==================== led7_scan
**led7_scan: M1 wires**

Cells faint in the background.
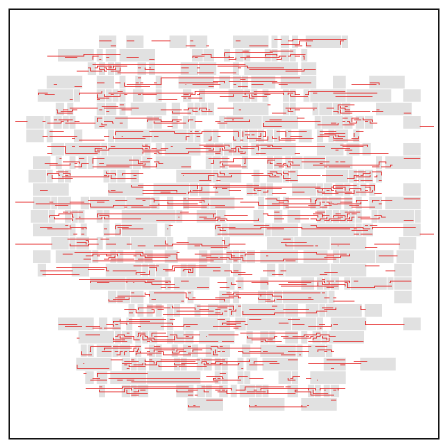

==> src/rtl/led7_pkg.sv <==
// Shared definitions for the multiplexed seven-segment scanner: segment
// patterns (active-low {g,f,e,d,c,b,a}), the blank pattern and an index-width helper.
package led7_pkg;

  typedef logic [6:0] seg_t;

  localparam seg_t SEG_0     = 7'b1000000;
  localparam seg_t SEG_1     = 7'b1111001;
  localparam seg_t SEG_2     = 7'b0100100;
  localparam seg_t SEG_3     = 7'b0110000;
  localparam seg_t SEG_4     = 7'b0011001;
  localparam seg_t SEG_5     = 7'b0010010;
  localparam seg_t SEG_6     = 7'b0000010;
  localparam seg_t SEG_7     = 7'b1111000;
  localparam seg_t SEG_8     = 7'b0000000;
  localparam seg_t SEG_9     = 7'b0010000;
  localparam seg_t SEG_A     = 7'b0001000;
  localparam seg_t SEG_B     = 7'b0000011;
  localparam seg_t SEG_C     = 7'b1000110;
  localparam seg_t SEG_D     = 7'b0100001;
  localparam seg_t SEG_E     = 7'b0000110;
  localparam seg_t SEG_F     = 7'b0001110;
  localparam seg_t SEG_BLANK = 7'h7F;

  // Bits needed to count 0..n-1, never less than one.
  function automatic int idx_width(input int n);
    int w;
    w = $clog2(n);
    return (w < 1) ? 1 : w;
  endfunction

endpackage

==> src/rtl/led7_hex_dec.sv <==
// Combinational hex nibble to active-low seven-segment decoder.
module led7_hex_dec
  import led7_pkg::*;
(
  input  logic [3:0] nibble,
  output logic [6:0] seg
);

  // Standard hex glyphs, lower-case b and d to stay distinct from 8 and 0.
  always_comb begin
    seg = SEG_BLANK;
    case (nibble)
      4'h0:    seg = SEG_0;
      4'h1:    seg = SEG_1;
      4'h2:    seg = SEG_2;
      4'h3:    seg = SEG_3;
      4'h4:    seg = SEG_4;
      4'h5:    seg = SEG_5;
      4'h6:    seg = SEG_6;
      4'h7:    seg = SEG_7;
      4'h8:    seg = SEG_8;
      4'h9:    seg = SEG_9;
      4'hA:    seg = SEG_A;
      4'hB:    seg = SEG_B;
      4'hC:    seg = SEG_C;
      4'hD:    seg = SEG_D;
      4'hE:    seg = SEG_E;
      4'hF:    seg = SEG_F;
      default: seg = SEG_BLANK;
    endcase
  end

endmodule

==> src/rtl/led7_scan.sv <==
// Time-multiplexed seven-segment driver with tear-free double-buffered load.
// Optional leading-zero blanking is enabled by defining LED7_SCAN_LZB_EN.
module led7_scan
  import led7_pkg::*;
#(
  parameter int P_DIGITS   = 4,
  parameter int P_PRESCALE = 50000
) (
  input  logic                  i_w_clk,
  input  logic                  i_w_reset,
  input  logic                  i_w_en,
  input  logic                  i_w_load,
  input  logic [4*P_DIGITS-1:0] i_w_data,
  output logic [6:0]            o_w_seg,
  output logic [P_DIGITS-1:0]   o_w_an,
  output logic                  o_w_busy,
  output logic                  o_w_frame
);

  localparam int CNT_W = idx_width(P_PRESCALE);
  localparam int IDX_W = idx_width(P_DIGITS);
  localparam logic [CNT_W-1:0] CNT_LAST = CNT_W'(P_PRESCALE - 1);
  localparam logic [IDX_W-1:0] IDX_LAST = IDX_W'(P_DIGITS - 1);

  logic [CNT_W-1:0]      cnt_r;
  logic [IDX_W-1:0]      idx_r;
  logic [4*P_DIGITS-1:0] pending_r;
  logic [4*P_DIGITS-1:0] committed_r;
  logic                  busy_r;
  logic                  frame_r;
  logic [6:0]            seg_r;
  logic [P_DIGITS-1:0]   an_r;

  logic                  cnt_wrap_s;
  logic                  frame_s;
  logic [3:0]            digit_s;
  logic [6:0]            dec_seg_s;
  logic                  blank_s;
  logic [6:0]            seg_nxt_s;
  logic [P_DIGITS-1:0]   an_nxt_s;

  assign cnt_wrap_s = (cnt_r == CNT_LAST);
  assign frame_s    = cnt_wrap_s && (idx_r == IDX_LAST);

  // Prescaler and digit index; a digit is driven for P_PRESCALE cycles.
  always_ff @(posedge i_w_clk) begin
    if (i_w_reset) begin
      cnt_r <= '0;
      idx_r <= '0;
    end else if (cnt_wrap_s) begin
      cnt_r <= '0;
      idx_r <= (idx_r == IDX_LAST) ? '0 : idx_r + IDX_W'(1);
    end else begin
      cnt_r <= cnt_r + CNT_W'(1);
      idx_r <= idx_r;
    end
  end

  // Double buffer: the committed value only changes at a frame boundary,
  // and a load landing on the boundary itself bypasses the pending stage.
  always_ff @(posedge i_w_clk) begin
    if (i_w_reset) begin
      pending_r   <= '0;
      committed_r <= '0;
      busy_r      <= 1'b0;
    end else if (i_w_load && frame_s) begin
      pending_r   <= i_w_data;
      committed_r <= i_w_data;
      busy_r      <= 1'b0;
    end else if (i_w_load) begin
      pending_r   <= i_w_data;
      committed_r <= committed_r;
      busy_r      <= 1'b1;
    end else if (frame_s && busy_r) begin
      pending_r   <= pending_r;
      committed_r <= pending_r;
      busy_r      <= 1'b0;
    end else begin
      pending_r   <= pending_r;
      committed_r <= committed_r;
      busy_r      <= busy_r;
    end
  end

  // Nibble of the committed value for the digit currently scanned.
  always_comb begin
    digit_s = 4'h0;
    for (int k = 0; k < P_DIGITS; k++) begin
      digit_s = (idx_r == IDX_W'(k)) ? committed_r[4*k +: 4] : digit_s;
    end
  end

  led7_hex_dec u_hex_dec (
    .nibble (digit_s),
    .seg    (dec_seg_s)
  );

`ifdef LED7_SCAN_LZB_EN
  logic [IDX_W-1:0] msd_s;

  // Highest non-zero digit; digit 0 stays lit even for an all-zero value.
  always_comb begin
    msd_s = '0;
    for (int k = 1; k < P_DIGITS; k++) begin
      msd_s = (committed_r[4*k +: 4] != 4'h0) ? IDX_W'(k) : msd_s;
    end
  end

  assign blank_s = (idx_r > msd_s);
`else
  assign blank_s = 1'b0;
`endif

  assign seg_nxt_s = blank_s ? SEG_BLANK : dec_seg_s;

  // Anode select: one digit low while enabled, all dark otherwise.
  always_comb begin
    an_nxt_s = {P_DIGITS{1'b1}};
    if (i_w_en) begin
      an_nxt_s[idx_r] = 1'b0;
    end else begin
      an_nxt_s = {P_DIGITS{1'b1}};
    end
  end

  // Registered pin drivers, one cycle behind the scan state.
  always_ff @(posedge i_w_clk) begin
    if (i_w_reset) begin
      seg_r   <= SEG_BLANK;
      an_r    <= {P_DIGITS{1'b1}};
      frame_r <= 1'b0;
    end else begin
      seg_r   <= seg_nxt_s;
      an_r    <= an_nxt_s;
      frame_r <= frame_s;
    end
  end

  assign o_w_seg   = seg_r;
  assign o_w_an    = an_r;
  assign o_w_busy  = busy_r;
  assign o_w_frame = frame_r;

endmodule

==> config.mk <==
export PLATFORM = sky130hd
export DESIGN_NAME = led7_scan
export DESIGN_NICKNAME = d
export VERILOG_FILES = /design/src/rtl/led7_pkg.sv /design/src/rtl/led7_hex_dec.sv /design/src/rtl/led7_scan.sv
export SDC_FILE = /design/constraint.sdc
export NUM_CORES = 1
export LEC_CHECK = 0
export ABC_AREA = 1
export CORE_MARGIN = 3
export CORE_UTILIZATION = 45
export CTS_CLUSTER_DIAMETER = 80
export DETAILED_ROUTE_END_ITERATION = 10
export GPL_ROUTABILITY_DRIVEN = 0
export GPL_TIMING_DRIVEN = 0
export PLACE_DENSITY = 0.69
export SLEW_MARGIN = 30
export SYNTH_ARGS = -nofsm -noshare
export SYNTH_HDL_FRONTEND = slang
export SYNTH_SLANG_ARGS = --single-unit
export TNS_END_PERCENT = 5
==> constraint.sdc <==
create_clock -name i_w_clk -period 1.95 [get_ports i_w_clk]
set_input_delay 0.195 -clock i_w_clk [delete_from_list [all_inputs] [get_ports i_w_clk]]
set_output_delay 0.195 -clock i_w_clk [all_outputs]
set_load 0.01 [all_outputs]
==================== acc_bank
## src/rtl/acc_bank_pkg.sv

```systemverilog
// acc_bank_pkg: shared encodings and sizing helpers for the accumulator bank.
// Exports the saturate-mode encoding and the channel-index width function.
package acc_bank_pkg;

    typedef enum logic {
        WRAP = 1'b0,
        SAT  = 1'b1
    } sat_mode_e;

    // Channel-index width; never below 1 so a single-bit port is always legal.
    function automatic int ch_width(input int n);
        int w;
        w = 1;
        while ((1 << w) < n) begin
            w = w + 1;
        end
        return w;
    endfunction

endpackage

```

## src/rtl/acc_bank_add.sv

```systemverilog
// acc_bank_add: shared ACC_W-bit adder with carry-out and saturate mux.
// Ports: acc/data operands, sat select in; sum and carry out.
module acc_bank_add
    import acc_bank_pkg::*;
#(
    parameter int DATA_W = 32,
    parameter int ACC_W  = 40
) (
    input  logic [ACC_W-1:0]  acc,
    input  logic [DATA_W-1:0] data,
    input  logic              sat,
    output logic [ACC_W-1:0]  sum,
    output logic              carry
);

    logic [ACC_W:0] wide;

    assign wide  = {1'b0, acc} + (ACC_W+1)'(data);
    assign carry = wide[ACC_W];

    // Saturate only clamps when the add actually overflowed.
    assign sum = (carry && (sat == SAT)) ? '1 : wide[ACC_W-1:0];

endmodule

```

## src/rtl/acc_bank.sv

```systemverilog
// acc_bank: NCH-channel accumulator bank, 2-stage pipeline, one update/cycle.
// Ports: clk/reset, in_* command, sat_mode, out_* result, rd_ch/rd_* read port.
module acc_bank
    import acc_bank_pkg::*;
#(
    parameter int DATA_W = 32,
    parameter int ACC_W  = 40,
    parameter int NCH    = 4,
    localparam int CH_W  = ch_width(NCH)
) (
    input  logic              clk,
    input  logic              reset,
    input  logic              in_valid,
    input  logic              in_load,
    input  logic [CH_W-1:0]   in_ch,
    input  logic [DATA_W-1:0] in_data,
    input  logic              sat_mode,
    output logic              out_valid,
    output logic [CH_W-1:0]   out_ch,
    output logic [ACC_W-1:0]  out_data,
    output logic              out_ovf,
    input  logic [CH_W-1:0]   rd_ch,
    output logic [ACC_W-1:0]  rd_data,
    output logic              rd_ovf
);

    localparam logic [CH_W:0] NCH_V = (CH_W+1)'(NCH);

    // Stage 1: unconditional capture of the command.
    logic              valid1;
    logic              load1;
    logic [CH_W-1:0]   ch1;
    logic [DATA_W-1:0] data1;
    logic              sat1;

    // Channel state held in flops.
    logic [ACC_W-1:0]  acc [NCH];
    logic              ovf [NCH];

    logic              ch_ok;
    logic              upd;
    logic [ACC_W-1:0]  cur_acc;
    logic              cur_ovf;
    logic [ACC_W-1:0]  add_sum;
    logic              add_carry;
    logic [ACC_W-1:0]  new_acc;
    logic              new_ovf;
    logic              rd_ok;

    always_ff @(posedge clk or posedge reset) begin
        if (reset) begin
            valid1 <= 1'b0;
            load1  <= 1'b0;
            ch1    <= '0;
            data1  <= '0;
            sat1   <= 1'b0;
        end else begin
            valid1 <= in_valid;
            load1  <= in_load;
            ch1    <= in_ch;
            data1  <= in_data;
            sat1   <= sat_mode;
        end
    end

    // Out-of-range channels (non power-of-two NCH) turn into no-ops.
    assign ch_ok   = ({1'b0, ch1} < NCH_V);
    assign upd     = valid1 && ch_ok;
    assign cur_acc = ch_ok ? acc[ch1] : '0;
    assign cur_ovf = ch_ok ? ovf[ch1] : 1'b0;

    acc_bank_add #(
        .DATA_W (DATA_W),
        .ACC_W  (ACC_W)
    ) u_add (
        .acc   (cur_acc),
        .data  (data1),
        .sat   (sat1),
        .sum   (add_sum),
        .carry (add_carry)
    );

    always_comb begin
        new_acc = add_sum;
        new_ovf = cur_ovf | add_carry;
        if (load1) begin
            new_acc = ACC_W'(data1);
            new_ovf = 1'b0;
        end
    end

    // Reading acc here gives the result of the previous edge, so
    // back-to-back updates to one channel chain without a bypass.
    always_ff @(posedge clk or posedge reset) begin
        if (reset) begin
            for (int i = 0; i < NCH; i++) begin
                acc[i] <= '0;
                ovf[i] <= 1'b0;
            end
        end else begin
            for (int i = 0; i < NCH; i++) begin
                if (upd && (ch1 == CH_W'(i))) begin
                    acc[i] <= new_acc;
                    ovf[i] <= new_ovf;
                end
            end
        end
    end

    always_ff @(posedge clk or posedge reset) begin
        if (reset) begin
            out_valid <= 1'b0;
            out_ch    <= '0;
            out_data  <= '0;
            out_ovf   <= 1'b0;
        end else begin
            out_valid <= upd;
            if (upd) begin
                out_ch   <= ch1;
                out_data <= new_acc;
                out_ovf  <= new_ovf;
            end
        end
    end

    assign rd_ok   = ({1'b0, rd_ch} < NCH_V);
    assign rd_data = rd_ok ? acc[rd_ch] : '0;
    assign rd_ovf  = rd_ok ? ovf[rd_ch] : 1'b0;

endmodule

```

## config.mk

```make
export PLATFORM = sky130hd
export DESIGN_NAME = acc_bank
export DESIGN_NICKNAME = d
export VERILOG_FILES = /design/src/rtl/acc_bank_pkg.sv /design/src/rtl/acc_bank_add.sv /design/src/rtl/acc_bank.sv
export SDC_FILE = /design/constraint.sdc
export NUM_CORES = 1
export LEC_CHECK = 0
export CORE_MARGIN = 2
export CORE_UTILIZATION = 52
export DETAILED_ROUTE_END_ITERATION = 6
export GPL_TIMING_DRIVEN = 0
export PLACE_DENSITY_LB_ADDON = 0.1
export SYNTH_ARGS = -nofsm -noshare
export SYNTH_HDL_FRONTEND = slang
export SYNTH_HIERARCHICAL = 1
export SYNTH_SLANG_ARGS = --single-unit
```

## constraint.sdc

```tcl
create_clock -name clk -period 9.09 [get_ports clk]
set_input_delay 2.2725 -clock clk [delete_from_list [all_inputs] [get_ports clk]]
set_output_delay 2.2725 -clock clk [all_outputs]
set_load 0.01 [all_outputs]
```

==================== usb_fs_rx_deser_flat
## config.mk

```make
export PLATFORM = sky130hd
export DESIGN_NAME = usb_fs_rx_deser_flat
export DESIGN_NICKNAME = d
export VERILOG_FILES = /design/src/rtl/usb_fs_rx_deser_if.sv /design/src/rtl/usb_fs_rx_deser.sv /design/src/flat_wrapper.sv
export SDC_FILE = /design/constraint.sdc
export NUM_CORES = 1
export LEC_CHECK = 0
export ABC_CLOCK_PERIOD_IN_PS = 2900
export CELL_PAD_IN_SITES_DETAIL_PLACEMENT = 0
export CELL_PAD_IN_SITES_GLOBAL_PLACEMENT = 1
export CORE_MARGIN = 2
export CORE_UTILIZATION = 45
export DETAILED_ROUTE_END_ITERATION = 7
export GPL_ROUTABILITY_DRIVEN = 1
export PLACE_DENSITY_LB_ADDON = 0.1
export SLEW_MARGIN = 15
export SYNTH_ARGS = -nofsm -noshare
export SYNTH_HDL_FRONTEND = slang
export SYNTH_SLANG_ARGS = --single-unit
```

## constraint.sdc

```tcl
create_clock -name clk_i -period 2.9 [get_ports clk_i]
set_input_delay 0.87 -clock clk_i [delete_from_list [all_inputs] [get_ports clk_i]]
set_output_delay 0.87 -clock clk_i [all_outputs]
set_load 0.005 [all_outputs]
```

## src/rtl/usb_fs_rx_deser_if.sv

```systemverilog
// Receive-side bundle from usb_fs_rx_deser to the packet-level protocol engine.
// master: the deserialiser drives it; slave: the protocol engine observes it.
interface usb_fs_rx_deser_if;
    logic       bit_strobe_o;
    logic       pkt_start_o;
    logic [3:0] pid_o;
    logic       rx_data_put_o;
    logic [7:0] rx_data_o;
    logic       pkt_end_o;
    logic       crc_error_o;
    logic       bitstuff_error_o;
    logic       pid_error_o;
    logic [7:0] err_count_o;

    modport master (
        output bit_strobe_o, pkt_start_o, pid_o, rx_data_put_o, rx_data_o,
               pkt_end_o, crc_error_o, bitstuff_error_o, pid_error_o, err_count_o
    );

    modport slave (
        input  bit_strobe_o, pkt_start_o, pid_o, rx_data_put_o, rx_data_o,
               pkt_end_o, crc_error_o, bitstuff_error_o, pid_error_o, err_count_o
    );
endinterface

```

## src/rtl/usb_fs_rx_deser.sv

```systemverilog
// USB full-speed receive front end: 4x oversampled clock recovery, line decode,
// NRZI decode, bit unstuffing, sync/PID detection, byte deserialisation and
// CRC5/CRC16 residual checking.
// Optional: define USB_FS_RX_ERR_CNT_EN to build the saturating error counter
// behind err_count_o; otherwise err_count_o is tied to zero.
module usb_fs_rx_deser #(
    parameter int unsigned MaxPktBytes = 72
) (
    input  logic clk_i,
    input  logic rst_ni,
    input  logic link_reset_i,
    input  logic cfg_pinflip_i,
    input  logic rx_enable_i,
    input  logic usb_dp_i,
    input  logic usb_dn_i,
    usb_fs_rx_deser_if.master rx
);

    localparam int unsigned ByteCntW = $clog2(MaxPktBytes + 1);
    localparam logic [ByteCntW-1:0] MaxBytes = ByteCntW'(MaxPktBytes);
    localparam logic [15:0] Crc16Init = 16'hFFFF;
    localparam logic [15:0] Crc16Poly = 16'h8005;
    localparam logic [15:0] Crc16Good = 16'h800D;
    localparam logic [4:0]  Crc5Init  = 5'h1F;
    localparam logic [4:0]  Crc5Poly  = 5'h05;
    localparam logic [4:0]  Crc5Good  = 5'h0C;

    typedef enum logic [1:0] {
        LS_SE0 = 2'd0,
        LS_J   = 2'd1,
        LS_K   = 2'd2
    } line_e;

    typedef enum logic [2:0] {
        ST_IDLE = 3'd0,
        ST_SYNC = 3'd1,
        ST_PID  = 3'd2,
        ST_DATA = 3'd3,
        ST_EOP  = 3'd4
    } state_e;

    state_e               state_q, state_d;
    line_e                line_q, line_d, prev_q, prev_d, line_c;
    logic [1:0]           phase_q, phase_d;
    logic                 strobe_q, strobe_d;
    logic [7:0]           sr_q, sr_d;
    logic [3:0]           bit_cnt_q, bit_cnt_d;
    logic [2:0]           ones_q, ones_d;
    logic [ByteCntW-1:0]  byte_cnt_q, byte_cnt_d;
    logic [15:0]          crc16_q, crc16_d;
    logic [4:0]           crc5_q, crc5_d;
    logic                 crc_err_q, crc_err_d;
    logic                 pid_err_q, pid_err_d;
    logic                 se0_seen_q, se0_seen_d;
    logic [3:0]           pid_q, pid_d;
    logic [7:0]           data_q, data_d;
    logic                 start_q, start_d;
    logic                 put_q, put_d;
    logic                 end_q, end_d;
    logic                 crc_flag_q, crc_flag_d;
    logic                 stuff_flag_q, stuff_flag_d;
    logic                 pid_flag_q, pid_flag_d;

    logic                 dp_c, dn_c;
    logic                 bit_c, stuff_c, crc_bad_c;
    logic [15:0]          crc16_step_c;
    logic [4:0]           crc5_step_c;

    // Pin swap and line-state decode; SE1 folds into SE0
    always_comb begin
        dp_c   = cfg_pinflip_i ? usb_dn_i : usb_dp_i;
        dn_c   = cfg_pinflip_i ? usb_dp_i : usb_dn_i;
        line_c = LS_SE0;
        if (dp_c && !dn_c) begin
            line_c = LS_J;
        end else if (!dp_c && dn_c) begin
            line_c = LS_K;
        end
    end

    // Next-state: clock recovery, NRZI/unstuff, packet FSM, CRC and outputs
    always_comb begin
        state_d      = state_q;
        line_d       = line_c;
        phase_d      = (line_c != line_q) ? 2'd0 : phase_q + 2'd1;
        strobe_d     = 1'b0;
        prev_d       = prev_q;
        sr_d         = sr_q;
        bit_cnt_d    = bit_cnt_q;
        ones_d       = ones_q;
        byte_cnt_d   = byte_cnt_q;
        crc16_d      = crc16_q;
        crc5_d       = crc5_q;
        crc_err_d    = crc_err_q;
        pid_err_d    = pid_err_q;
        se0_seen_d   = se0_seen_q;
        pid_d        = pid_q;
        data_d       = data_q;
        start_d      = 1'b0;
        put_d        = 1'b0;
        end_d        = 1'b0;
        crc_flag_d   = 1'b0;
        stuff_flag_d = 1'b0;
        pid_flag_d   = 1'b0;

        strobe_d     = (phase_d == 2'd1);
        bit_c        = (line_q == prev_q);
        stuff_c      = (ones_q == 3'd6);
        crc16_step_c = {crc16_q[14:0], 1'b0} ^ ((crc16_q[15] ^ bit_c) ? Crc16Poly : 16'h0000);
        crc5_step_c  = {crc5_q[3:0], 1'b0} ^ ((crc5_q[4] ^ bit_c) ? Crc5Poly : 5'h00);
        crc_bad_c    = ((pid_q[1:0] == 2'b11) && (crc16_q != Crc16Good)) ||
                       ((pid_q[1:0] == 2'b01) && (crc5_q != Crc5Good));

        if (strobe_q) begin
            // Idle bus after SE0 is J, so NRZI history restarts from J
            prev_d = (line_q == LS_SE0) ? LS_J : line_q;
            case (state_q)
                ST_IDLE: begin
                    if (rx_enable_i && line_q == LS_K) begin
                        state_d   = ST_SYNC;
                        sr_d      = {7'd0, bit_c};
                        bit_cnt_d = 4'd1;
                    end
                end
                ST_SYNC: begin
                    if (line_q == LS_SE0) begin
                        state_d = ST_IDLE;
                    end else begin
                        sr_d = {sr_q[6:0], bit_c};
                        if (sr_d[5:0] == 6'b000001 && bit_cnt_q >= 4'd5) begin
                            state_d    = ST_PID;
                            sr_d       = 8'h00;
                            bit_cnt_d  = 4'd0;
                            ones_d     = 3'd0;
                            crc_err_d  = 1'b0;
                            pid_err_d  = 1'b0;
                            se0_seen_d = 1'b0;
                        end else if (bit_cnt_q == 4'd8) begin
                            state_d = ST_IDLE;
                        end else begin
                            bit_cnt_d = bit_cnt_q + 4'd1;
                        end
                    end
                end
                ST_PID, ST_DATA: begin
                    if (line_q == LS_SE0) begin
                        state_d    = ST_EOP;
                        se0_seen_d = 1'b1;
                        if (state_q == ST_PID) begin
                            pid_err_d = 1'b1;
                        end else if (bit_cnt_q != 4'd0 || crc_bad_c) begin
                            crc_err_d = 1'b1;
                        end
                    end else if (stuff_c) begin
                        // Bit after six ones must be a stuffed zero
                        if (bit_c) begin
                            end_d        = 1'b1;
                            stuff_flag_d = 1'b1;
                            state_d      = ST_IDLE;
                        end else begin
                            ones_d = 3'd0;
                        end
                    end else begin
                        ones_d = bit_c ? ones_q + 3'd1 : 3'd0;
                        sr_d   = {bit_c, sr_q[7:1]};
                        if (state_q == ST_PID) begin
                            if (bit_cnt_q == 4'd7) begin
                                bit_cnt_d = 4'd0;
                                if (sr_d[7:4] == ~sr_d[3:0]) begin
                                    pid_d      = sr_d[3:0];
                                    start_d    = 1'b1;
                                    state_d    = ST_DATA;
                                    byte_cnt_d = '0;
                                    crc16_d    = Crc16Init;
                                    crc5_d     = Crc5Init;
                                end else begin
                                    pid_err_d = 1'b1;
                                    state_d   = ST_EOP;
                                end
                            end else begin
                                bit_cnt_d = bit_cnt_q + 4'd1;
                            end
                        end else begin
                            crc16_d = crc16_step_c;
                            crc5_d  = crc5_step_c;
                            if (bit_cnt_q == 4'd7) begin
                                bit_cnt_d  = 4'd0;
                                put_d      = 1'b1;
                                data_d     = sr_d;
                                byte_cnt_d = byte_cnt_q + ByteCntW'(1);
                                if (byte_cnt_d == MaxBytes) begin
                                    crc_err_d = 1'b1;
                                    state_d   = ST_EOP;
                                end
                            end else begin
                                bit_cnt_d = bit_cnt_q + 4'd1;
                            end
                        end
                    end
                end
                ST_EOP: begin
                    if (line_q == LS_SE0) begin
                        se0_seen_d = 1'b1;
                    end else if (line_q == LS_J && se0_seen_q) begin
                        end_d      = 1'b1;
                        crc_flag_d = crc_err_q;
                        pid_flag_d = pid_err_q;
                        state_d    = ST_IDLE;
                    end
                end
                default: state_d = ST_IDLE;
            endcase
        end

        // Transmitter owns the bus: drop any packet in flight without reporting it
        if (!rx_enable_i) begin
            state_d      = ST_IDLE;
            start_d      = 1'b0;
            put_d        = 1'b0;
            end_d        = 1'b0;
            crc_flag_d   = 1'b0;
            stuff_flag_d = 1'b0;
            pid_flag_d   = 1'b0;
        end

        // USB reset wins over everything
        if (link_reset_i) begin
            state_d      = ST_IDLE;
            line_d       = LS_J;
            phase_d      = 2'd0;
            strobe_d     = 1'b0;
            prev_d       = LS_J;
            sr_d         = 8'h00;
            bit_cnt_d    = 4'd0;
            ones_d       = 3'd0;
            byte_cnt_d   = '0;
            crc16_d      = 16'h0000;
            crc5_d       = 5'h00;
            crc_err_d    = 1'b0;
            pid_err_d    = 1'b0;
            se0_seen_d   = 1'b0;
            pid_d        = 4'h0;
            data_d       = 8'h00;
            start_d      = 1'b0;
            put_d        = 1'b0;
            end_d        = 1'b0;
            crc_flag_d   = 1'b0;
            stuff_flag_d = 1'b0;
            pid_flag_d   = 1'b0;
        end
    end

    // State and output registers
    always_ff @(posedge clk_i or negedge rst_ni) begin
        if (!rst_ni) begin
            state_q      <= ST_IDLE;
            line_q       <= LS_J;
            phase_q      <= 2'd0;
            strobe_q     <= 1'b0;
            prev_q       <= LS_J;
            sr_q         <= 8'h00;
            bit_cnt_q    <= 4'd0;
            ones_q       <= 3'd0;
            byte_cnt_q   <= '0;
            crc16_q      <= 16'h0000;
            crc5_q       <= 5'h00;
            crc_err_q    <= 1'b0;
            pid_err_q    <= 1'b0;
            se0_seen_q   <= 1'b0;
            pid_q        <= 4'h0;
            data_q       <= 8'h00;
            start_q      <= 1'b0;
            put_q        <= 1'b0;
            end_q        <= 1'b0;
            crc_flag_q   <= 1'b0;
            stuff_flag_q <= 1'b0;
            pid_flag_q   <= 1'b0;
        end else begin
            state_q      <= state_d;
            line_q       <= line_d;
            phase_q      <= phase_d;
            strobe_q     <= strobe_d;
            prev_q       <= prev_d;
            sr_q         <= sr_d;
            bit_cnt_q    <= bit_cnt_d;
            ones_q       <= ones_d;
            byte_cnt_q   <= byte_cnt_d;
            crc16_q      <= crc16_d;
            crc5_q       <= crc5_d;
            crc_err_q    <= crc_err_d;
            pid_err_q    <= pid_err_d;
            se0_seen_q   <= se0_seen_d;
            pid_q        <= pid_d;
            data_q       <= data_d;
            start_q      <= start_d;
            put_q        <= put_d;
            end_q        <= end_d;
            crc_flag_q   <= crc_flag_d;
            stuff_flag_q <= stuff_flag_d;
            pid_flag_q   <= pid_flag_d;
        end
    end

`ifdef USB_FS_RX_ERR_CNT_EN
    logic [7:0] err_cnt_q, err_cnt_d;

    // Saturating count of packets that ended with any error flag
    always_comb begin
        err_cnt_d = err_cnt_q;
        if (end_q && (crc_flag_q || stuff_flag_q || pid_flag_q) && err_cnt_q != 8'hFF) begin
            err_cnt_d = err_cnt_q + 8'd1;
        end
        if (link_reset_i) begin
            err_cnt_d = 8'h00;
        end
    end

    // Error counter register
    always_ff @(posedge clk_i or negedge rst_ni) begin
        if (!rst_ni) begin
            err_cnt_q <= 8'h00;
        end else begin
            err_cnt_q <= err_cnt_d;
        end
    end

    assign rx.err_count_o = err_cnt_q;
`else
    assign rx.err_count_o = 8'h00;
`endif

    assign rx.bit_strobe_o     = strobe_q;
    assign rx.pkt_start_o      = start_q;
    assign rx.pid_o            = pid_q;
    assign rx.rx_data_put_o    = put_q;
    assign rx.rx_data_o        = data_q;
    assign rx.pkt_end_o        = end_q;
    assign rx.crc_error_o      = crc_flag_q;
    assign rx.bitstuff_error_o = stuff_flag_q;
    assign rx.pid_error_o      = pid_flag_q;

endmodule
```

## src/flat_wrapper.sv

```systemverilog
// flat-port wrapper written by rule: the top's interface ports become plain ports
module usb_fs_rx_deser_flat 
#(
    parameter int unsigned MaxPktBytes = 72
)
  (clk_i, rst_ni, link_reset_i, cfg_pinflip_i, rx_enable_i, usb_dp_i, usb_dn_i, rx_bit_strobe_o, rx_pkt_start_o, rx_pid_o, rx_rx_data_put_o, rx_rx_data_o, rx_pkt_end_o, rx_crc_error_o, rx_bitstuff_error_o, rx_pid_error_o, rx_err_count_o);
  usb_fs_rx_deser_if rx_i ();
  input  logic clk_i;
  input  logic rst_ni;
  input  logic link_reset_i;
  input  logic cfg_pinflip_i;
  input  logic rx_enable_i;
  input  logic usb_dp_i;
  input  logic usb_dn_i;
  output wire logic [$bits(rx_i.bit_strobe_o)-1:0] rx_bit_strobe_o;
  output wire logic [$bits(rx_i.pkt_start_o)-1:0] rx_pkt_start_o;
  output wire logic [$bits(rx_i.pid_o)-1:0] rx_pid_o;
  output wire logic [$bits(rx_i.rx_data_put_o)-1:0] rx_rx_data_put_o;
  output wire logic [$bits(rx_i.rx_data_o)-1:0] rx_rx_data_o;
  output wire logic [$bits(rx_i.pkt_end_o)-1:0] rx_pkt_end_o;
  output wire logic [$bits(rx_i.crc_error_o)-1:0] rx_crc_error_o;
  output wire logic [$bits(rx_i.bitstuff_error_o)-1:0] rx_bitstuff_error_o;
  output wire logic [$bits(rx_i.pid_error_o)-1:0] rx_pid_error_o;
  output wire logic [$bits(rx_i.err_count_o)-1:0] rx_err_count_o;
  assign rx_bit_strobe_o = rx_i.bit_strobe_o;
  assign rx_pkt_start_o = rx_i.pkt_start_o;
  assign rx_pid_o = rx_i.pid_o;
  assign rx_rx_data_put_o = rx_i.rx_data_put_o;
  assign rx_rx_data_o = rx_i.rx_data_o;
  assign rx_pkt_end_o = rx_i.pkt_end_o;
  assign rx_crc_error_o = rx_i.crc_error_o;
  assign rx_bitstuff_error_o = rx_i.bitstuff_error_o;
  assign rx_pid_error_o = rx_i.pid_error_o;
  assign rx_err_count_o = rx_i.err_count_o;
  usb_fs_rx_deser #(.MaxPktBytes(MaxPktBytes)) u_core (.clk_i(clk_i), .rst_ni(rst_ni), .link_reset_i(link_reset_i), .cfg_pinflip_i(cfg_pinflip_i), .rx_enable_i(rx_enable_i), .usb_dp_i(usb_dp_i), .usb_dn_i(usb_dn_i), .rx(rx_i));
endmodule
```

==================== spram_arbiter
`config.mk`:
```
export PLATFORM = sky130hd
export DESIGN_NAME = spram_arbiter
export DESIGN_NICKNAME = d
export VERILOG_FILES = /design/src/rtl/spram_arbiter.sv
export SDC_FILE = /design/constraint.sdc
export NUM_CORES = 1
export LEC_CHECK = 0
export CAP_MARGIN = 20
export CORE_MARGIN = 1
export CORE_UTILIZATION = 46
export CTS_BUF_LIST = sky130_fd_sc_hd__clkbuf_4 sky130_fd_sc_hd__clkbuf_8
export DETAILED_ROUTE_END_ITERATION = 8
export PLACE_DENSITY = 0.82
export SYNTH_ARGS = -nofsm -noshare
export SYNTH_HDL_FRONTEND = slang
export SYNTH_SLANG_ARGS = --single-unit
```
`constraint.sdc`:
```
create_clock -name clk -period 2.15 [get_ports clk]
set_input_delay 0.43 -clock clk [delete_from_list [all_inputs] [get_ports clk]]
set_output_delay 0.43 -clock clk [all_outputs]
set_load 0.05 [all_outputs]
```
`src/rtl/spram_arbiter.sv`:
```
// spram_arbiter: arbitrates two 32-bit requesters onto a 16K x 16 single-port SPRAM,
// running every granted access as a low-half cycle followed by a high-half cycle.
module spram_arbiter #(
    parameter int PRIO_A = 0
) (
    input  logic        clk,
    input  logic        rst_n,
    input  logic        a_req,
    input  logic        a_we,
    input  logic [3:0]  a_be,
    input  logic [12:0] a_addr,
    input  logic [31:0] a_wdata,
    output logic        a_gnt,
    output logic        a_ack,
    input  logic        b_req,
    input  logic        b_we,
    input  logic [3:0]  b_be,
    input  logic [12:0] b_addr,
    input  logic [31:0] b_wdata,
    output logic        b_gnt,
    output logic        b_ack,
    output logic [31:0] rdata,
    output logic [13:0] mem_addr,
    output logic [3:0]  mem_we,
    output logic [15:0] mem_wdata,
    input  logic [15:0] mem_rdata
);
    typedef enum logic [1:0] {IDLE, LO, HI, TAIL} state_t;

    state_t      state_reg;
    state_t      state_next;
    logic        we_reg;
    logic [3:0]  be_reg;
    logic [12:0] addr_reg;
    logic [31:0] wdata_reg;
    logic        port_reg;      // latched owner: 0 = A, 1 = B
    logic        last_b_reg;    // 1 when the most recent grant went to B
    logic [15:0] lo_reg;
    logic [31:0] rdata_reg;
    logic        a_ack_reg;
    logic        b_ack_reg;

    logic        arb_point;
    logic        grant_a;
    logic        grant_b;
    logic [3:0]  lo_mask;
    logic [3:0]  hi_mask;

    // Each byte enable covers two adjacent nibbles of its 16-bit half.
    for (genvar gi = 0; gi < 4; gi++) begin : g_mask
        assign lo_mask[gi] = be_reg[gi / 2];
        assign hi_mask[gi] = be_reg[2 + gi / 2];
    end

    assign arb_point = (state_reg == IDLE) || (state_reg == TAIL);

    // Grants are combinational; gating with rst_n keeps them low while reset is held.
    always_comb begin
        grant_a = 1'b0;
        grant_b = 1'b0;
        if (arb_point && rst_n) begin
            if (a_req && b_req) begin
                grant_a = (PRIO_A != 0) || last_b_reg;
                grant_b = !grant_a;
            end else begin
                grant_a = a_req;
                grant_b = b_req;
            end
        end
    end

    always_comb begin
        state_next = state_reg;
        mem_addr   = 14'h0000;
        mem_we     = 4'h0;
        mem_wdata  = 16'h0000;
        case (state_reg)
            IDLE: begin
                if (grant_a || grant_b) state_next = LO;
            end
            LO: begin
                state_next = HI;
                mem_addr   = {addr_reg, 1'b0};
                mem_wdata  = wdata_reg[15:0];
                mem_we     = we_reg ? lo_mask : 4'h0;
            end
            HI: begin
                state_next = TAIL;
                mem_addr   = {addr_reg, 1'b1};
                mem_wdata  = wdata_reg[31:16];
                mem_we     = we_reg ? hi_mask : 4'h0;
            end
            TAIL: begin
                mem_addr   = {addr_reg, 1'b1};
                state_next = (grant_a || grant_b) ? LO : IDLE;
            end
            default: state_next = IDLE;
        endcase
    end

    always_ff @(posedge clk or negedge rst_n) begin
        if (!rst_n) begin
            state_reg  <= IDLE;
            we_reg     <= 1'b0;
            be_reg     <= 4'h0;
            addr_reg   <= 13'h0000;
            wdata_reg  <= 32'h0000_0000;
            port_reg   <= 1'b0;
            last_b_reg <= 1'b1;
            lo_reg     <= 16'h0000;
            rdata_reg  <= 32'h0000_0000;
            a_ack_reg  <= 1'b0;
            b_ack_reg  <= 1'b0;
        end else begin
            state_reg <= state_next;
            a_ack_reg <= (state_reg == TAIL) && !port_reg;
            b_ack_reg <= (state_reg == TAIL) && port_reg;
            if (grant_a || grant_b) begin
                we_reg     <= grant_a ? a_we    : b_we;
                be_reg     <= grant_a ? a_be    : b_be;
                addr_reg   <= grant_a ? a_addr  : b_addr;
                wdata_reg  <= grant_a ? a_wdata : b_wdata;
                port_reg   <= grant_b;
                last_b_reg <= grant_b;
            end
            if (state_reg == HI) lo_reg <= mem_rdata;
            // The high half arrives in TAIL; this uses the finishing access's we_reg.
            if ((state_reg == TAIL) && !we_reg) rdata_reg <= {mem_rdata, lo_reg};
        end
    end

    assign a_gnt = grant_a;
    assign b_gnt = grant_b;
    assign a_ack = a_ack_reg;
    assign b_ack = b_ack_reg;
    assign rdata = rdata_reg;

endmodule

```
**usb_fs_rx_deser_flat: routing congestion**

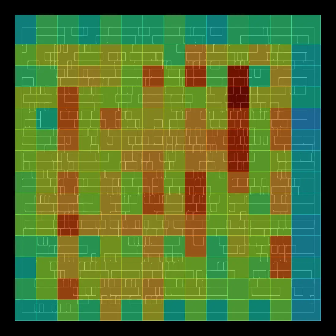
detailed-route wire length per cell: 16.6 µm
aggregate global-route resource usage: 0.210
GR Util met3: 0.0527

**usb_fs_rx_deser_flat: sequential cells coloured by netlist name**

Bar = 20 µm. Other sequential cells in the stronger grey, the rest of the logic in the fainter grey.
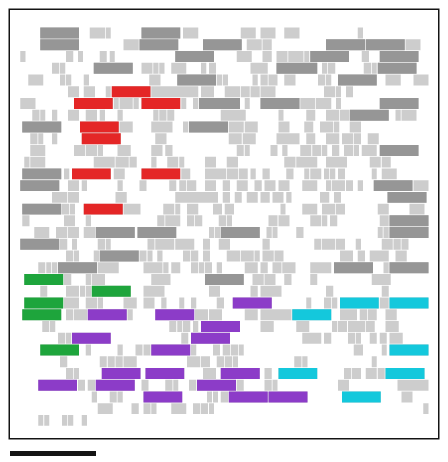
u_core.crc16_q: marked purple, sequential cells 16. u_core.byte_cnt_q: marked cyan, sequential cells 7, where bottom right. u_core.sr_q: marked red, sequential cells 8. u_core.crc5_q: marked green, sequential cells 5.
Another 38 sequential cells are not coloured.

==> flow_summary.yaml, usb_fs_rx_deser_flat <==
# physical design summary
placement:
  hpwl_um: 6880
grt:
  met2_usage: 0.318
  gr_peak_layer: "met2"
  antenna_found_initial: 0
critical_path:
  cp_num_buf_inv: 0
  crit_end_element: "register"
  timing.reg2reg.worst_path_depth: 5
  r2r-end: "u_core.crc_err_q"
clock_network:
  numCtsBuffers: 9
floorplanning:
  die-width_um: 99.2
power_and_ir_drop:
  vdd_ir_drop_max_v: 0.000295
yosys:
  netlist.top_cell.by_area: "dfrtp_1"
  yosys_area_um2: 4080
worst_hold_path:
  whs_path_depth: 1
run_status:
  status: "complete, no violations"
layout:
  layout.cells.most_common_list: "dfrtp_1 (72), nand2_1 (61), o21ai_0 (61)"
  regMostFlops: "u_core.crc16_q"
final_timing:
  timing.final.crit_period_ns: 2.46
run:
  max-cap-violations: 0
==> usb_fs_rx_deser_flat: stage by stage <==
stage	cells	setup WS, ns	utilization	area [µm²]	power [mW]
6_report	595	0.435	0.530	4640	2.11
5_1_grt	595	0.336	0.530	4640	2.21
4_1_cts	595	0.473	0.530	4640	2.14
3_5_place_dp	579	0.102	0.508	4450	1.32
3_3_place_gp	579	0.173	0.508	4450	1.32
2_1_floorplan	466	0.670	-	4100	1.25
==> usb_fs_rx_deser_flat: report_power, final <==
group	internal, mW	leakage, nW	switching (mW)
registers	1.06	1.01	0.0296
logic	0.0826	0.825	0.128
clock network	0.399	0.0889	0.404
**spram_arbiter: routing congestion**

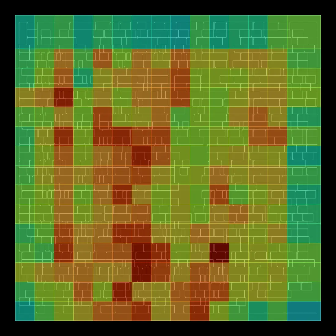
detailed-route wire length per cell: 17.6 µm
met1 layer usage reported by global route: 0.301

==> flow_summary.yaml, spram_arbiter <==
# physical design summary
floorplanning:
  die-width_um: 109
  core_area_um2: 10900
layout:
  final.fill_count: 725
  finalNonFillerCells: 816
  layout_top_cell_excl_fill_tap: "clkdlybuf4s50_1"
  nFlopsAndLatches: 104
  final_area_um2: 8260
worst_hold_path:
  hp-class: "input port to async pin"
final_timing:
  final-setup-viol-count: 30
  worst_slew_margin_rel: 0.524
  timing.final.crit_period_ns: 2.20
  worst_pin_slew_ns: 0.713
  fin_ws_ns: -0.0508
power_and_ir_drop:
  p_comb_frac: 0.697
  share_seq_of_total_power: 0.229
clock_network:
  clk-insertion-delay-late_ns: 0.37
  cts_sinks: 104
  numCtsBuffers: 9
  postCtsHoldBufs: 0
yosys:
  ys_top_cells_by_area: "dfrtp_1 (49%), a21oi_2 (16%), mux2_1 (6.7%), nand2_1 (4.1%), nor2_1 (4.0%)"
  synth_largest_type_area_fraction: 0.494
  aoi_share: 0.200
  synth.cellmix.xorXnorShare: 0
run_status:
  status: "complete, but fails checks"
  violations: "negative setup slack"
route:
  met1Wirelength_um: 5830
  drcViolationCount: 0
critical_path:
  element_type_at_the_critical_path_start: "register"
-- spram_arbiter: Yosys cell counts, drive strengths merged --
library cell	number
and2b	1
mux2	49
o211a	1
ha	5
buf	28
inv	4
clkinv	1
nand3	2
nand2b	3
dfrtp	103
o21ai	2
or2	1
nor2b	17
nor2	56
dfstp	1
a31oi	1
a21boi	1
a22oi	18
clkbuf	7
and2	13
nand2	57
a21oi	101
-- spram_arbiter: what timing repair did --
| action | in CTS | in global routing |
|---|---|---|
| setup endpoints to repair | 85 | 80 |
| gates cloned | 3 | 0 |
| buffers inserted | 5 | 6 |
| pin swaps | 28 | 11 |
| gates resized | 70 | 7 |
**acc_bank: signal wires on met4**

Bar = 50 µm. Cells faint in the background.
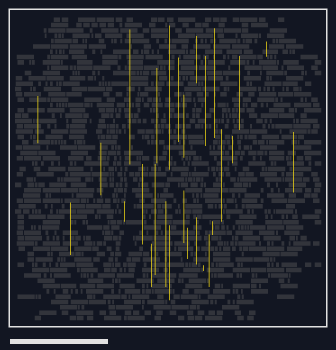
The longest straight run is 73.4 µm. The layer holds 2.6% of the routed length. 18 nets have wire on it.

==> flow_summary.yaml, acc_bank <==
# physical design summary
yosys:
  ys_top_logic_family: "multiplexers"
  syn_inst: 1161
  netlist.top_cell.by_instances: "dfrtp_1"
  synth_async_sr_flop_share: 1.00
  netlist.top_cell.by_area: "dfrtp_1"
  synth.cellmix.xorXnorShare: 0.0218
  yosys.area_share.simple: 0.110
  synth_warn: 6
final_timing:
  worst_slew_margin_rel: 0.459
power_and_ir_drop:
  share_seq_of_total_power: 0.357
  netSwitchingFraction: 0.359
critical_path:
  element_type_at_the_critical_path_start: "input port"
  required_arrival_time_at_the_worst_endpoint_ns: 6.82
  timing.reg2reg.worst_path_depth: 16
floorplanning:
  num_io_pins: 126
  n_tap_cell: 324
layout:
  finalNonFillerCells: 1655
  area.sequential_um2: 6130
  final.fill_count: 1975
  largest_registers: "acc: 160 flops, out_data: 40 flops, data1: 32 flops"
run:
  warning_count: 30
run_status:
  status: "complete, no violations"
grt:
  grt_pass1_wl_um: 55200
route:
  wirelength_um: 34700
  wl_met2_um: 16600
  met1Wirelength_um: 15400
clock_network:
  cts_max_level: 1
placement:
  hpwl_um: 23900
-- acc_bank: critical path: stages --
cell and delay, ns:
buf_2 0.19, buf_2 0.36, buf_2 0.36, mux4_2 0.38
clkdlybuf4s50_1 0.50
-- acc_bank: cell usage in the layout, fill, tap and decap left out, drive strengths merged, types with 12 or more instances in the layout --
cell type / instances
xor2: 20
xnor2: 12
buf: 38
clkbuf: 75
nand2b: 13
clkdlybuf4s50: 123
dfrtp: 245
nor2: 44
a21oi: 61
mux4: 81
o21ai: 186
nand2: 235
ha: 32
mux2i: 33
a21o: 13
**led7_scan: M2 wires**

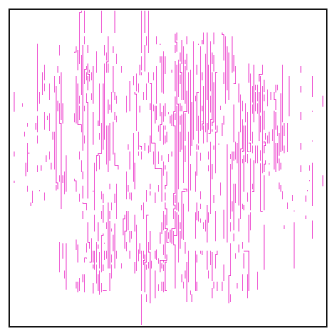
The layer holds 47% of the routed length. The layer carries 2990 µm of wire.

## Picture notes: 'M1 wires' of led7_scan
The layer carries 3060 µm of wire. The longest straight run is 30.8 µm. 441 nets have wire on it. The wires run mostly horizontal. The layer holds 48% of the routed length.

==> flow_summary.yaml, led7_scan <==
# physical design summary
floorplanning:
  initial_core_utilization: 0.481
  core_area_um2: 6100
layout:
  area.sequential_um2: 1270
  sh_seq_area: 0.339
  drive_above_1_share: 0.149
run_status:
  status: "complete, no violations"
clock_network:
  cts.repair_timing.setup_buffer_count: 5
yosys:
  post_synth_instance_area_um2: 2930
  netlist.top_cell.by_instances: "nand2_1"
  yosys_cells: 403
critical_path:
  required_arrival_time_at_the_worst_endpoint_ns: 2.23
  timing.rr.start: "idx_r[0]"
  timing.reg2reg.worst_path_depth: 12
grt:
  maximum_number_of_pins_on_one_net_before_global_route_repair: 12
power_and_ir_drop:
  power_clock_mw: 1.48
  combinational_power_uw: 175
final_timing:
  finalSetupTns_ns: 0
  final-setup-viol-count: 0
placement:
  port_buffers: 30
## led7_scan: logic make-up after synthesis
group	count (synthesis)
buf+inv	61
xor+xnor	2
compound gates	62
fa+ha+maj	11
simple gates	204
flops	63
## led7_scan: stage by stage
stage / setup WS, ns / instance area (µm²) / std cells / hold slack, ns
2_1_floorplan: 0.0790 / 2930 / 403 / 0.356
3_3_place_gp: -0.136 / 3330 / 508 / 0.426
3_5_place_dp: -0.170 / 3330 / 508 / 0.434
4_1_cts: 0.0000364 / 3670 / 528 / 0.233
5_1_grt: -0.132 / 3740 / 532 / 0.254
6_report: 0.0292 / 3740 / 532 / 0.243

==> notes/layouts.md <==
Pictures saved along the way, in no particular order.

The metal 3 layer.
Cells faint in the background.
Plate I
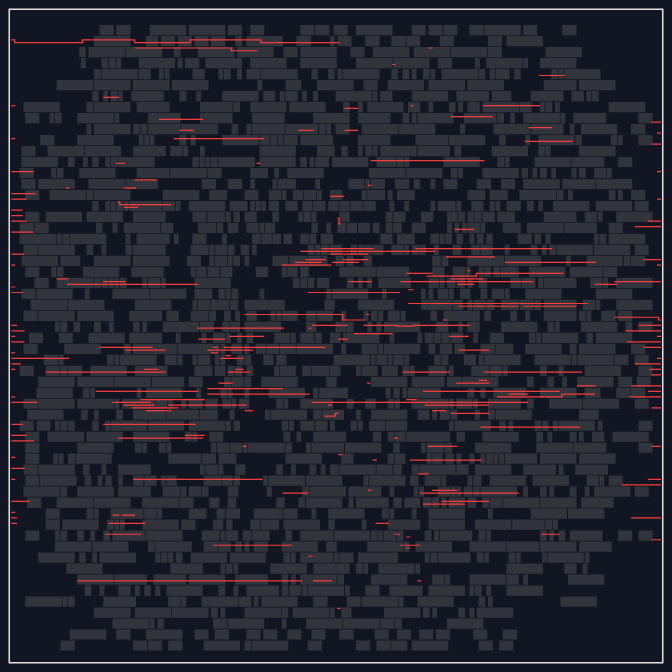
Plate II
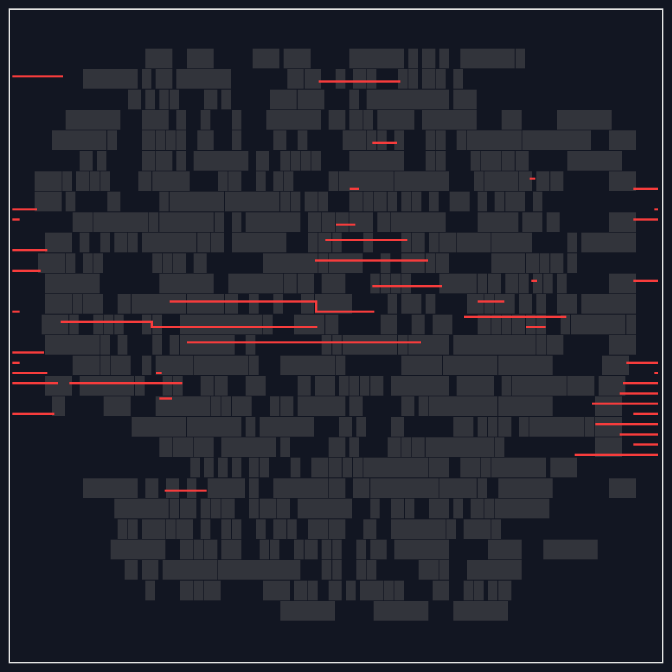
Plate III
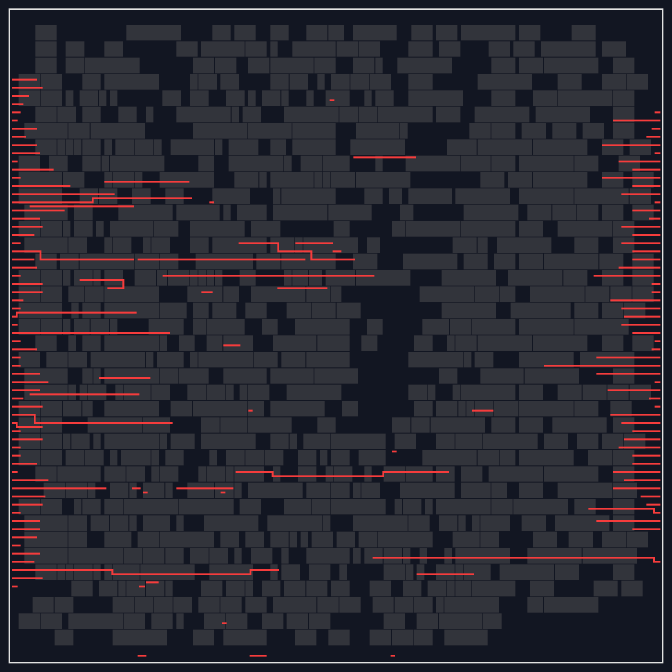
Plate IV
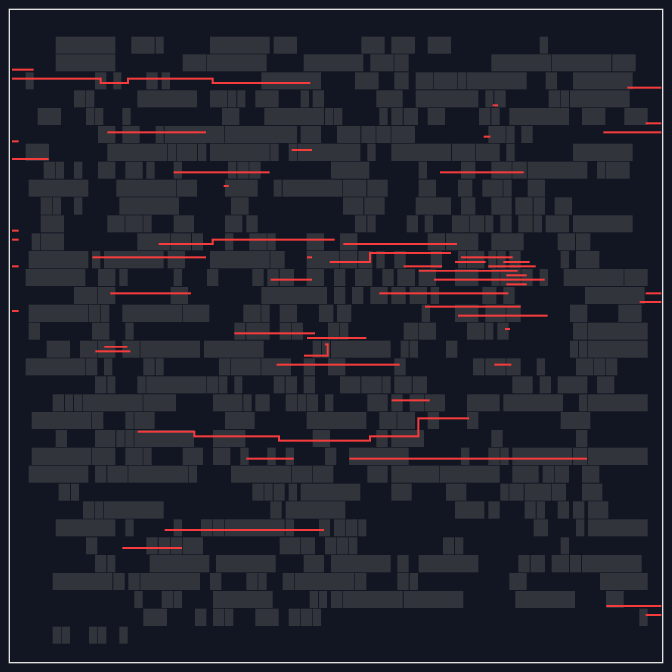
- spram_arbiter = Plate III
- led7_scan = Plate II
- usb_fs_rx_deser_flat = Plate IV
- acc_bank = Plate I

Key to Plate II:
The layer holds 4.4% of the routed length. The longest straight run is 30.8 µm. The layer carries 285 µm of wire. The wires run mostly horizontal.


==================== scan_scheduler
**scan_scheduler: routing congestion**

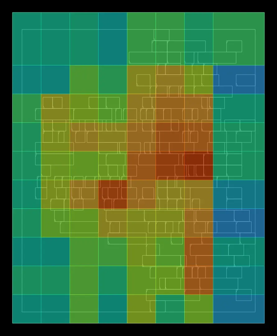

$ cat src/rtl/scan_scheduler.sv
// scan_scheduler: ping-pong scanner sequencer with a per-state watchdog.
// Define SCAN_SCHED_STATS_EN to add the uploadCount statistics port.
module scan_scheduler #(
  parameter int TIMEOUT = 32,
  parameter int CW = 8
) (
  input  logic          clk,
  input  logic          reset,
  input  logic          startReq,
  input  logic          uploadReq,
  input  logic          flushReq,
  input  logic [2:0]    state0,
  input  logic [2:0]    state1,
  output logic [1:0]    cmd0,
  output logic [1:0]    cmd1,
  output logic          xfer0,
  output logic          xfer1,
  output logic          active,
  output logic          busy,
  output logic          error,
  output logic [2:0]    schedState
`ifdef SCAN_SCHED_STATS_EN
  ,output logic [CW-1:0] uploadCount
`endif
);

  typedef enum logic [2:0] {
    S_IDLE, S_WAKE, S_ARM, S_SCAN,
    S_READY, S_XFER, S_FLUSH, S_FAULT
  } sched_t;

  localparam logic [2:0] SC_LP   = 3'd0;
  localparam logic [2:0] SC_SB   = 3'd1;
  localparam logic [2:0] SC_COL  = 3'd2;
  localparam logic [2:0] SC_IDLE = 3'd3;

  localparam logic [1:0] CMD_NONE  = 2'd0;
  localparam logic [1:0] CMD_SB    = 2'd1;
  localparam logic [1:0] CMD_SCAN  = 2'd2;
  localparam logic [1:0] CMD_FLUSH = 2'd3;

  localparam logic [CW-1:0] WD_LAST = CW'(TIMEOUT - 1);

  sched_t        st;
  sched_t        st_n;
  logic [CW-1:0] wdog;
  logic          pending;
  logic [1:0]    cmd_n;
  logic          xfer_n;
  logic [2:0]    s_a;
  logic          timed_out;
  logic          xfer_exit;
  logic          counting;

  assign s_a        = active ? state1 : state0;
  assign timed_out  = (wdog == WD_LAST);
  assign xfer_exit  = (st == S_XFER) && (s_a == SC_LP);
  assign schedState = st;

  assign counting = (st == S_WAKE) || (st == S_ARM) ||
                    (st == S_SCAN) || (st == S_XFER) ||
                    (st == S_FLUSH);

  // Exit condition has priority over the watchdog in every wait state.
  always_comb begin
    st_n   = st;
    cmd_n  = CMD_NONE;
    xfer_n = 1'b0;
    unique case (st)
      S_IDLE: begin
        if (startReq) begin
          st_n  = S_WAKE;
          cmd_n = CMD_SB;
        end
      end
      S_WAKE: begin
        if (s_a == SC_SB) begin
          st_n  = S_ARM;
          cmd_n = CMD_SCAN;
        end else if (timed_out) begin
          st_n = S_FAULT;
        end
      end
      S_ARM: begin
        if (s_a == SC_COL)  st_n = S_SCAN;
        else if (timed_out) st_n = S_FAULT;
      end
      S_SCAN: begin
        if (s_a == SC_IDLE) st_n = S_READY;
        else if (timed_out) st_n = S_FAULT;
      end
      S_READY: begin
        if (pending) begin
          st_n   = S_XFER;
          xfer_n = 1'b1;
        end else if (flushReq) begin
          st_n  = S_FLUSH;
          cmd_n = CMD_FLUSH;
        end
      end
      S_XFER: begin
        if (xfer_exit)      st_n = S_IDLE;
        else if (timed_out) st_n = S_FAULT;
      end
      S_FLUSH: begin
        if (s_a == SC_LP)   st_n = S_IDLE;
        else if (timed_out) st_n = S_FAULT;
      end
      S_FAULT: st_n = S_FAULT;
    endcase
  end

  always_ff @(posedge clk or posedge reset) begin
    if (reset) begin
      st      <= S_IDLE;
      active  <= 1'b0;
      error   <= 1'b0;
      pending <= 1'b0;
      busy    <= 1'b0;
      wdog    <= '0;
      cmd0    <= CMD_NONE;
      cmd1    <= CMD_NONE;
      xfer0   <= 1'b0;
      xfer1   <= 1'b0;
    end else begin
      st    <= st_n;
      busy  <= (st_n != S_IDLE);
      cmd0  <= active ? CMD_NONE : cmd_n;
      cmd1  <= active ? cmd_n : CMD_NONE;
      xfer0 <= xfer_n & ~active;
      xfer1 <= xfer_n & active;
      if (st_n != st)
        wdog <= '0;
      else if (counting && (wdog != '1))
        wdog <= wdog + 1'b1;
      // A request coinciding with the upload exit is dropped.
      if (xfer_exit) begin
        active  <= ~active;
        pending <= 1'b0;
      end else if (uploadReq && (st != S_FAULT)) begin
        pending <= 1'b1;
      end
      if (st_n == S_FAULT)
        error <= 1'b1;
    end
  end

`ifdef SCAN_SCHED_STATS_EN
  always_ff @(posedge clk or posedge reset) begin
    if (reset)
      uploadCount <= '0;
    else if (xfer_exit && (uploadCount != '1))
      uploadCount <= uploadCount + 1'b1;
  end
`endif

endmodule

$ cat config.mk
export PLATFORM = sky130hd
export DESIGN_NAME = scan_scheduler
export DESIGN_NICKNAME = d
export VERILOG_FILES = /design/src/rtl/scan_scheduler.sv
export SDC_FILE = /design/constraint.sdc
export NUM_CORES = 1
export LEC_CHECK = 0
export CAP_MARGIN = 15
export CORE_ASPECT_RATIO = 1.25
export CORE_MARGIN = 2
export CORE_UTILIZATION = 35
export DETAILED_ROUTE_END_ITERATION = 8
export GPL_ROUTABILITY_DRIVEN = 0
export PLACE_DENSITY = 0.64
export SYNTH_ARGS = -nofsm -noshare
export SYNTH_HDL_FRONTEND = slang
export SYNTH_SLANG_ARGS = --single-unit
export TNS_END_PERCENT = 30
$ cat constraint.sdc
create_clock -name clk -period 2.8 [get_ports clk]
set_input_delay 0.28 -clock clk [delete_from_list [all_inputs] [get_ports clk]]
set_output_delay 0.28 -clock clk [all_outputs]
set_load 0.01 [all_outputs]
==================== jk_ff_bank_arbiter_flat
### src/rtl/jk_ff_bank_arbiter_if.sv
// Requester-side command bus for the JK flop bank arbiter.
// Requesters drive valid/op/idx; the arbiter answers with a one-hot ready.
interface jk_ff_bank_arbiter_if #(
  parameter int N_REQ = 4,
  parameter int IDX_W = 3
);
  logic [N_REQ-1:0]       req_valid;
  logic [2*N_REQ-1:0]     req_op;
  logic [IDX_W*N_REQ-1:0] req_idx;
  logic [N_REQ-1:0]       req_ready;

  modport master (output req_valid, req_op, req_idx, input req_ready);
  modport slave  (input req_valid, req_op, req_idx, output req_ready);
endinterface

### src/rtl/jk_ff_bank_arbiter.sv
// Round-robin arbiter sharing a bank of JK flops between several requesters.
// One command is applied per grant, followed by a programmable idle gap.
module jk_ff_bank_arbiter #(
  parameter int N_REQ      = 4,
  parameter int NUM_FF     = 8,
  parameter int IDX_W      = 3,
  parameter int GAP_CYCLES = 1
) (
  input  logic                     clk,
  input  logic                     rst_n,
  jk_ff_bank_arbiter_if.slave      bus,
  output logic [NUM_FF-1:0]        q,
  output logic                     apply_valid,
  output logic [$clog2(N_REQ)-1:0] grant_id,
  output logic                     err_idx,
  output logic                     busy
);
  localparam int GID_W = $clog2(N_REQ);

  localparam logic [1:0] S_IDLE  = 2'd0;
  localparam logic [1:0] S_APPLY = 2'd1;
  localparam logic [1:0] S_GAP   = 2'd2;

  logic [1:0]       state;
  logic [GID_W-1:0] rr_ptr;
  logic [GID_W-1:0] sel;
  logic             found;
  logic [GID_W:0]   cand;
  logic [1:0]       op_sel;
  logic [IDX_W-1:0] idx_sel;
  logic [1:0]       op_p0;
  logic [IDX_W-1:0] idx_p0;
  logic [3:0]       gap_cnt;
  logic             hs;
  logic             idx_ok;

  function automatic logic jk_next(input logic qc, input logic j, input logic k);
    case ({j, k})
      2'b00:   return qc;
      2'b01:   return 1'b0;
      2'b10:   return 1'b1;
      default: return ~qc;
    endcase
  endfunction

  // Round-robin search starting at rr_ptr, wrapping modulo N_REQ.
  always_comb begin
    sel           = '0;
    found         = 1'b0;
    cand          = '0;
    op_sel        = '0;
    idx_sel       = '0;
    bus.req_ready = '0;
    if (state == S_IDLE) begin
      for (int k = 0; k < N_REQ; k++) begin
        cand = {1'b0, rr_ptr} + (GID_W+1)'(k);
        if (cand >= (GID_W+1)'(N_REQ)) cand = cand - (GID_W+1)'(N_REQ);
        if (!found && bus.req_valid[cand[GID_W-1:0]]) begin
          found = 1'b1;
          sel   = cand[GID_W-1:0];
        end
      end
      if (found) bus.req_ready[sel] = 1'b1;
    end
    for (int k = 0; k < N_REQ; k++) begin
      if (sel == GID_W'(k)) begin
        op_sel  = bus.req_op[2*k +: 2];
        idx_sel = bus.req_idx[IDX_W*k +: IDX_W];
      end
    end
  end

  assign hs          = found;
  assign apply_valid = (state == S_APPLY);
  assign idx_ok      = (32'(idx_p0) < NUM_FF);
  assign err_idx     = apply_valid && !idx_ok;
  assign busy        = (state != S_IDLE);

  // Stage p0: command captured at the handshake, consumed in APPLY.
  always_ff @(posedge clk) begin
    if (hs) begin
      op_p0  <= op_sel;
      idx_p0 <= idx_sel;
    end
  end

  always_ff @(posedge clk or negedge rst_n) begin
    if (!rst_n) begin
      state    <= S_IDLE;
      rr_ptr   <= '0;
      grant_id <= '0;
      gap_cnt  <= '0;
      q        <= '0;
    end else begin
      case (state)
        S_IDLE: begin
          if (hs) begin
            grant_id <= sel;
            rr_ptr   <= (sel == GID_W'(N_REQ-1)) ? '0 : sel + 1'b1;
            state    <= S_APPLY;
          end
        end
        S_APPLY: begin
          if (idx_ok) begin
            for (int i = 0; i < NUM_FF; i++) begin
              if (idx_p0 == IDX_W'(i)) q[i] <= jk_next(q[i], op_p0[1], op_p0[0]);
            end
          end
          if (GAP_CYCLES > 0) begin
            gap_cnt <= 4'(GAP_CYCLES - 1);
            state   <= S_GAP;
          end else begin
            state   <= S_IDLE;
          end
        end
        S_GAP: begin
          if (gap_cnt == 4'd0) state <= S_IDLE;
          else                 gap_cnt <= gap_cnt - 4'd1;
        end
        default: state <= S_IDLE;
      endcase
    end
  end
endmodule

### src/flat_wrapper.sv
// flat-port wrapper written by rule: the top's interface ports become plain ports
module jk_ff_bank_arbiter_flat 
#(
  parameter int N_REQ      = 4,
  parameter int NUM_FF     = 8,
  parameter int IDX_W      = 3,
  parameter int GAP_CYCLES = 1
)
  (clk, rst_n, q, apply_valid, grant_id, err_idx, busy, bus_req_valid, bus_req_op, bus_req_idx, bus_req_ready);
  jk_ff_bank_arbiter_if #(.N_REQ(N_REQ), .IDX_W(IDX_W)) bus_i ();
  input  logic clk;
  input  logic rst_n;
  output logic [NUM_FF-1:0] q;
  output logic apply_valid;
  output logic [$clog2(N_REQ)-1:0] grant_id;
  output logic err_idx;
  output logic busy;
  input wire logic [$bits(bus_i.req_valid)-1:0] bus_req_valid;
  input wire logic [$bits(bus_i.req_op)-1:0] bus_req_op;
  input wire logic [$bits(bus_i.req_idx)-1:0] bus_req_idx;
  output wire logic [$bits(bus_i.req_ready)-1:0] bus_req_ready;
  assign bus_i.req_valid = bus_req_valid;
  assign bus_i.req_op = bus_req_op;
  assign bus_i.req_idx = bus_req_idx;
  assign bus_req_ready = bus_i.req_ready;
  jk_ff_bank_arbiter #(.N_REQ(N_REQ), .NUM_FF(NUM_FF), .IDX_W(IDX_W), .GAP_CYCLES(GAP_CYCLES)) u_core (.clk(clk), .rst_n(rst_n), .bus(bus_i), .q(q), .apply_valid(apply_valid), .grant_id(grant_id), .err_idx(err_idx), .busy(busy));
endmodule
### config.mk
export PLATFORM = sky130hd
export DESIGN_NAME = jk_ff_bank_arbiter_flat
export DESIGN_NICKNAME = d
export VERILOG_FILES = /design/src/rtl/jk_ff_bank_arbiter_if.sv /design/src/rtl/jk_ff_bank_arbiter.sv /design/src/flat_wrapper.sv
export SDC_FILE = /design/constraint.sdc
export NUM_CORES = 1
export LEC_CHECK = 0
export CAP_MARGIN = 20
export CORE_ASPECT_RATIO = 1.2
export CORE_MARGIN = 1.5
export CORE_UTILIZATION = 47
export CTS_CLUSTER_SIZE = 10
export DETAILED_ROUTE_END_ITERATION = 8
export PLACE_DENSITY = 0.8
export SLEW_MARGIN = 25
export SYNTH_ARGS = -nofsm -noshare
export SYNTH_HDL_FRONTEND = slang
export SYNTH_SLANG_ARGS = --single-unit
### constraint.sdc
create_clock -name clk -period 2.6 [get_ports clk]
set_clock_uncertainty 0.2 [all_clocks]
set_input_delay 0.52 -clock clk [delete_from_list [all_inputs] [get_ports clk]]
set_output_delay 0.52 -clock clk [all_outputs]
set_load 0.05 [all_outputs]
==================== mem_copy_engine
## src/rtl/mem_copy_pkg.sv

```systemverilog
// Shared types and default widths for the word-copy DMA engine.
package mem_copy_pkg;

  localparam int DEF_ADDR_W = 32;
  localparam int DEF_DATA_W = 32;
  localparam int DEF_LEN_W  = 9;

  typedef enum logic [1:0] {
    IDLE   = 2'd0,
    READ   = 2'd1,
    WRITE  = 2'd2,
    FINISH = 2'd3
  } state_e;

endpackage

```

## src/rtl/mem_copy_engine.sv

```systemverilog
// Word-copy master for the single-port data memory: reads LEN words from SRC and
// writes them to DST, two cycles per word, with abort and a one-cycle done pulse.
module mem_copy_engine
  import mem_copy_pkg::*;
#(
  parameter int ADDR_W = DEF_ADDR_W,
  parameter int DATA_W = DEF_DATA_W,
  parameter int LEN_W  = DEF_LEN_W
) (
  input  logic              clk_i,
  input  logic              rst_n_i,
  input  logic              start_i,
  input  logic              abort_i,
  input  logic [ADDR_W-1:0] src_addr_i,
  input  logic [ADDR_W-1:0] dst_addr_i,
  input  logic [LEN_W-1:0]  len_i,
  output logic              busy_o,
  output logic              done_o,
  output logic              aborted_o,
  output logic [LEN_W-1:0]  words_done_o,
  output logic              mem_read_o,
  output logic              mem_write_o,
  output logic [ADDR_W-1:0] mem_addr_o,
  output logic [DATA_W-1:0] mem_wdata_o,
  input  logic [DATA_W-1:0] mem_rdata_i
);

  state_e            state_q;
  logic [ADDR_W-1:0] src_ptr_q;
  logic [ADDR_W-1:0] dst_ptr_q;
  logic [LEN_W-1:0]  remaining_q;
  logic [LEN_W-1:0]  words_done_q;
  logic              aborted_q;

  // start_i and abort_i are level inputs with no handshake back: start_i is honoured
  // only in IDLE, abort_i only in READ/WRITE, and start wins if both arrive in IDLE.
  always_ff @(posedge clk_i) begin
    if (!rst_n_i) begin
      state_q      <= IDLE;
      src_ptr_q    <= '0;
      dst_ptr_q    <= '0;
      remaining_q  <= '0;
      words_done_q <= '0;
      aborted_q    <= 1'b0;
    end else begin
      case (state_q)
        IDLE: begin
          if (start_i) begin
            src_ptr_q    <= src_addr_i;
            dst_ptr_q    <= dst_addr_i;
            remaining_q  <= len_i;
            words_done_q <= '0;
            aborted_q    <= 1'b0;
            state_q      <= (len_i != '0) ? READ : FINISH;
          end
        end
        READ: begin
          if (abort_i) begin
            aborted_q <= 1'b1;
            state_q   <= FINISH;
          end else begin
            state_q   <= WRITE;
          end
        end
        WRITE: begin
          // The write in this cycle always lands and is counted, even when aborting.
          src_ptr_q    <= src_ptr_q + ADDR_W'(1);
          dst_ptr_q    <= dst_ptr_q + ADDR_W'(1);
          words_done_q <= words_done_q + LEN_W'(1);
          remaining_q  <= remaining_q - LEN_W'(1);
          if (abort_i) begin
            aborted_q <= 1'b1;
            state_q   <= FINISH;
          end else if (remaining_q == LEN_W'(1)) begin
            state_q   <= FINISH;
          end else begin
            state_q   <= READ;
          end
        end
        FINISH:  state_q <= IDLE;
        default: state_q <= IDLE;
      endcase
    end
  end

  always_comb begin
    mem_read_o  = 1'b0;
    mem_write_o = 1'b0;
    mem_addr_o  = '0;
    mem_wdata_o = '0;
    case (state_q)
      READ: begin
        mem_read_o = 1'b1;
        mem_addr_o = src_ptr_q;
      end
      WRITE: begin
        mem_write_o = 1'b1;
        mem_addr_o  = dst_ptr_q;
        mem_wdata_o = mem_rdata_i;
      end
      default: ;
    endcase
  end

  assign busy_o       = (state_q == READ) || (state_q == WRITE);
  assign done_o       = (state_q == FINISH);
  assign aborted_o    = aborted_q;
  assign words_done_o = words_done_q;

endmodule
```

## config.mk

```make
export PLATFORM = sky130hd
export DESIGN_NAME = mem_copy_engine
export DESIGN_NICKNAME = d
export VERILOG_FILES = /design/src/rtl/mem_copy_pkg.sv /design/src/rtl/mem_copy_engine.sv
export SDC_FILE = /design/constraint.sdc
export NUM_CORES = 1
export LEC_CHECK = 0
export ABC_AREA = 1
export CORE_ASPECT_RATIO = 2
export CORE_UTILIZATION = 53
export CTS_BUF_LIST = sky130_fd_sc_hd__clkbuf_16
export CTS_CLUSTER_SIZE = 14
export DETAILED_ROUTE_END_ITERATION = 7
export PLACE_DENSITY = 0.95
export SLEW_MARGIN = 20
export SYNTH_ARGS = -nofsm -noshare
export SYNTH_HDL_FRONTEND = slang
export SYNTH_SLANG_ARGS = --single-unit
```

## constraint.sdc

```tcl
create_clock -name clk_i -period 5.5 [get_ports clk_i]
set_input_delay 1.1 -clock clk_i [delete_from_list [all_inputs] [get_ports clk_i]]
set_output_delay 1.1 -clock clk_i [all_outputs]
set_load 0.01 [all_outputs]
```


==> gallery <==
The metal 3 layer.
Cells faint in the background.
panel A
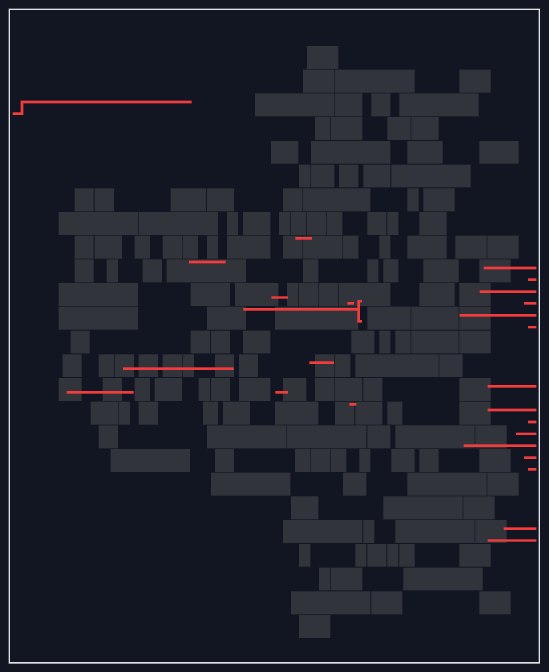
panel B
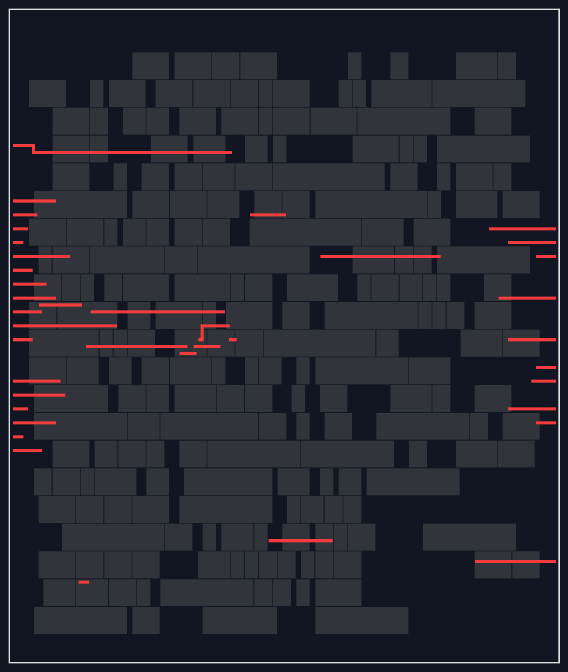
panel C
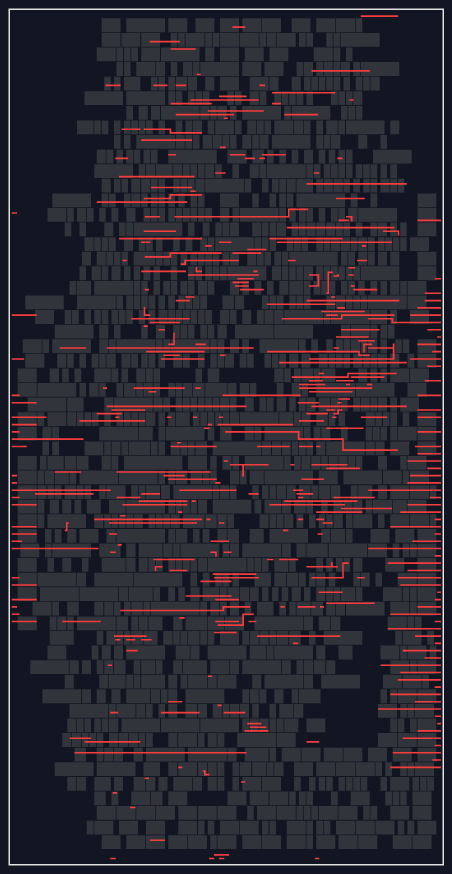
panel A: scan_scheduler
panel B: jk_ff_bank_arbiter_flat
panel C: mem_copy_engine

**mem_copy_engine: signal wires on met4**

Bar = 20 µm. Cells faint in the background.
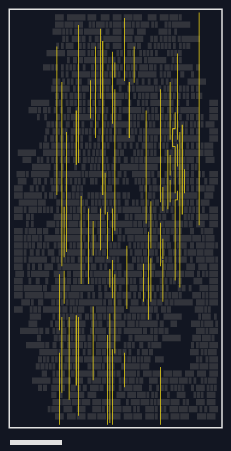
The layer holds 7.4% of the routed length. The longest straight run is 80.9 µm. The wires run mostly vertical.

==> flow_summary.yaml, mem_copy_engine <==
# physical design summary
run_status:
  status: "complete, no violations"
power_and_ir_drop:
  power_clock_uw: 645
  p_switching_uw: 765
yosys:
  netlist.top_cell.by_area: "dfxtp_1"
  synth.mux.area_fraction: 0
  postSynthNetCount: 1292
  yosys_cells: 1174
clock_network:
  postCtsHoldBufs: 0
  clock_tree.buffer_depth: 2
  cts-resized-gates: 0
  cts_sinks: 85
layout:
  area.sequential_um2: 1700
  drive_above_1_share: 0.0466
worst_hold_path:
  min_from: "words_done_o[7]"
floorplanning:
  std_cell_rows: 57
grt:
  maximum_number_of_pins_on_one_net_before_global_route_repair: 79
==> mem_copy_engine: layer usage <==
metal / share of wire / up-vias / GRT usage
met5: 0 / - / 0
met4: 0.073 / 0 / 0.274
met3: 0.078 / 134 / 0.0562
met2: 0.50 / 499 / 0.615
met1: 0.35 / 3777 / 0.394
li1: - / 4045 / -
==> mem_copy_engine: synthesized netlist by cell type, drive strengths merged (6+ instances only) <==
cell / count
nand3: 60
o21ai: 88
dfxtp: 85
a31oi: 6
a21oi: 103
nor2: 165
nor3: 19
nand4: 8
buf: 26
inv: 121
ha: 9
nand2: 416
clkbuf: 27
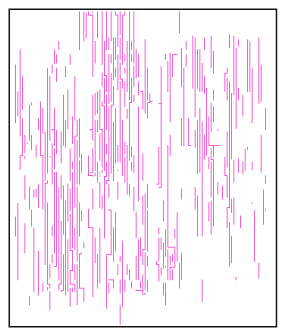
**Above:** jk_ff_bank_arbiter_flat (M2 wires).
The layer holds 54% of the routed length. The wires run mostly vertical. 214 nets have wire on it.

==> flow_summary.yaml, jk_ff_bank_arbiter_flat <==
# physical design summary
critical_path:
  crit_path_end: "bus_req_ready[3]"
  required_arrival_time_at_the_worst_endpoint_ns: 1.88
  worst_path_arrival_ns: 1.89
  cp_cell_sequence: "clkdlybuf4s15_1 -> inv_1 -> o22ai_1 -> a211o_1 -> buf_6 -> nor4b_4 -> buf_12"
clock_network:
  clock_tree.buffer_depth: 2
  clk-insertion-delay-late_ns: 0.31
  clkSlewWorstSetupHoldPaths_ns: 0.13
layout:
  buffers: 66
  sh_seq_area: 0.279
  area_share_nonclk_buffers: 0.289
  clk_share: 0.0122
  final_nets: 250
  regMostFlops: "u_core.q"
  area_growth_pct: 48.4
  post-route-util: 0.754
  number_of_flip_flops_in_the_largest_register: 8
run:
  warning_count: 31
  max-cap-violations: 0
final_timing:
  fmax_ghz: 0.384
  fin_ws_ns: -0.00674
  final-setup-viol-count: 1
route:
  met3RoutedLength_um: 170
  wl_met2_um: 2010
run_status:
  status: "complete, but fails checks"
  violations: "negative setup slack"
floorplanning:
  floorplan_die_area_um2: 3440
placement:
  port_buffers: 41
  place_inst: 239
grt:
  met1_usage: 0.251
  via_count_of_the_first_global_routing_pass: 1423
yosys:
  yosys_most_used_dff: "dfrtp_1"
  netlist.top_cell.by_area: "dfrtp_1"
  syn_inst: 151
  ys_top_cells_by_area: "dfrtp_1 (31%), edfxtp_1 (10%), ha_1 (6.0%), mux2_2 (5.4%), a21oi_1 (5.2%)"
worst_hold_path:
  whs_path_depth: 1
-- jk_ff_bank_arbiter_flat: cells by family after synthesis --
kind of cell	share of synthesized area
and+or+nand+nor	0.216
AOI/OAI and AO/OA	0.195
DFF	0.413
buffers and inverters	0.0516
muxes	0.0619
adders and majority gates	0.0602
other	0.00258
-- jk_ff_bank_arbiter_flat: report_power, final --
| group | internal [mW] | total (mW) | switching, mW |
|---|---|---|---|
| registers | 0.550 | 0.662 | 0.112 |
| logic | 0.760 | 1.82 | 1.06 |
| clock network | 0.0599 | 0.171 | 0.111 |
| total | 1.37 | 2.65 | 1.28 |
**scan_scheduler: M1 wires**

Cells faint in the background.
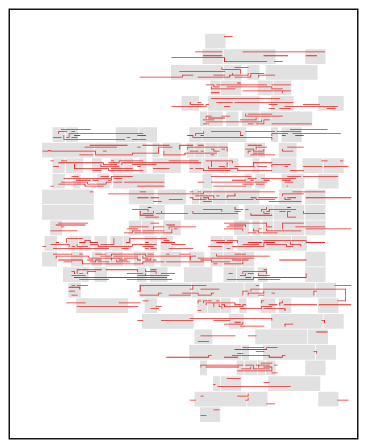
The wires run mostly horizontal. The layer carries 1450 µm of wire. The layer holds 43% of the routed length. 155 nets have wire on it. The longest straight run is 16.6 µm.

Notes on 'routing congestion' of scan_scheduler above:
met1 layer usage reported by global route: 0.202
detailed-route wire length per cell: 15.7 µm
GR Util met3: 0.0223
GR peak layer: met2

==> flow_summary.yaml, scan_scheduler <==
# physical design summary
floorplanning:
  die_h_um: 74.8
  die-width_um: 60.6
final_timing:
  timing.final.crit_period_ns: 2.34
  hold_viol: 0
  slew_violations: 0
  final.setup_skew_ns: 0.00371
  finalSetupTns_ns: 0
critical_path:
  critical_path.max_fanout: 14
  cp_cell_sequence: "nand3_1 -> o211ai_1 -> o31a_1 -> o22ai_1 -> nor4_2"
  worstSetupStartpoint: "wdog[2]"
  crit_end_element: "register"
layout:
  layout_top_cell_excl_fill_tap: "clkdlybuf4s50_1"
  nMultiInputCombCells: 107
  largest_class: "multi-input combinational cells"
  area_share_nonclk_buffers: 0.134
  insertedDiodeCount: 0
yosys:
  synth_async_sr_flop_share: 1.00
  post_synth_instance_area_um2: 1400
  synthTopCellsByCount: "dfrtp_1 (21), nor4_1 (12), nand2_1 (7), nor2_1 (7), o22ai_1 (7)"
  enable_flop_cells: 0
route:
  met1Wirelength_um: 1450
  drt_iter0_markers: 60
clock_network:
  cts_sinks: 21
  cts_tree: "done"
  numCtsBuffers: 3
power_and_ir_drop:
  seq-power_uw: 440
  share_seq_of_total_power: 0.352
  power.group.top: "combinational logic"
  internal_power_uw: 725
grt:
  aggregate_global_route_resource_usage: 0.159
run_status:
  status: "complete, no violations"
run:
  max-cap-violations: 0
  warning_count: 26
==> scan_scheduler: state kept, by name, summed over array words and instances (netlist names) <==
register	count
wdog	8
schedState	3
cmd0	2
cmd1	2
active	1
busy	1
error	1
pending	1
xfer0	1
xfer1	1
==> scan_scheduler: cells by family (layout without fill, tap and decap cells) <==
family / after synthesis / after routing
simple gates: 62 / 62
flops: 21 / 21
xor+xnor: 4 / 4
fa+ha+maj: 1 / 1
compound gates: 39 / 39
buf+inv: 13 / 32
mux: 1 / 1

==================== rx_eth_dispatch
**rx_eth_dispatch: signal wires on met4**

Bar = 50 µm. Cells faint in the background.
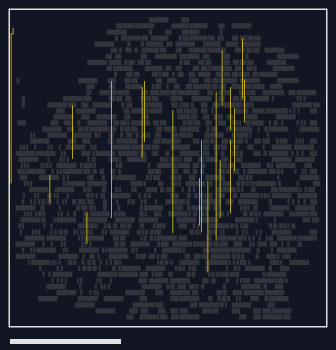

$ cat src/rtl/rx_eth_dispatch.sv
`default_nettype none
// ============================================================================
//  Module      : rx_eth_dispatch
//  Description : GMII receive front end for Ethernet II frames.  Strips the
//                preamble, SFD, MAC header and FCS.  Filters on destination
//                MAC and steers each payload byte to one of NUM_CH channels
//                selected by EtherType.  Reports a per-frame verdict covering
//                FCS, RX_ER and runt length.
//  Ports       : RX_CLK / rst            - clock, async active-high reset
//                RX_DV, RXD, RX_ER       - GMII receive pins
//                promisc                 - accept any destination MAC
//                rx_data, rx_valid       - payload byte + one-hot channel strobe
//                rx_sof                  - first payload byte of the frame
//                rx_eof, rx_good, rx_len - end-of-frame status strobe
//                rx_ch                   - selected channel, held for the frame
//  Revision    : 1.0 - initial release
// ============================================================================
module rx_eth_dispatch #(
    parameter int                   NUM_CH   = 2,
    parameter logic [NUM_CH*16-1:0] ETYPES   = {16'h0800, 16'h0806},
    parameter logic [47:0]          MAC_ADDR = 48'h02_00_00_00_00_01,
    parameter int                   MIN_LEN  = 60,
    localparam int                  CH_W     = (NUM_CH > 1) ? $clog2(NUM_CH) : 1
) (
    input  logic              RX_CLK,
    input  logic              rst,
    input  logic              RX_DV,
    input  logic [7:0]        RXD,
    input  logic              RX_ER,
    input  logic              promisc,
    output logic [7:0]        rx_data,
    output logic [NUM_CH-1:0] rx_valid,
    output logic              rx_sof,
    output logic              rx_eof,
    output logic              rx_good,
    output logic [10:0]       rx_len,
    output logic [CH_W-1:0]   rx_ch
);

    localparam logic [2:0] S_WAIT = 3'd0;
    localparam logic [2:0] S_IDLE = 3'd1;
    localparam logic [2:0] S_PRE  = 3'd2;
    localparam logic [2:0] S_HDR  = 3'd3;
    localparam logic [2:0] S_PAY  = 3'd4;

    logic [2:0]        r_state;
    logic [2:0]        w_next;
    logic [3:0]        r_cnt;        // header byte index 0..13
    logic [39:0]       r_dst;        // first five destination octets
    logic [7:0]        r_et_hi;      // EtherType high octet
    logic [31:0]       r_crc;
    logic [7:0]        r_dly [0:3];  // FCS delay line, index 0 is oldest
    logic [2:0]        r_dly_cnt;
    logic              r_err;
    logic [10:0]       r_plen;       // running payload count
    logic              r_first;      // next emitted byte is the first
    logic [7:0]        r_data;
    logic [NUM_CH-1:0] r_valid;
    logic              r_sof;
    logic              r_eof;
    logic              r_good;
    logic [10:0]       r_len;
    logic [CH_W-1:0]   r_ch;

    logic [47:0]       w_dst;
    logic              w_dst_ok;
    logic [15:0]       w_etype;
    logic              w_match;
    logic [CH_W-1:0]   w_ch_sel;
    logic              w_full;
    logic [31:0]       w_fcs;
    logic              w_good;
    logic              w_emit;
    logic              w_eof;
    logic              w_sfd;

    // Reflected IEEE 802.3 CRC-32, one byte, LSB first.
    function automatic logic [31:0] f_crc8(input logic [31:0] c, input logic [7:0] d);
        logic [31:0] x;
        x = c ^ {24'd0, d};
        for (int k = 0; k < 8; k++) begin
            x = x[0] ? ((x >> 1) ^ 32'hEDB8_8320) : (x >> 1);
        end
        return x;
    endfunction

    // ---------------- decode / output qualifiers ----------------
    always_comb begin
        w_dst    = {r_dst, RXD};
        w_dst_ok = promisc || (w_dst == MAC_ADDR) || (w_dst == 48'hFFFF_FFFF_FFFF);
        w_etype  = {r_et_hi, RXD};
        w_match  = 1'b0;
        w_ch_sel = '0;
        // Scan downward so the lowest matching index is the one kept.
        for (int i = NUM_CH - 1; i >= 0; i--) begin
            if (w_etype == ETYPES[16*i +: 16]) begin
                w_match  = 1'b1;
                w_ch_sel = CH_W'(i);
            end
        end
        w_full = (r_dly_cnt == 3'd4);
        w_fcs  = {r_dly[3], r_dly[2], r_dly[1], r_dly[0]};
        w_good = !r_err && ((32'd14 + 32'(r_plen)) >= 32'(MIN_LEN)) && w_full
                 && (w_fcs == ~r_crc);
        w_emit = (r_state == S_PAY) && RX_DV && w_full;
        w_eof  = (r_state == S_PAY) && !RX_DV;
        w_sfd  = (r_state == S_PRE) && RX_DV && (RXD == 8'hD5);
    end

    // ---------------- next-state logic ----------------
    always_comb begin
        w_next = r_state;
        case (r_state)
            S_WAIT: if (!RX_DV) w_next = S_IDLE;
            S_IDLE: if (RX_DV) w_next = (RXD == 8'h55) ? S_PRE : S_WAIT;
            S_PRE: begin
                if (!RX_DV)               w_next = S_IDLE;
                else if (RXD == 8'h55)    w_next = S_PRE;
                else if (RXD == 8'hD5)    w_next = S_HDR;
                else                      w_next = S_WAIT;
            end
            S_HDR: begin
                if (!RX_DV || RX_ER)                w_next = S_WAIT;
                else if (r_cnt == 4'd5 && !w_dst_ok) w_next = S_WAIT;
                else if (r_cnt == 4'd13)            w_next = w_match ? S_PAY : S_WAIT;
            end
            S_PAY:  if (!RX_DV) w_next = S_IDLE;
            default: w_next = S_WAIT;
        endcase
    end

    // ---------------- state register ----------------
    always_ff @(posedge RX_CLK or posedge rst) begin
        if (rst) r_state <= S_WAIT;
        else     r_state <= w_next;
    end

    // ---------------- datapath and registered outputs ----------------
    always_ff @(posedge RX_CLK or posedge rst) begin
        if (rst) begin
            r_cnt     <= '0;
            r_dst     <= '0;
            r_et_hi   <= '0;
            r_crc     <= '0;
            for (int i = 0; i < 4; i++) r_dly[i] <= '0;
            r_dly_cnt <= '0;
            r_err     <= 1'b0;
            r_plen    <= '0;
            r_first   <= 1'b0;
            r_data    <= '0;
            r_valid   <= '0;
            r_sof     <= 1'b0;
            r_eof     <= 1'b0;
            r_good    <= 1'b0;
            r_len     <= '0;
            r_ch      <= '0;
        end else begin
            r_valid <= '0;
            r_sof   <= 1'b0;
            r_eof   <= 1'b0;
            if (w_sfd) begin
                r_cnt     <= '0;
                r_crc     <= 32'hFFFF_FFFF;
                r_dly_cnt <= '0;
                r_err     <= 1'b0;
                r_plen    <= '0;
                r_first   <= 1'b1;
            end
            if (r_state == S_HDR && RX_DV) begin
                r_crc <= f_crc8(r_crc, RXD);
                r_cnt <= r_cnt + 4'd1;
                r_dst <= {r_dst[31:0], RXD};
                if (r_cnt == 4'd12) r_et_hi <= RXD;
                if (r_cnt == 4'd13 && w_match) r_ch <= w_ch_sel;
            end
            if (r_state == S_PAY && RX_DV) begin
                if (RX_ER) r_err <= 1'b1;
                if (w_full) begin
                    // Oldest byte is now known not to be FCS: forward it.
                    r_data         <= r_dly[0];
                    r_valid[r_ch]  <= 1'b1;
                    r_sof          <= r_first;
                    r_first        <= 1'b0;
                    r_crc          <= f_crc8(r_crc, r_dly[0]);
                    if (r_plen != 11'h7FF) r_plen <= r_plen + 11'd1;
                    r_dly[0]       <= r_dly[1];
                    r_dly[1]       <= r_dly[2];
                    r_dly[2]       <= r_dly[3];
                    r_dly[3]       <= RXD;
                end else begin
                    r_dly[r_dly_cnt[1:0]] <= RXD;
                    r_dly_cnt             <= r_dly_cnt + 3'd1;
                end
            end
            if (w_eof) begin
                r_eof  <= 1'b1;
                r_good <= w_good;
                r_len  <= r_plen;
            end
        end
    end

    assign rx_data  = r_data;
    assign rx_valid = r_valid;
    assign rx_sof   = r_sof;
    assign rx_eof   = r_eof;
    assign rx_good  = r_good;
    assign rx_len   = r_len;
    assign rx_ch    = r_ch;

    // w_emit is folded into the PAY branch above; kept as a named qualifier
    // for readability of the output path.
    logic w_unused;
    assign w_unused = w_emit;

endmodule
`default_nettype wire
$ cat config.mk
export PLATFORM = sky130hd
export DESIGN_NAME = rx_eth_dispatch
export DESIGN_NICKNAME = d
export VERILOG_FILES = /design/src/rtl/rx_eth_dispatch.sv
export SDC_FILE = /design/constraint.sdc
export NUM_CORES = 1
export LEC_CHECK = 0
export CORE_MARGIN = 2
export CORE_UTILIZATION = 48
export CTS_BUF_LIST = sky130_fd_sc_hd__clkbuf_4
export CTS_CLUSTER_DIAMETER = 120
export DETAILED_ROUTE_END_ITERATION = 6
export GPL_TIMING_DRIVEN = 0
export PLACE_DENSITY = 0.66
export SLEW_MARGIN = 20
export SYNTH_ARGS = -nofsm -noshare
export SYNTH_HDL_FRONTEND = slang
export SYNTH_SLANG_ARGS = --single-unit
$ cat constraint.sdc
create_clock -name RX_CLK -period 14.1 [get_ports RX_CLK]
set_clock_uncertainty 0.15 [all_clocks]
set_input_delay 2.82 -clock RX_CLK [delete_from_list [all_inputs] [get_ports RX_CLK]]
set_output_delay 2.82 -clock RX_CLK [all_outputs]
set_load 0.1 [all_outputs]
==================== fetch_unit
File: config.mk
export PLATFORM = sky130hd
export DESIGN_NAME = fetch_unit
export DESIGN_NICKNAME = d
export VERILOG_FILES = /design/src/rtl/mips_pkg.sv /design/src/rtl/fetch_unit_npc_calc.sv /design/src/rtl/fetch_unit.sv
export SDC_FILE = /design/constraint.sdc
export NUM_CORES = 1
export LEC_CHECK = 0
export CAP_MARGIN = 20
export CORE_AREA = 2 2 109 111
export CTS_CLUSTER_SIZE = 10
export DETAILED_ROUTE_END_ITERATION = 8
export DIE_AREA = 0 0 111 113
export DONT_BUFFER_PORTS = 1
export GPL_ROUTABILITY_DRIVEN = 0
export PLACE_DENSITY = 0.85
export SLEW_MARGIN = 20
export SYNTH_ARGS = -nofsm -noshare
export SYNTH_HDL_FRONTEND = slang
export SYNTH_SLANG_ARGS = --single-unit
File: constraint.sdc
create_clock -name clk -period 7.8 [get_ports clk]
set_input_delay 1.17 -clock clk [delete_from_list [all_inputs] [get_ports clk]]
set_output_delay 1.17 -clock clk [all_outputs]
set_load 0.02 [all_outputs]
File: src/rtl/mips_pkg.sv
// Shared MIPS definitions: opcode/funct constants, the nop word, the fetch FSM encoding and the default reset PC.
package mips_pkg;

  localparam logic [5:0] OP_RTYPE  = 6'h00;
  localparam logic [5:0] OP_ADDI   = 6'h08;
  localparam logic [5:0] OP_LW     = 6'h23;
  localparam logic [5:0] OP_SW     = 6'h2B;
  localparam logic [5:0] OP_BGTZ   = 6'h07;
  localparam logic [5:0] OP_J      = 6'h02;
  localparam logic [5:0] FUNCT_ADD = 6'h20;

  localparam logic [31:0] INSTR_NOP        = 32'h0000_0000;
  localparam logic [31:0] PC_RESET_DEFAULT = 32'h0000_0000;

  typedef enum logic [1:0] {
    ST_BOOT = 2'd0,
    ST_RUN  = 2'd1,
    ST_HALT = 2'd2
  } fetch_state_t;

  function automatic logic [31:0] sext16(input logic [15:0] v);
    return {{16{v[15]}}, v};
  endfunction

endpackage

File: src/rtl/fetch_unit_npc_calc.sv
// Next-PC selection, purely combinational: jump beats taken branch beats pc+4.
// Zero latency; no flow control of its own.
module npc_calc
  import mips_pkg::*;
(
  input  logic [31:0] pc,
  input  logic [31:0] instr,
  input  logic        Branch,
  input  logic        Jump,
  input  logic        br_cond,
  output logic [31:0] next_pc,
  output logic [31:0] pc_plus4
);

  logic [31:0] jump_target;
  logic [31:0] branch_target;
  logic        unused_opcode;

  assign pc_plus4      = pc + 32'd4;
  assign jump_target   = {pc_plus4[31:28], instr[25:0], 2'b00};
  assign branch_target = pc_plus4 + (sext16(instr[15:0]) << 2);

  // The opcode is decoded upstream; only the immediate/target fields matter here.
  assign unused_opcode = ^instr[31:26];

  always_comb begin
    next_pc = pc_plus4;
    if (Jump) begin
      next_pc = jump_target;
    end else if (Branch && br_cond) begin
      next_pc = branch_target;
    end
  end

endmodule

File: src/rtl/fetch_unit.sv
// Fetch stage: PC register, BOOT/RUN/HALT FSM, bubble on stall, self-jump halt and saturating retire count.
// instr is valid in the same cycle as pc; redirects land next cycle; stall freezes all state and emits a nop.
module fetch_unit
  import mips_pkg::*;
#(
  parameter logic [31:0] PC_RESET = PC_RESET_DEFAULT,
  parameter int          IM_AW    = 6,
  parameter int          CNT_W    = 32
) (
  input  logic             clk,
  input  logic             rst,
  input  logic             stall,
  input  logic             Branch,
  input  logic             Jump,
  input  logic             br_cond,
  input  logic [31:0]      spoIM,
  output logic [IM_AW-1:0] im_addr,
  output logic [31:0]      instr,
  output logic [31:0]      pc,
  output logic [31:0]      pc_plus4,
  output logic             halted,
  output logic [CNT_W-1:0] retired
);

  fetch_state_t state;
  logic [31:0]  next_pc;
  logic         fetch_en;
  logic         halt_hit;

  assign fetch_en = (state == ST_RUN) && !stall;
  assign instr    = fetch_en ? spoIM : INSTR_NOP;
  assign im_addr  = pc[IM_AW+1:2];

  npc_calc u_npc (
    .pc       (pc),
    .instr    (instr),
    .Branch   (Branch),
    .Jump     (Jump),
    .br_cond  (br_cond),
    .next_pc  (next_pc),
    .pc_plus4 (pc_plus4)
  );

  // A jump whose target is its own address can never make progress.
  assign halt_hit = Jump && (next_pc == pc);

  always_ff @(posedge clk) begin
    if (rst) begin
      state   <= ST_BOOT;
      pc      <= PC_RESET;
      retired <= '0;
      halted  <= 1'b0;
    end else if (!stall) begin
      case (state)
        ST_BOOT: begin
          state <= ST_RUN;
        end
        ST_RUN: begin
          pc <= next_pc;
          if (retired != '1) begin
            retired <= retired + CNT_W'(1);
          end
          if (halt_hit) begin
            state  <= ST_HALT;
            halted <= 1'b1;
          end
        end
        ST_HALT: begin
          state <= ST_HALT;
        end
        default: begin
          state <= ST_BOOT;
        end
      endcase
    end
  end

endmodule

==================== uart_rx_core
==> config.mk <==
export PLATFORM = sky130hd
export DESIGN_NAME = uart_rx_core
export DESIGN_NICKNAME = d
export VERILOG_FILES = /design/src/rtl/uart_rx_core.sv
export SDC_FILE = /design/constraint.sdc
export NUM_CORES = 1
export LEC_CHECK = 0
export CAP_MARGIN = 10
export CELL_PAD_IN_SITES_DETAIL_PLACEMENT = 1
export CELL_PAD_IN_SITES_GLOBAL_PLACEMENT = 2
export CORE_MARGIN = 2
export CORE_UTILIZATION = 40
export CTS_CLUSTER_DIAMETER = 150
export DETAILED_ROUTE_END_ITERATION = 10
export HOLD_SLACK_MARGIN = 0.05
export PLACE_DENSITY_LB_ADDON = 0.1
export SLEW_MARGIN = 20
export SYNTH_ARGS = -nofsm -noshare
export SYNTH_HDL_FRONTEND = slang
export SYNTH_SLANG_ARGS = --single-unit
==> constraint.sdc <==
create_clock -name clk_in -period 3.1 [get_ports clk_in]
set_clock_uncertainty 0.1 [all_clocks]
set_input_delay 0.465 -clock clk_in [delete_from_list [all_inputs] [get_ports clk_in]]
set_output_delay 0.465 -clock clk_in [all_outputs]
set_load 0.1 [all_outputs]
==> src/rtl/uart_rx_core.sv <==
// uart_rx_core
//   Serial-to-parallel UART receiver for the uart_rxd pin. Deframes 8N1 frames
//   (8E1 when UART_RX_PARITY_EN is defined), majority-votes each bit around
//   mid-period and pushes {framing/parity error, byte} into a small
//   first-word-fall-through FIFO.
//
//   Parameters: BAUD_DIV   clock cycles per bit (16..65535)
//               FIFO_DEPTH receive FIFO entries (power of two, 2..16)
//   Macro:      UART_RX_PARITY_EN  adds an even-parity bit after the data bits
//
//   Ports: clk_in    system clock (rising edge)
//          sys_rstn  asynchronous active-low reset
//          uart_rxd  serial line, idle high, asynchronous to clk_in
//          rd_en     pop FIFO head (ignored when empty)
//          clr_err   clear sticky overrun
//          rd_data   FIFO head byte
//          rd_ferr   framing/parity error flag of FIFO head
//          rd_valid  FIFO not empty
//          overrun   sticky, a byte was dropped on a full FIFO
//          busy      receiver FSM not idle
//
//   state     | meaning
//   ----------+-----------------------------------------------------
//   IDLE      | line idle, waiting for a falling edge
//   START     | validating the start bit
//   DATA      | shifting in 8 data bits, LSB first
//   PARITY    | checking the even-parity bit (parity build only)
//   STOP      | sampling the stop bit, pushes the byte at resolution
//   WAIT_IDLE | stop bit was low (break), waiting for the line to go high

module uart_rx_core #(
    parameter int BAUD_DIV   = 325,
    parameter int FIFO_DEPTH = 4
) (
    input  logic       clk_in,
    input  logic       sys_rstn,
    input  logic       uart_rxd,
    input  logic       rd_en,
    input  logic       clr_err,
    output logic [7:0] rd_data,
    output logic       rd_ferr,
    output logic       rd_valid,
    output logic       overrun,
    output logic       busy
);

    localparam int AW = $clog2(FIFO_DEPTH);
    localparam logic [15:0] CNT_MAX = 16'(BAUD_DIV - 1);
    localparam logic [15:0] MID_M1  = 16'(BAUD_DIV / 2 - 1);
    localparam logic [15:0] MID     = 16'(BAUD_DIV / 2);
    localparam logic [15:0] MID_P1  = 16'(BAUD_DIV / 2 + 1);

    typedef enum logic [2:0] {
        S_IDLE,
        S_START,
        S_DATA,
        S_PARITY,
        S_STOP,
        S_WAIT_IDLE
    } state_t;

    state_t      r_state;
    logic [1:0]  r_sync;
    logic        r_rxd_prev;
    logic [15:0] r_cnt;
    logic        r_s0;
    logic        r_s1;
    logic [7:0]  r_shreg;
    logic [2:0]  r_bitidx;
    logic        r_perr;

    logic [AW:0] r_wptr;
    logic [AW:0] r_rptr;
    logic [8:0]  r_mem [FIFO_DEPTH];

    logic        w_rxd_s;
    logic        w_fall;
    logic        w_wrap;
    logic        w_at_res;
    logic        w_bit;
    logic        w_push;
    logic [8:0]  w_push_data;
    logic        w_empty;
    logic        w_full;
    logic        w_pop;
    logic        w_wr;

    assign w_rxd_s  = r_sync[1];
    assign w_fall   = r_rxd_prev & ~w_rxd_s;
    assign w_wrap   = (r_cnt == CNT_MAX);
    assign w_at_res = (r_cnt == MID_P1);
    // Third vote is the live synchronised line at mid+1.
    assign w_bit    = (r_s0 & r_s1) | (r_s0 & w_rxd_s) | (r_s1 & w_rxd_s);

    assign w_push      = (r_state == S_STOP) && w_at_res;
    assign w_push_data = {r_perr | ~w_bit, r_shreg};

    always_ff @(posedge clk_in or negedge sys_rstn) begin
        if (!sys_rstn) begin
            r_sync     <= 2'b11;
            r_rxd_prev <= 1'b1;
        end else begin
            r_sync     <= {r_sync[0], uart_rxd};
            r_rxd_prev <= w_rxd_s;
        end
    end

    always_ff @(posedge clk_in or negedge sys_rstn) begin
        if (!sys_rstn) begin
            r_state  <= S_IDLE;
            r_cnt    <= '0;
            r_s0     <= 1'b1;
            r_s1     <= 1'b1;
            r_shreg  <= '0;
            r_bitidx <= '0;
            r_perr   <= 1'b0;
        end else begin
            if (r_state == S_IDLE || w_wrap)
                r_cnt <= '0;
            else
                r_cnt <= r_cnt + 16'd1;

            if (r_cnt == MID_M1) r_s0 <= w_rxd_s;
            if (r_cnt == MID)    r_s1 <= w_rxd_s;

            case (r_state)
                S_IDLE: begin
                    r_perr   <= 1'b0;
                    r_bitidx <= '0;
                    if (w_fall) r_state <= S_START;
                end
                S_START: begin
                    if (w_at_res && w_bit)
                        r_state <= S_IDLE;
                    else if (w_wrap)
                        r_state <= S_DATA;
                end
                S_DATA: begin
                    if (w_at_res) r_shreg <= {w_bit, r_shreg[7:1]};
                    if (w_wrap) begin
                        r_bitidx <= r_bitidx + 3'd1;
                        if (r_bitidx == 3'd7) begin
`ifdef UART_RX_PARITY_EN
                            r_state <= S_PARITY;
`else
                            r_state <= S_STOP;
`endif
                        end
                    end
                end
`ifdef UART_RX_PARITY_EN
                S_PARITY: begin
                    // Even parity: data bits plus parity bit have an even count of ones.
                    if (w_at_res) r_perr <= w_bit ^ (^r_shreg);
                    if (w_wrap) r_state <= S_STOP;
                end
`endif
                S_STOP: begin
                    // Leave at resolution so a back-to-back start edge is not missed.
                    if (w_at_res) r_state <= w_bit ? S_IDLE : S_WAIT_IDLE;
                end
                S_WAIT_IDLE: begin
                    if (w_rxd_s) r_state <= S_IDLE;
                end
                default: r_state <= S_IDLE;
            endcase
        end
    end

    assign busy = (r_state != S_IDLE);

    assign w_empty = (r_wptr == r_rptr);
    assign w_full  = (r_wptr[AW] != r_rptr[AW]) && (r_wptr[AW-1:0] == r_rptr[AW-1:0]);
    assign w_pop   = rd_en & ~w_empty;
    // A pop in the same cycle frees the head slot, so a full FIFO can still accept.
    assign w_wr    = w_push & (~w_full | w_pop);

    always_ff @(posedge clk_in or negedge sys_rstn) begin
        if (!sys_rstn) begin
            r_wptr  <= '0;
            r_rptr  <= '0;
            overrun <= 1'b0;
            for (int i = 0; i < FIFO_DEPTH; i++) r_mem[i] <= '0;
        end else begin
            if (w_wr) begin
                r_mem[r_wptr[AW-1:0]] <= w_push_data;
                r_wptr <= r_wptr + 1'b1;
            end
            if (w_pop) r_rptr <= r_rptr + 1'b1;
            if (w_push && w_full && !w_pop)
                overrun <= 1'b1;
            else if (clr_err)
                overrun <= 1'b0;
        end
    end

    assign rd_data  = r_mem[r_rptr[AW-1:0]][7:0];
    assign rd_ferr  = r_mem[r_rptr[AW-1:0]][8];
    assign rd_valid = ~w_empty;

endmodule
==================== keyb_event_fifo
## config.mk

```make
export PLATFORM = sky130hd
export DESIGN_NAME = keyb_event_fifo
export DESIGN_NICKNAME = d
export VERILOG_FILES = /design/src/rtl/keyb_event_fifo.sv
export SDC_FILE = /design/constraint.sdc
export NUM_CORES = 1
export LEC_CHECK = 0
export ABC_AREA = 1
export CELL_PAD_IN_SITES_DETAIL_PLACEMENT = 0
export CELL_PAD_IN_SITES_GLOBAL_PLACEMENT = 1
export CORE_UTILIZATION = 40
export CTS_CLUSTER_SIZE = 28
export DETAILED_ROUTE_END_ITERATION = 12
export PLACE_DENSITY_LB_ADDON = 0.3
export SLEW_MARGIN = 10
export SYNTH_ARGS = -nofsm -noshare
export SYNTH_HDL_FRONTEND = slang
export SYNTH_SLANG_ARGS = --single-unit
```

## constraint.sdc

```tcl
create_clock -name clk -period 3.4 [get_ports clk]
set_input_delay 1.02 -clock clk [delete_from_list [all_inputs] [get_ports clk]]
set_output_delay 1.02 -clock clk [all_outputs]
set_load 0.03 [all_outputs]
```

## src/rtl/keyb_event_fifo.sv

```systemverilog
// rtl/keyb_event_fifo.sv - debounced keypad event generator feeding a small key FIFO
//
// Purpose:
//   Takes the keypad scanner's held code and pressed flag, debounces presses and
//   releases, decodes each accepted press into a 4-bit key value and queues exactly
//   one event per physical press. Events drain through a valid/ready handshake.
//
// Ports:
//   clk         system clock
//   reset       asynchronous, active-low reset
//   btn_pressed scanner pressed flag
//   btn_code    scanner code, [7:4] column one-hot, [3:0] row one-hot
//   key_data    FIFO head key value (registered)
//   key_valid   FIFO non-empty
//   key_ready   consumer accepts the head when key_valid and key_ready at a rising edge
//   overflow    one-cycle pulse when an event is dropped because the FIFO is full
//   fifo_count  current FIFO occupancy
//
// Optional feature:
//   KEYB_HEX_MAP_EN - when defined, the raw row*4+col index is remapped to the
//   printed keypad legend before it is queued.

module keyb_event_fifo #(
    parameter int DEB_CYCLES = 16,
    parameter int DEPTH      = 4
) (
    input  logic                     clk,
    input  logic                     reset,
    input  logic                     btn_pressed,
    input  logic [7:0]               btn_code,
    output logic [3:0]               key_data,
    output logic                     key_valid,
    input  logic                     key_ready,
    output logic                     overflow,
    output logic [$clog2(DEPTH):0]   fifo_count
);

    localparam int              PW      = $clog2(DEPTH);
    localparam int              CW      = PW + 1;
    localparam logic [7:0]      DEB_C   = 8'(DEB_CYCLES);
    localparam logic [CW-1:0]   DEPTH_C = CW'(DEPTH);
    localparam logic [CW-1:0]   ONE_C   = CW'(1);

    typedef enum logic [1:0] {
        IDLE,
        DEBOUNCE,
        HELD,
        RELEASE
    } state_t;

    // ------------------------------------------------------------------
    // Code qualification and decode
    // ------------------------------------------------------------------
    function automatic logic is_onehot4(input logic [3:0] v);
        return (v != 4'd0) && ((v & (v - 4'd1)) == 4'd0);
    endfunction

    function automatic logic [1:0] enc4(input logic [3:0] v);
        logic [1:0] idx;
        idx = 2'd0;
        if (v[3])      idx = 2'd3;
        else if (v[2]) idx = 2'd2;
        else if (v[1]) idx = 2'd1;
        return idx;
    endfunction

    function automatic logic [3:0] map_key(input logic [3:0] idx);
`ifdef KEYB_HEX_MAP_EN
        logic [3:0] val;
        case (idx)
            4'd0:    val = 4'h1;
            4'd1:    val = 4'h2;
            4'd2:    val = 4'h3;
            4'd3:    val = 4'hA;
            4'd4:    val = 4'h4;
            4'd5:    val = 4'h5;
            4'd6:    val = 4'h6;
            4'd7:    val = 4'hB;
            4'd8:    val = 4'h7;
            4'd9:    val = 4'h8;
            4'd10:   val = 4'h9;
            4'd11:   val = 4'hC;
            4'd12:   val = 4'hE;
            4'd13:   val = 4'h0;
            4'd14:   val = 4'hF;
            default: val = 4'hD;
        endcase
        return val;
`else
        return idx;
`endif
    endfunction

    logic       code_valid;
    logic [3:0] push_data;

    assign code_valid = btn_pressed && is_onehot4(btn_code[7:4]) && is_onehot4(btn_code[3:0]);

    // ------------------------------------------------------------------
    // Debounce FSM
    // ------------------------------------------------------------------
    state_t     state, state_n;
    logic [7:0] cnt, cnt_n;
    logic [7:0] cand, cand_n;
    logic [7:0] cnt_inc;
    logic       push;

    assign cnt_inc = cnt + 8'd1;

    // The candidate equals btn_code on the push edge, so decoding the latched
    // candidate keeps the pushed value independent of same-cycle input changes.
    assign push_data = map_key({enc4(cand[3:0]), enc4(cand[7:4])});

    always_ff @(posedge clk or negedge reset) begin
        if (!reset) begin
            state <= IDLE;
            cnt   <= 8'd0;
            cand  <= 8'd0;
        end else begin
            state <= state_n;
            cnt   <= cnt_n;
            cand  <= cand_n;
        end
    end

    always_comb begin
        state_n = state;
        cnt_n   = cnt;
        cand_n  = cand;
        push    = 1'b0;
        case (state)
            IDLE: begin
                if (code_valid) begin
                    cand_n  = btn_code;
                    cnt_n   = 8'd1;
                    state_n = DEBOUNCE;
                end
            end
            DEBOUNCE: begin
                if (code_valid && (btn_code == cand)) begin
                    if (cnt_inc == DEB_C) begin
                        push    = 1'b1;
                        cnt_n   = 8'd0;
                        state_n = HELD;
                    end else begin
                        cnt_n = cnt_inc;
                    end
                end else begin
                    cnt_n   = 8'd0;
                    state_n = IDLE;
                end
            end
            HELD: begin
                // Any code is tolerated while held: rolling onto a second key
                // must not create a new event.
                if (!btn_pressed) begin
                    cnt_n   = 8'd1;
                    state_n = RELEASE;
                end
            end
            RELEASE: begin
                if (btn_pressed) begin
                    cnt_n   = 8'd0;
                    state_n = HELD;
                end else if (cnt_inc == DEB_C) begin
                    cnt_n   = 8'd0;
                    state_n = IDLE;
                end else begin
                    cnt_n = cnt_inc;
                end
            end
            default: begin
                cnt_n   = 8'd0;
                state_n = IDLE;
            end
        endcase
    end

    // ------------------------------------------------------------------
    // Event FIFO
    // ------------------------------------------------------------------
    logic [3:0]    mem [DEPTH];
    logic [PW-1:0] wr_ptr, rd_ptr;
    logic [PW-1:0] rd_ptr_inc;
    logic          pop, full, wr_en, drop;
    logic [CW-1:0] count_n;
    logic [3:0]    head_n;

    assign pop        = key_valid && key_ready;
    assign full       = (fifo_count == DEPTH_C);
    assign wr_en      = push && (!full || pop);
    assign drop       = push && full && !pop;
    assign rd_ptr_inc = rd_ptr + 1'b1;

    always_comb begin
        count_n = fifo_count;
        if (wr_en && !pop)      count_n = fifo_count + ONE_C;
        else if (!wr_en && pop) count_n = fifo_count - ONE_C;
    end

    // key_data is kept as its own register holding the next head, so the output
    // never glitches through the storage read mux.
    always_comb begin
        head_n = key_data;
        if (fifo_count == '0) begin
            if (wr_en) head_n = push_data;
        end else if (pop) begin
            if (fifo_count == ONE_C) begin
                if (wr_en) head_n = push_data;
            end else begin
                head_n = mem[rd_ptr_inc];
            end
        end
    end

    always_ff @(posedge clk) begin
        if (wr_en) mem[wr_ptr] <= push_data;
    end

    always_ff @(posedge clk or negedge reset) begin
        if (!reset) begin
            wr_ptr     <= '0;
            rd_ptr     <= '0;
            fifo_count <= '0;
            key_valid  <= 1'b0;
            key_data   <= 4'd0;
            overflow   <= 1'b0;
        end else begin
            if (wr_en) wr_ptr <= wr_ptr + 1'b1;
            if (pop)   rd_ptr <= rd_ptr_inc;
            fifo_count <= count_n;
            key_valid  <= (count_n != '0);
            key_data   <= head_n;
            overflow   <= drop;
        end
    end

endmodule

```

**rx_eth_dispatch: routing congestion**

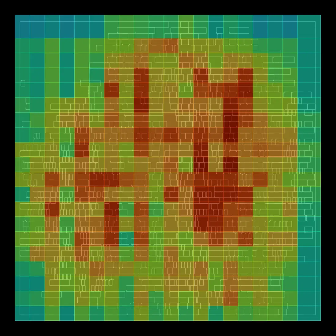
share of the core filled with cells in the final layout: 0.539
aggregate global-route resource usage: 0.249
global-route track usage on met2: 0.390
GR Util met3: 0.0435

About 'signal wires on met4' of rx_eth_dispatch:
The longest straight run is 66.8 µm. The layer carries 639 µm of wire. 17 nets have wire on it.

==> flow_summary.yaml, rx_eth_dispatch <==
# physical design summary
yosys:
  netlist.top_cell.by_instances: "nand2_1"
  yosys_cells: 883
  yosys_area_um2: 9120
  yosys_most_used_dff: "dfrtp_1"
  aoi_share: 0.111
  syn_inst: 883
  synthTopCellsByCount: "nand2_1 (166), dfrtp_1 (160), xnor2_1 (88), nor2_1 (45), clkbuf_1 (34)"
grt:
  grt_pass1_wl_um: 38300
  overflow: 0
clock_network:
  cts_max_level: 4
  postCtsHoldBufs: 0
  clock_tree.buffer_depth: 2
critical_path:
  worst-path-stages: 1
  worst_path_arrival_ns: 2.25
  crit_end_element: "output port"
placement:
  port_buffers: 32
  pre_cts_ws_ns: 8.36
  hpwl_um: 16800
final_timing:
  slew_violations: 0
  fin_ws_ns: 8.88
layout:
  buffers: 80
  layout.cells.most_common_list: "nand2_1 (166), dfrtp_1 (160), xnor2_1 (88)"
  final_nets: 962
  insertedDiodeCount: 2
  drive_above_1_share: 0.113
floorplanning:
  std_cell_rows: 50
  floorplan_die_area_um2: 20100
route:
  drcViolationCount: 0
  met1Wirelength_um: 10700
power_and_ir_drop:
  total_leakage_power_nw: 4.49
  vdd_ir_drop_max_v: 0.0000791
run_status:
  status: "complete, no violations"
worst_hold_path:
  hp-class: "register to register"
  min_from: "rx_data[6]"
[rx_eth_dispatch: flip-flops by register name (all words and copies together), names as in the netlist, 2 cells and up]
| name | flops |
|---|---|
| r_dly_cnt | 3 |
| rx_len | 11 |
| r_plen | 11 |
| r_et_hi | 8 |
| r_dst | 40 |
| r_cnt | 4 |
| rx_valid | 2 |
| r_state | 3 |
| r_dly | 32 |
| rx_data | 8 |
| r_crc | 32 |
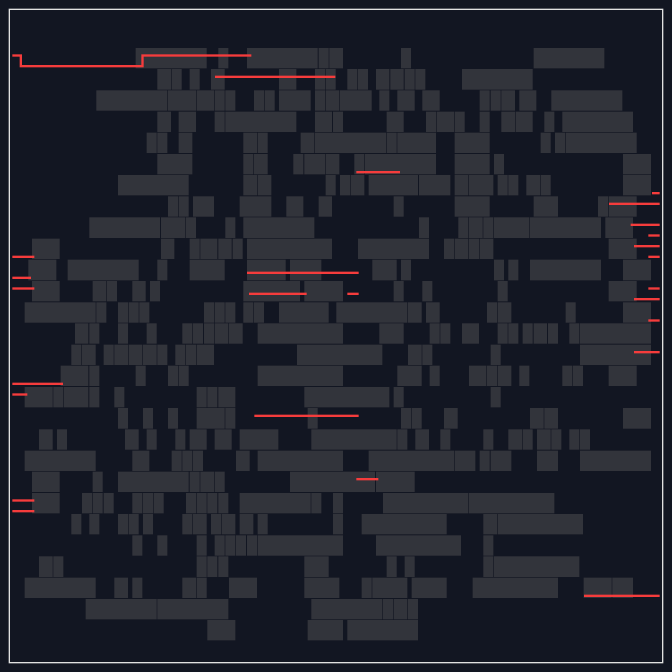
**Above:** keyb_event_fifo (the metal 3 layer).
Cells faint in the background.
The layer holds 2.7% of the routed length. The longest straight run is 15.6 µm. The wires run mostly horizontal. 21 nets have wire on it.

==> flow_summary.yaml, keyb_event_fifo <==
# physical design summary
placement:
  pre_cts_ws_ns: 0.316
  detailed_place.area_um2: 2980
  gp_congestion: 0.779
  hpwl_um: 3950
layout:
  regMostFlops: "mem"
  buffers: 22
  area.combinational_um2: 1210
  sh_comb_area: 0.391
  drive_above_1_share: 0.0978
  layout_top_cell_excl_fill_tap: "nand2_1"
clock_network:
  cts_sinks: 47
  clkSlewWorstSetupHoldPaths_ns: 0.09
  cts_max_level: 2
  numCtsBuffers: 5
  clk-insertion-delay-late_ns: 0.30
  cts-resized-gates: 0
  cts.repair_timing.setup_buffer_count: 0
critical_path:
  required_arrival_time_at_the_worst_endpoint_ns: 3.38
  cp_slowest_stage_delay_ns: 0.47
  critical_path.max_fanout: 10
yosys:
  ys_top_logic_family: "simple AND/OR/NAND/NOR gates"
  synth_async_sr_flop_share: 0.660
  post_synth_instance_area_um2: 2670
floorplanning:
  num_io_pins: 21
  n_tap_cell: 77
  core_area_um2: 6390
power_and_ir_drop:
  power_density_nw_per_um2: 678
  combinational_power_uw: 839
  p_comb_frac: 0.401
  post-layout-total-power_mw: 2.09
grt:
  gr_peak_layer: "met2"
  met1_usage: 0.229
  via_count_of_the_first_global_routing_pass: 2057
final_timing:
  worst_slew_margin_rel: 0.477
  final.setup_skew_ns: 0.00466
  rsz0062_at_grt: "false"
route:
  drcViolationCount: 0
  ant_nets: 0
  routed_via_density: 4.73
  top_layer: "met4"
run_status:
  status: "complete, no violations"
worst_hold_path:
  hp-class: "register to register"
  min_from: "cand[4]"
[keyb_event_fifo: synth_stat cells (all sizes together) (2+ instances only)]
library cell / number / area share
nand2: 109 / 0.17
inv: 51 / 0.073
dfrtp: 31 / 0.29
nor2: 29 / 0.055
nand3: 25 / 0.060
o21ai: 24 / 0.045
edfxtp: 16 / 0.18
a21oi: 9 / 0.017
ha: 9 / 0.042
nand4: 4 / 0.0094
a31oi: 3 / 0.0094
xor2: 3 / 0.0098
a22o: 2 / 0.0066
a22oi: 2 / 0.0056
and3: 2 / 0.0047
clkinv: 2 / 0.0033
nor3: 2 / 0.0037
xnor2: 2 / 0.0066
**fetch_unit: signal wires on met4**

Bar = 20 µm. Cells faint in the background.
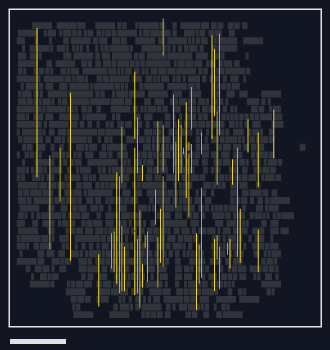
The wires run mostly vertical. The layer holds 4.9% of the routed length.

==> flow_summary.yaml, fetch_unit <==
# physical design summary
layout:
  clockBufferCount: 9
  final_nets: 1046
  nMultiInputCombCells: 856
  nFlopsAndLatches: 67
  area_share_nonclk_buffers: 0.00906
  clk_share: 0.0443
clock_network:
  numCtsBuffers: 9
  cts.repair_timing.setup_buffer_count: 0
  clockRootBuffer: "clkbuf_16"
critical_path:
  timing.rr.start: "pc[2]"
  critPathKind: "register to register"
  worst-path-stages: 18
  element_type_at_the_critical_path_start: "register"
  critical_path.slowest_cell: "dfxtp_1"
yosys:
  postSynthNetCount: 1106
  synth_area_per_cell_um2: 7.04
  post_synth_instance_area_um2: 7260
run_status:
  status: "complete, no violations"
final_timing:
  final.setup_skew_ns: 0.00785
  worst_slew_margin_rel: 0.345
  timing.final.crit_period_ns: 6.34
  final-setup-viol-count: 0
  worst_pin_slew_ns: 0.979
power_and_ir_drop:
  power_density_nw_per_um2: 158
route:
  met3RoutedLength_um: 3570
  wirelength_um: 24900
  top_layer: "met4"
  routed_via_density: 7.23
  wl_per_cell_um: 22.2
  wl_met2_um: 11100
worst_hold_path:
  destination_of_the_worst_hold_path: "state[0]"
floorplanning:
  floorplan_die_area_um2: 12500
  die_h_um: 113
placement:
  port_buffers: 0
grt:
  grt.met3_usage: 0.122
  gr_peak_layer: "met2"
fetch_unit: state kept, by name, summed over array words and instances (netlist names):
signal	cells
pc	32
retired	32
state	2
halted	1
fetch_unit: through the flow:
stage | hold WS, ns | area [µm²]
floorplan | 0.520 | 7260
global placement | 0.537 | 7130
detailed placement | 0.573 | 7130
CTS | 0.581 | 7460
global route | 0.617 | 7460
finish | 0.588 | 7460
fetch_unit: power by group:
| group | switching (mW) | internal [mW] |
|---|---|---|
| logic | 0.202 | 0.102 |
| registers | 0.0478 | 0.354 |
| clock network | 0.183 | 0.286 |
| total | 0.433 | 0.743 |
**uart_rx_core: M2 wires**

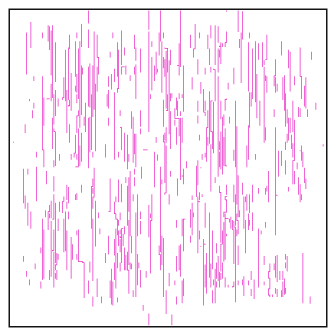
The longest straight run is 34.3 µm. The wires run mostly vertical. 291 nets have wire on it.

**uart_rx_core: the metal 3 layer**

Cells faint in the background.
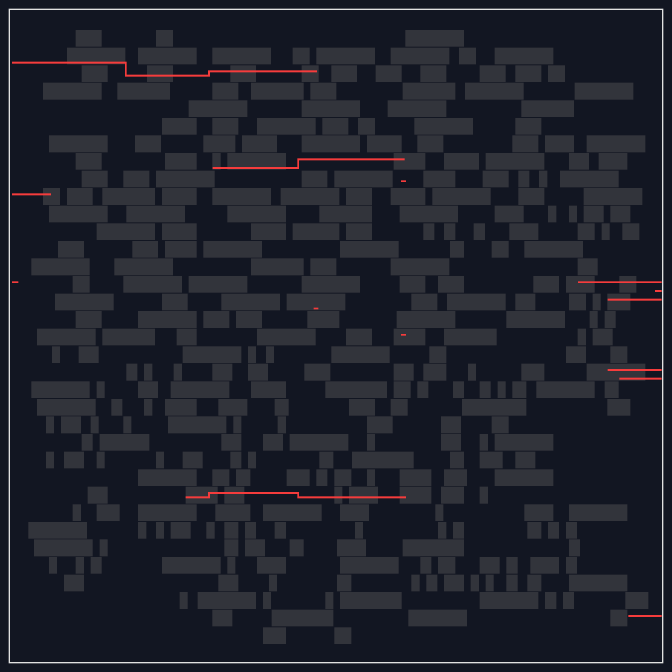
10 nets have wire on it. The layer carries 163 µm of wire. The layer holds 2.2% of the routed length. The longest straight run is 17.5 µm.

==> flow_summary.yaml, uart_rx_core <==
# physical design summary
layout:
  clockBufferCount: 12
  drive_above_1_share: 0.338
  area.combinational_um2: 1730
  area_growth_pct: 12.4
  layout_top_cell_excl_fill_tap: "dfrtp_1"
  final_area_um2: 4230
power_and_ir_drop:
  total_leakage_power_nw: 2.02
  netSwitchingFraction: 0.283
  combinational_power_uw: 228
grt:
  antenna_found_initial: 0
  via_count_of_the_first_global_routing_pass: 2521
critical_path:
  crit_family: "simple AND/OR/NAND/NOR gates"
  critPathKind: "register to register"
  cp_slowest_stage_delay_ns: 0.56
route:
  detailed_routing_iteration_count_for_the_pre_antenna_repair_pass: 4
  wl_met2_um: 3450
  detailroute.via_count: 2292
run_status:
  status: "complete, no violations"
final_timing:
  timing.final.crit_period_ns: 2.49
clock_network:
  numCtsBuffers: 9
  cts_max_level: 3
uart_rx_core: sequential cells by signal, summed over array words and instances, names as in the netlist, 2 cells and up:
name / flops
r_bitidx: 3
r_sync: 2
r_state: 3
r_rptr: 3
r_shreg: 8
r_wptr: 3
r_cnt: 16
r_mem: 36
uart_rx_core: worst min-delay path by stage:
stage / from / endpoint / cells after the start
global placement: r_sync[0] / r_sync[1] / 0
detailed placement: r_sync[0] / r_sync[1] / 0
finish: r_sync[0] / r_sync[1] / 0
global route: r_sync[0] / r_sync[1] / 0
floorplan: sys_rstn / overrun / 0
CTS: sys_rstn / r_bitidx[1] / 1


==> layout pictures side by side <==
M1 wires.
Cells faint in the background.
image #1
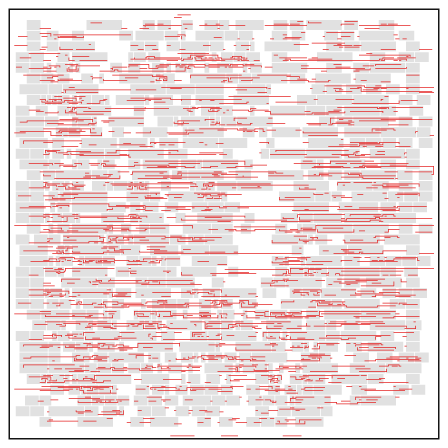
image #2
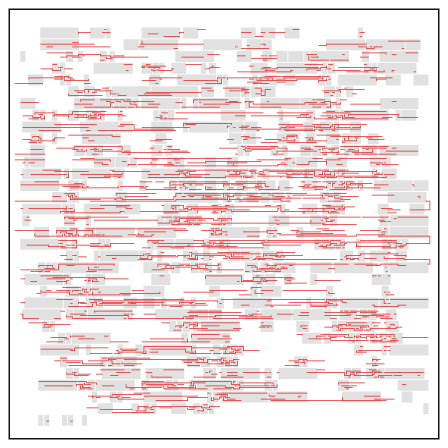
image #3
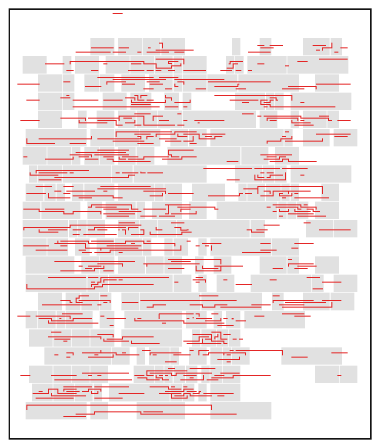
image #4
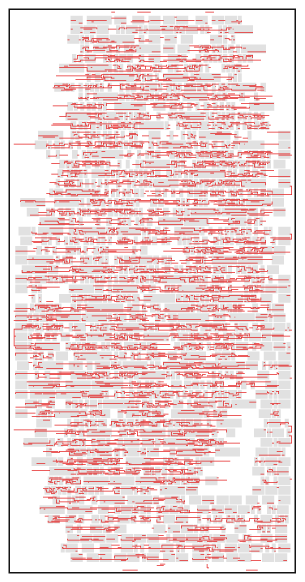
image #5
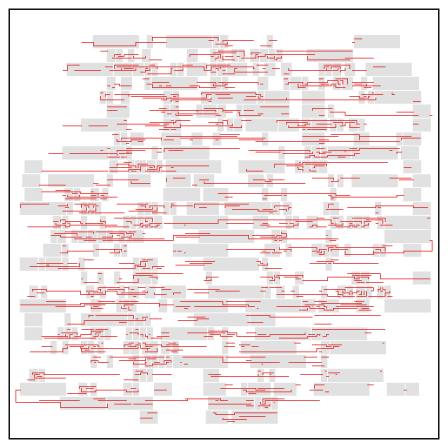
image #6
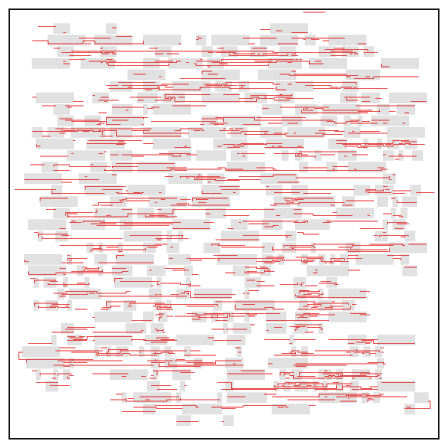
Image #2 is usb_fs_rx_deser_flat.
Image #1 is spram_arbiter.
Image #6 is uart_rx_core.
Image #4 is mem_copy_engine.
Image #5 is keyb_event_fifo.
Image #3 is jk_ff_bank_arbiter_flat.

Key to image #1:
The wires run mostly horizontal. The layer carries 5830 µm of wire.


==> gallery <==
M1 wires.
Cells faint in the background.
(a)
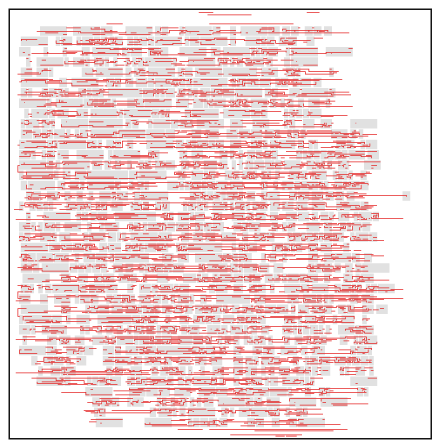
(b)
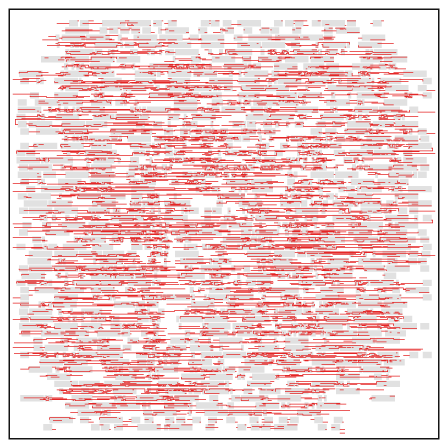
(c)
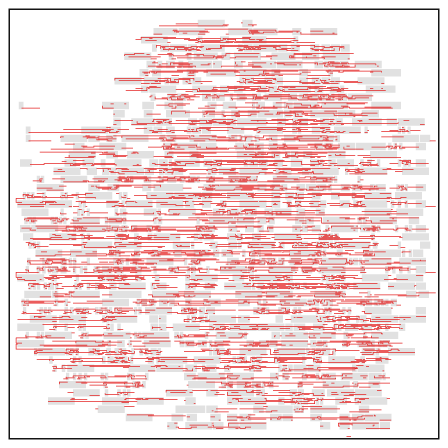
(c): rx_eth_dispatch
(b): acc_bank
(a): fetch_unit

Key to (a):
The wires run mostly horizontal. The longest straight run is 46.5 µm. 988 nets have wire on it.

Power figures rest on the tool's default switching activity, not on a simulated workload.
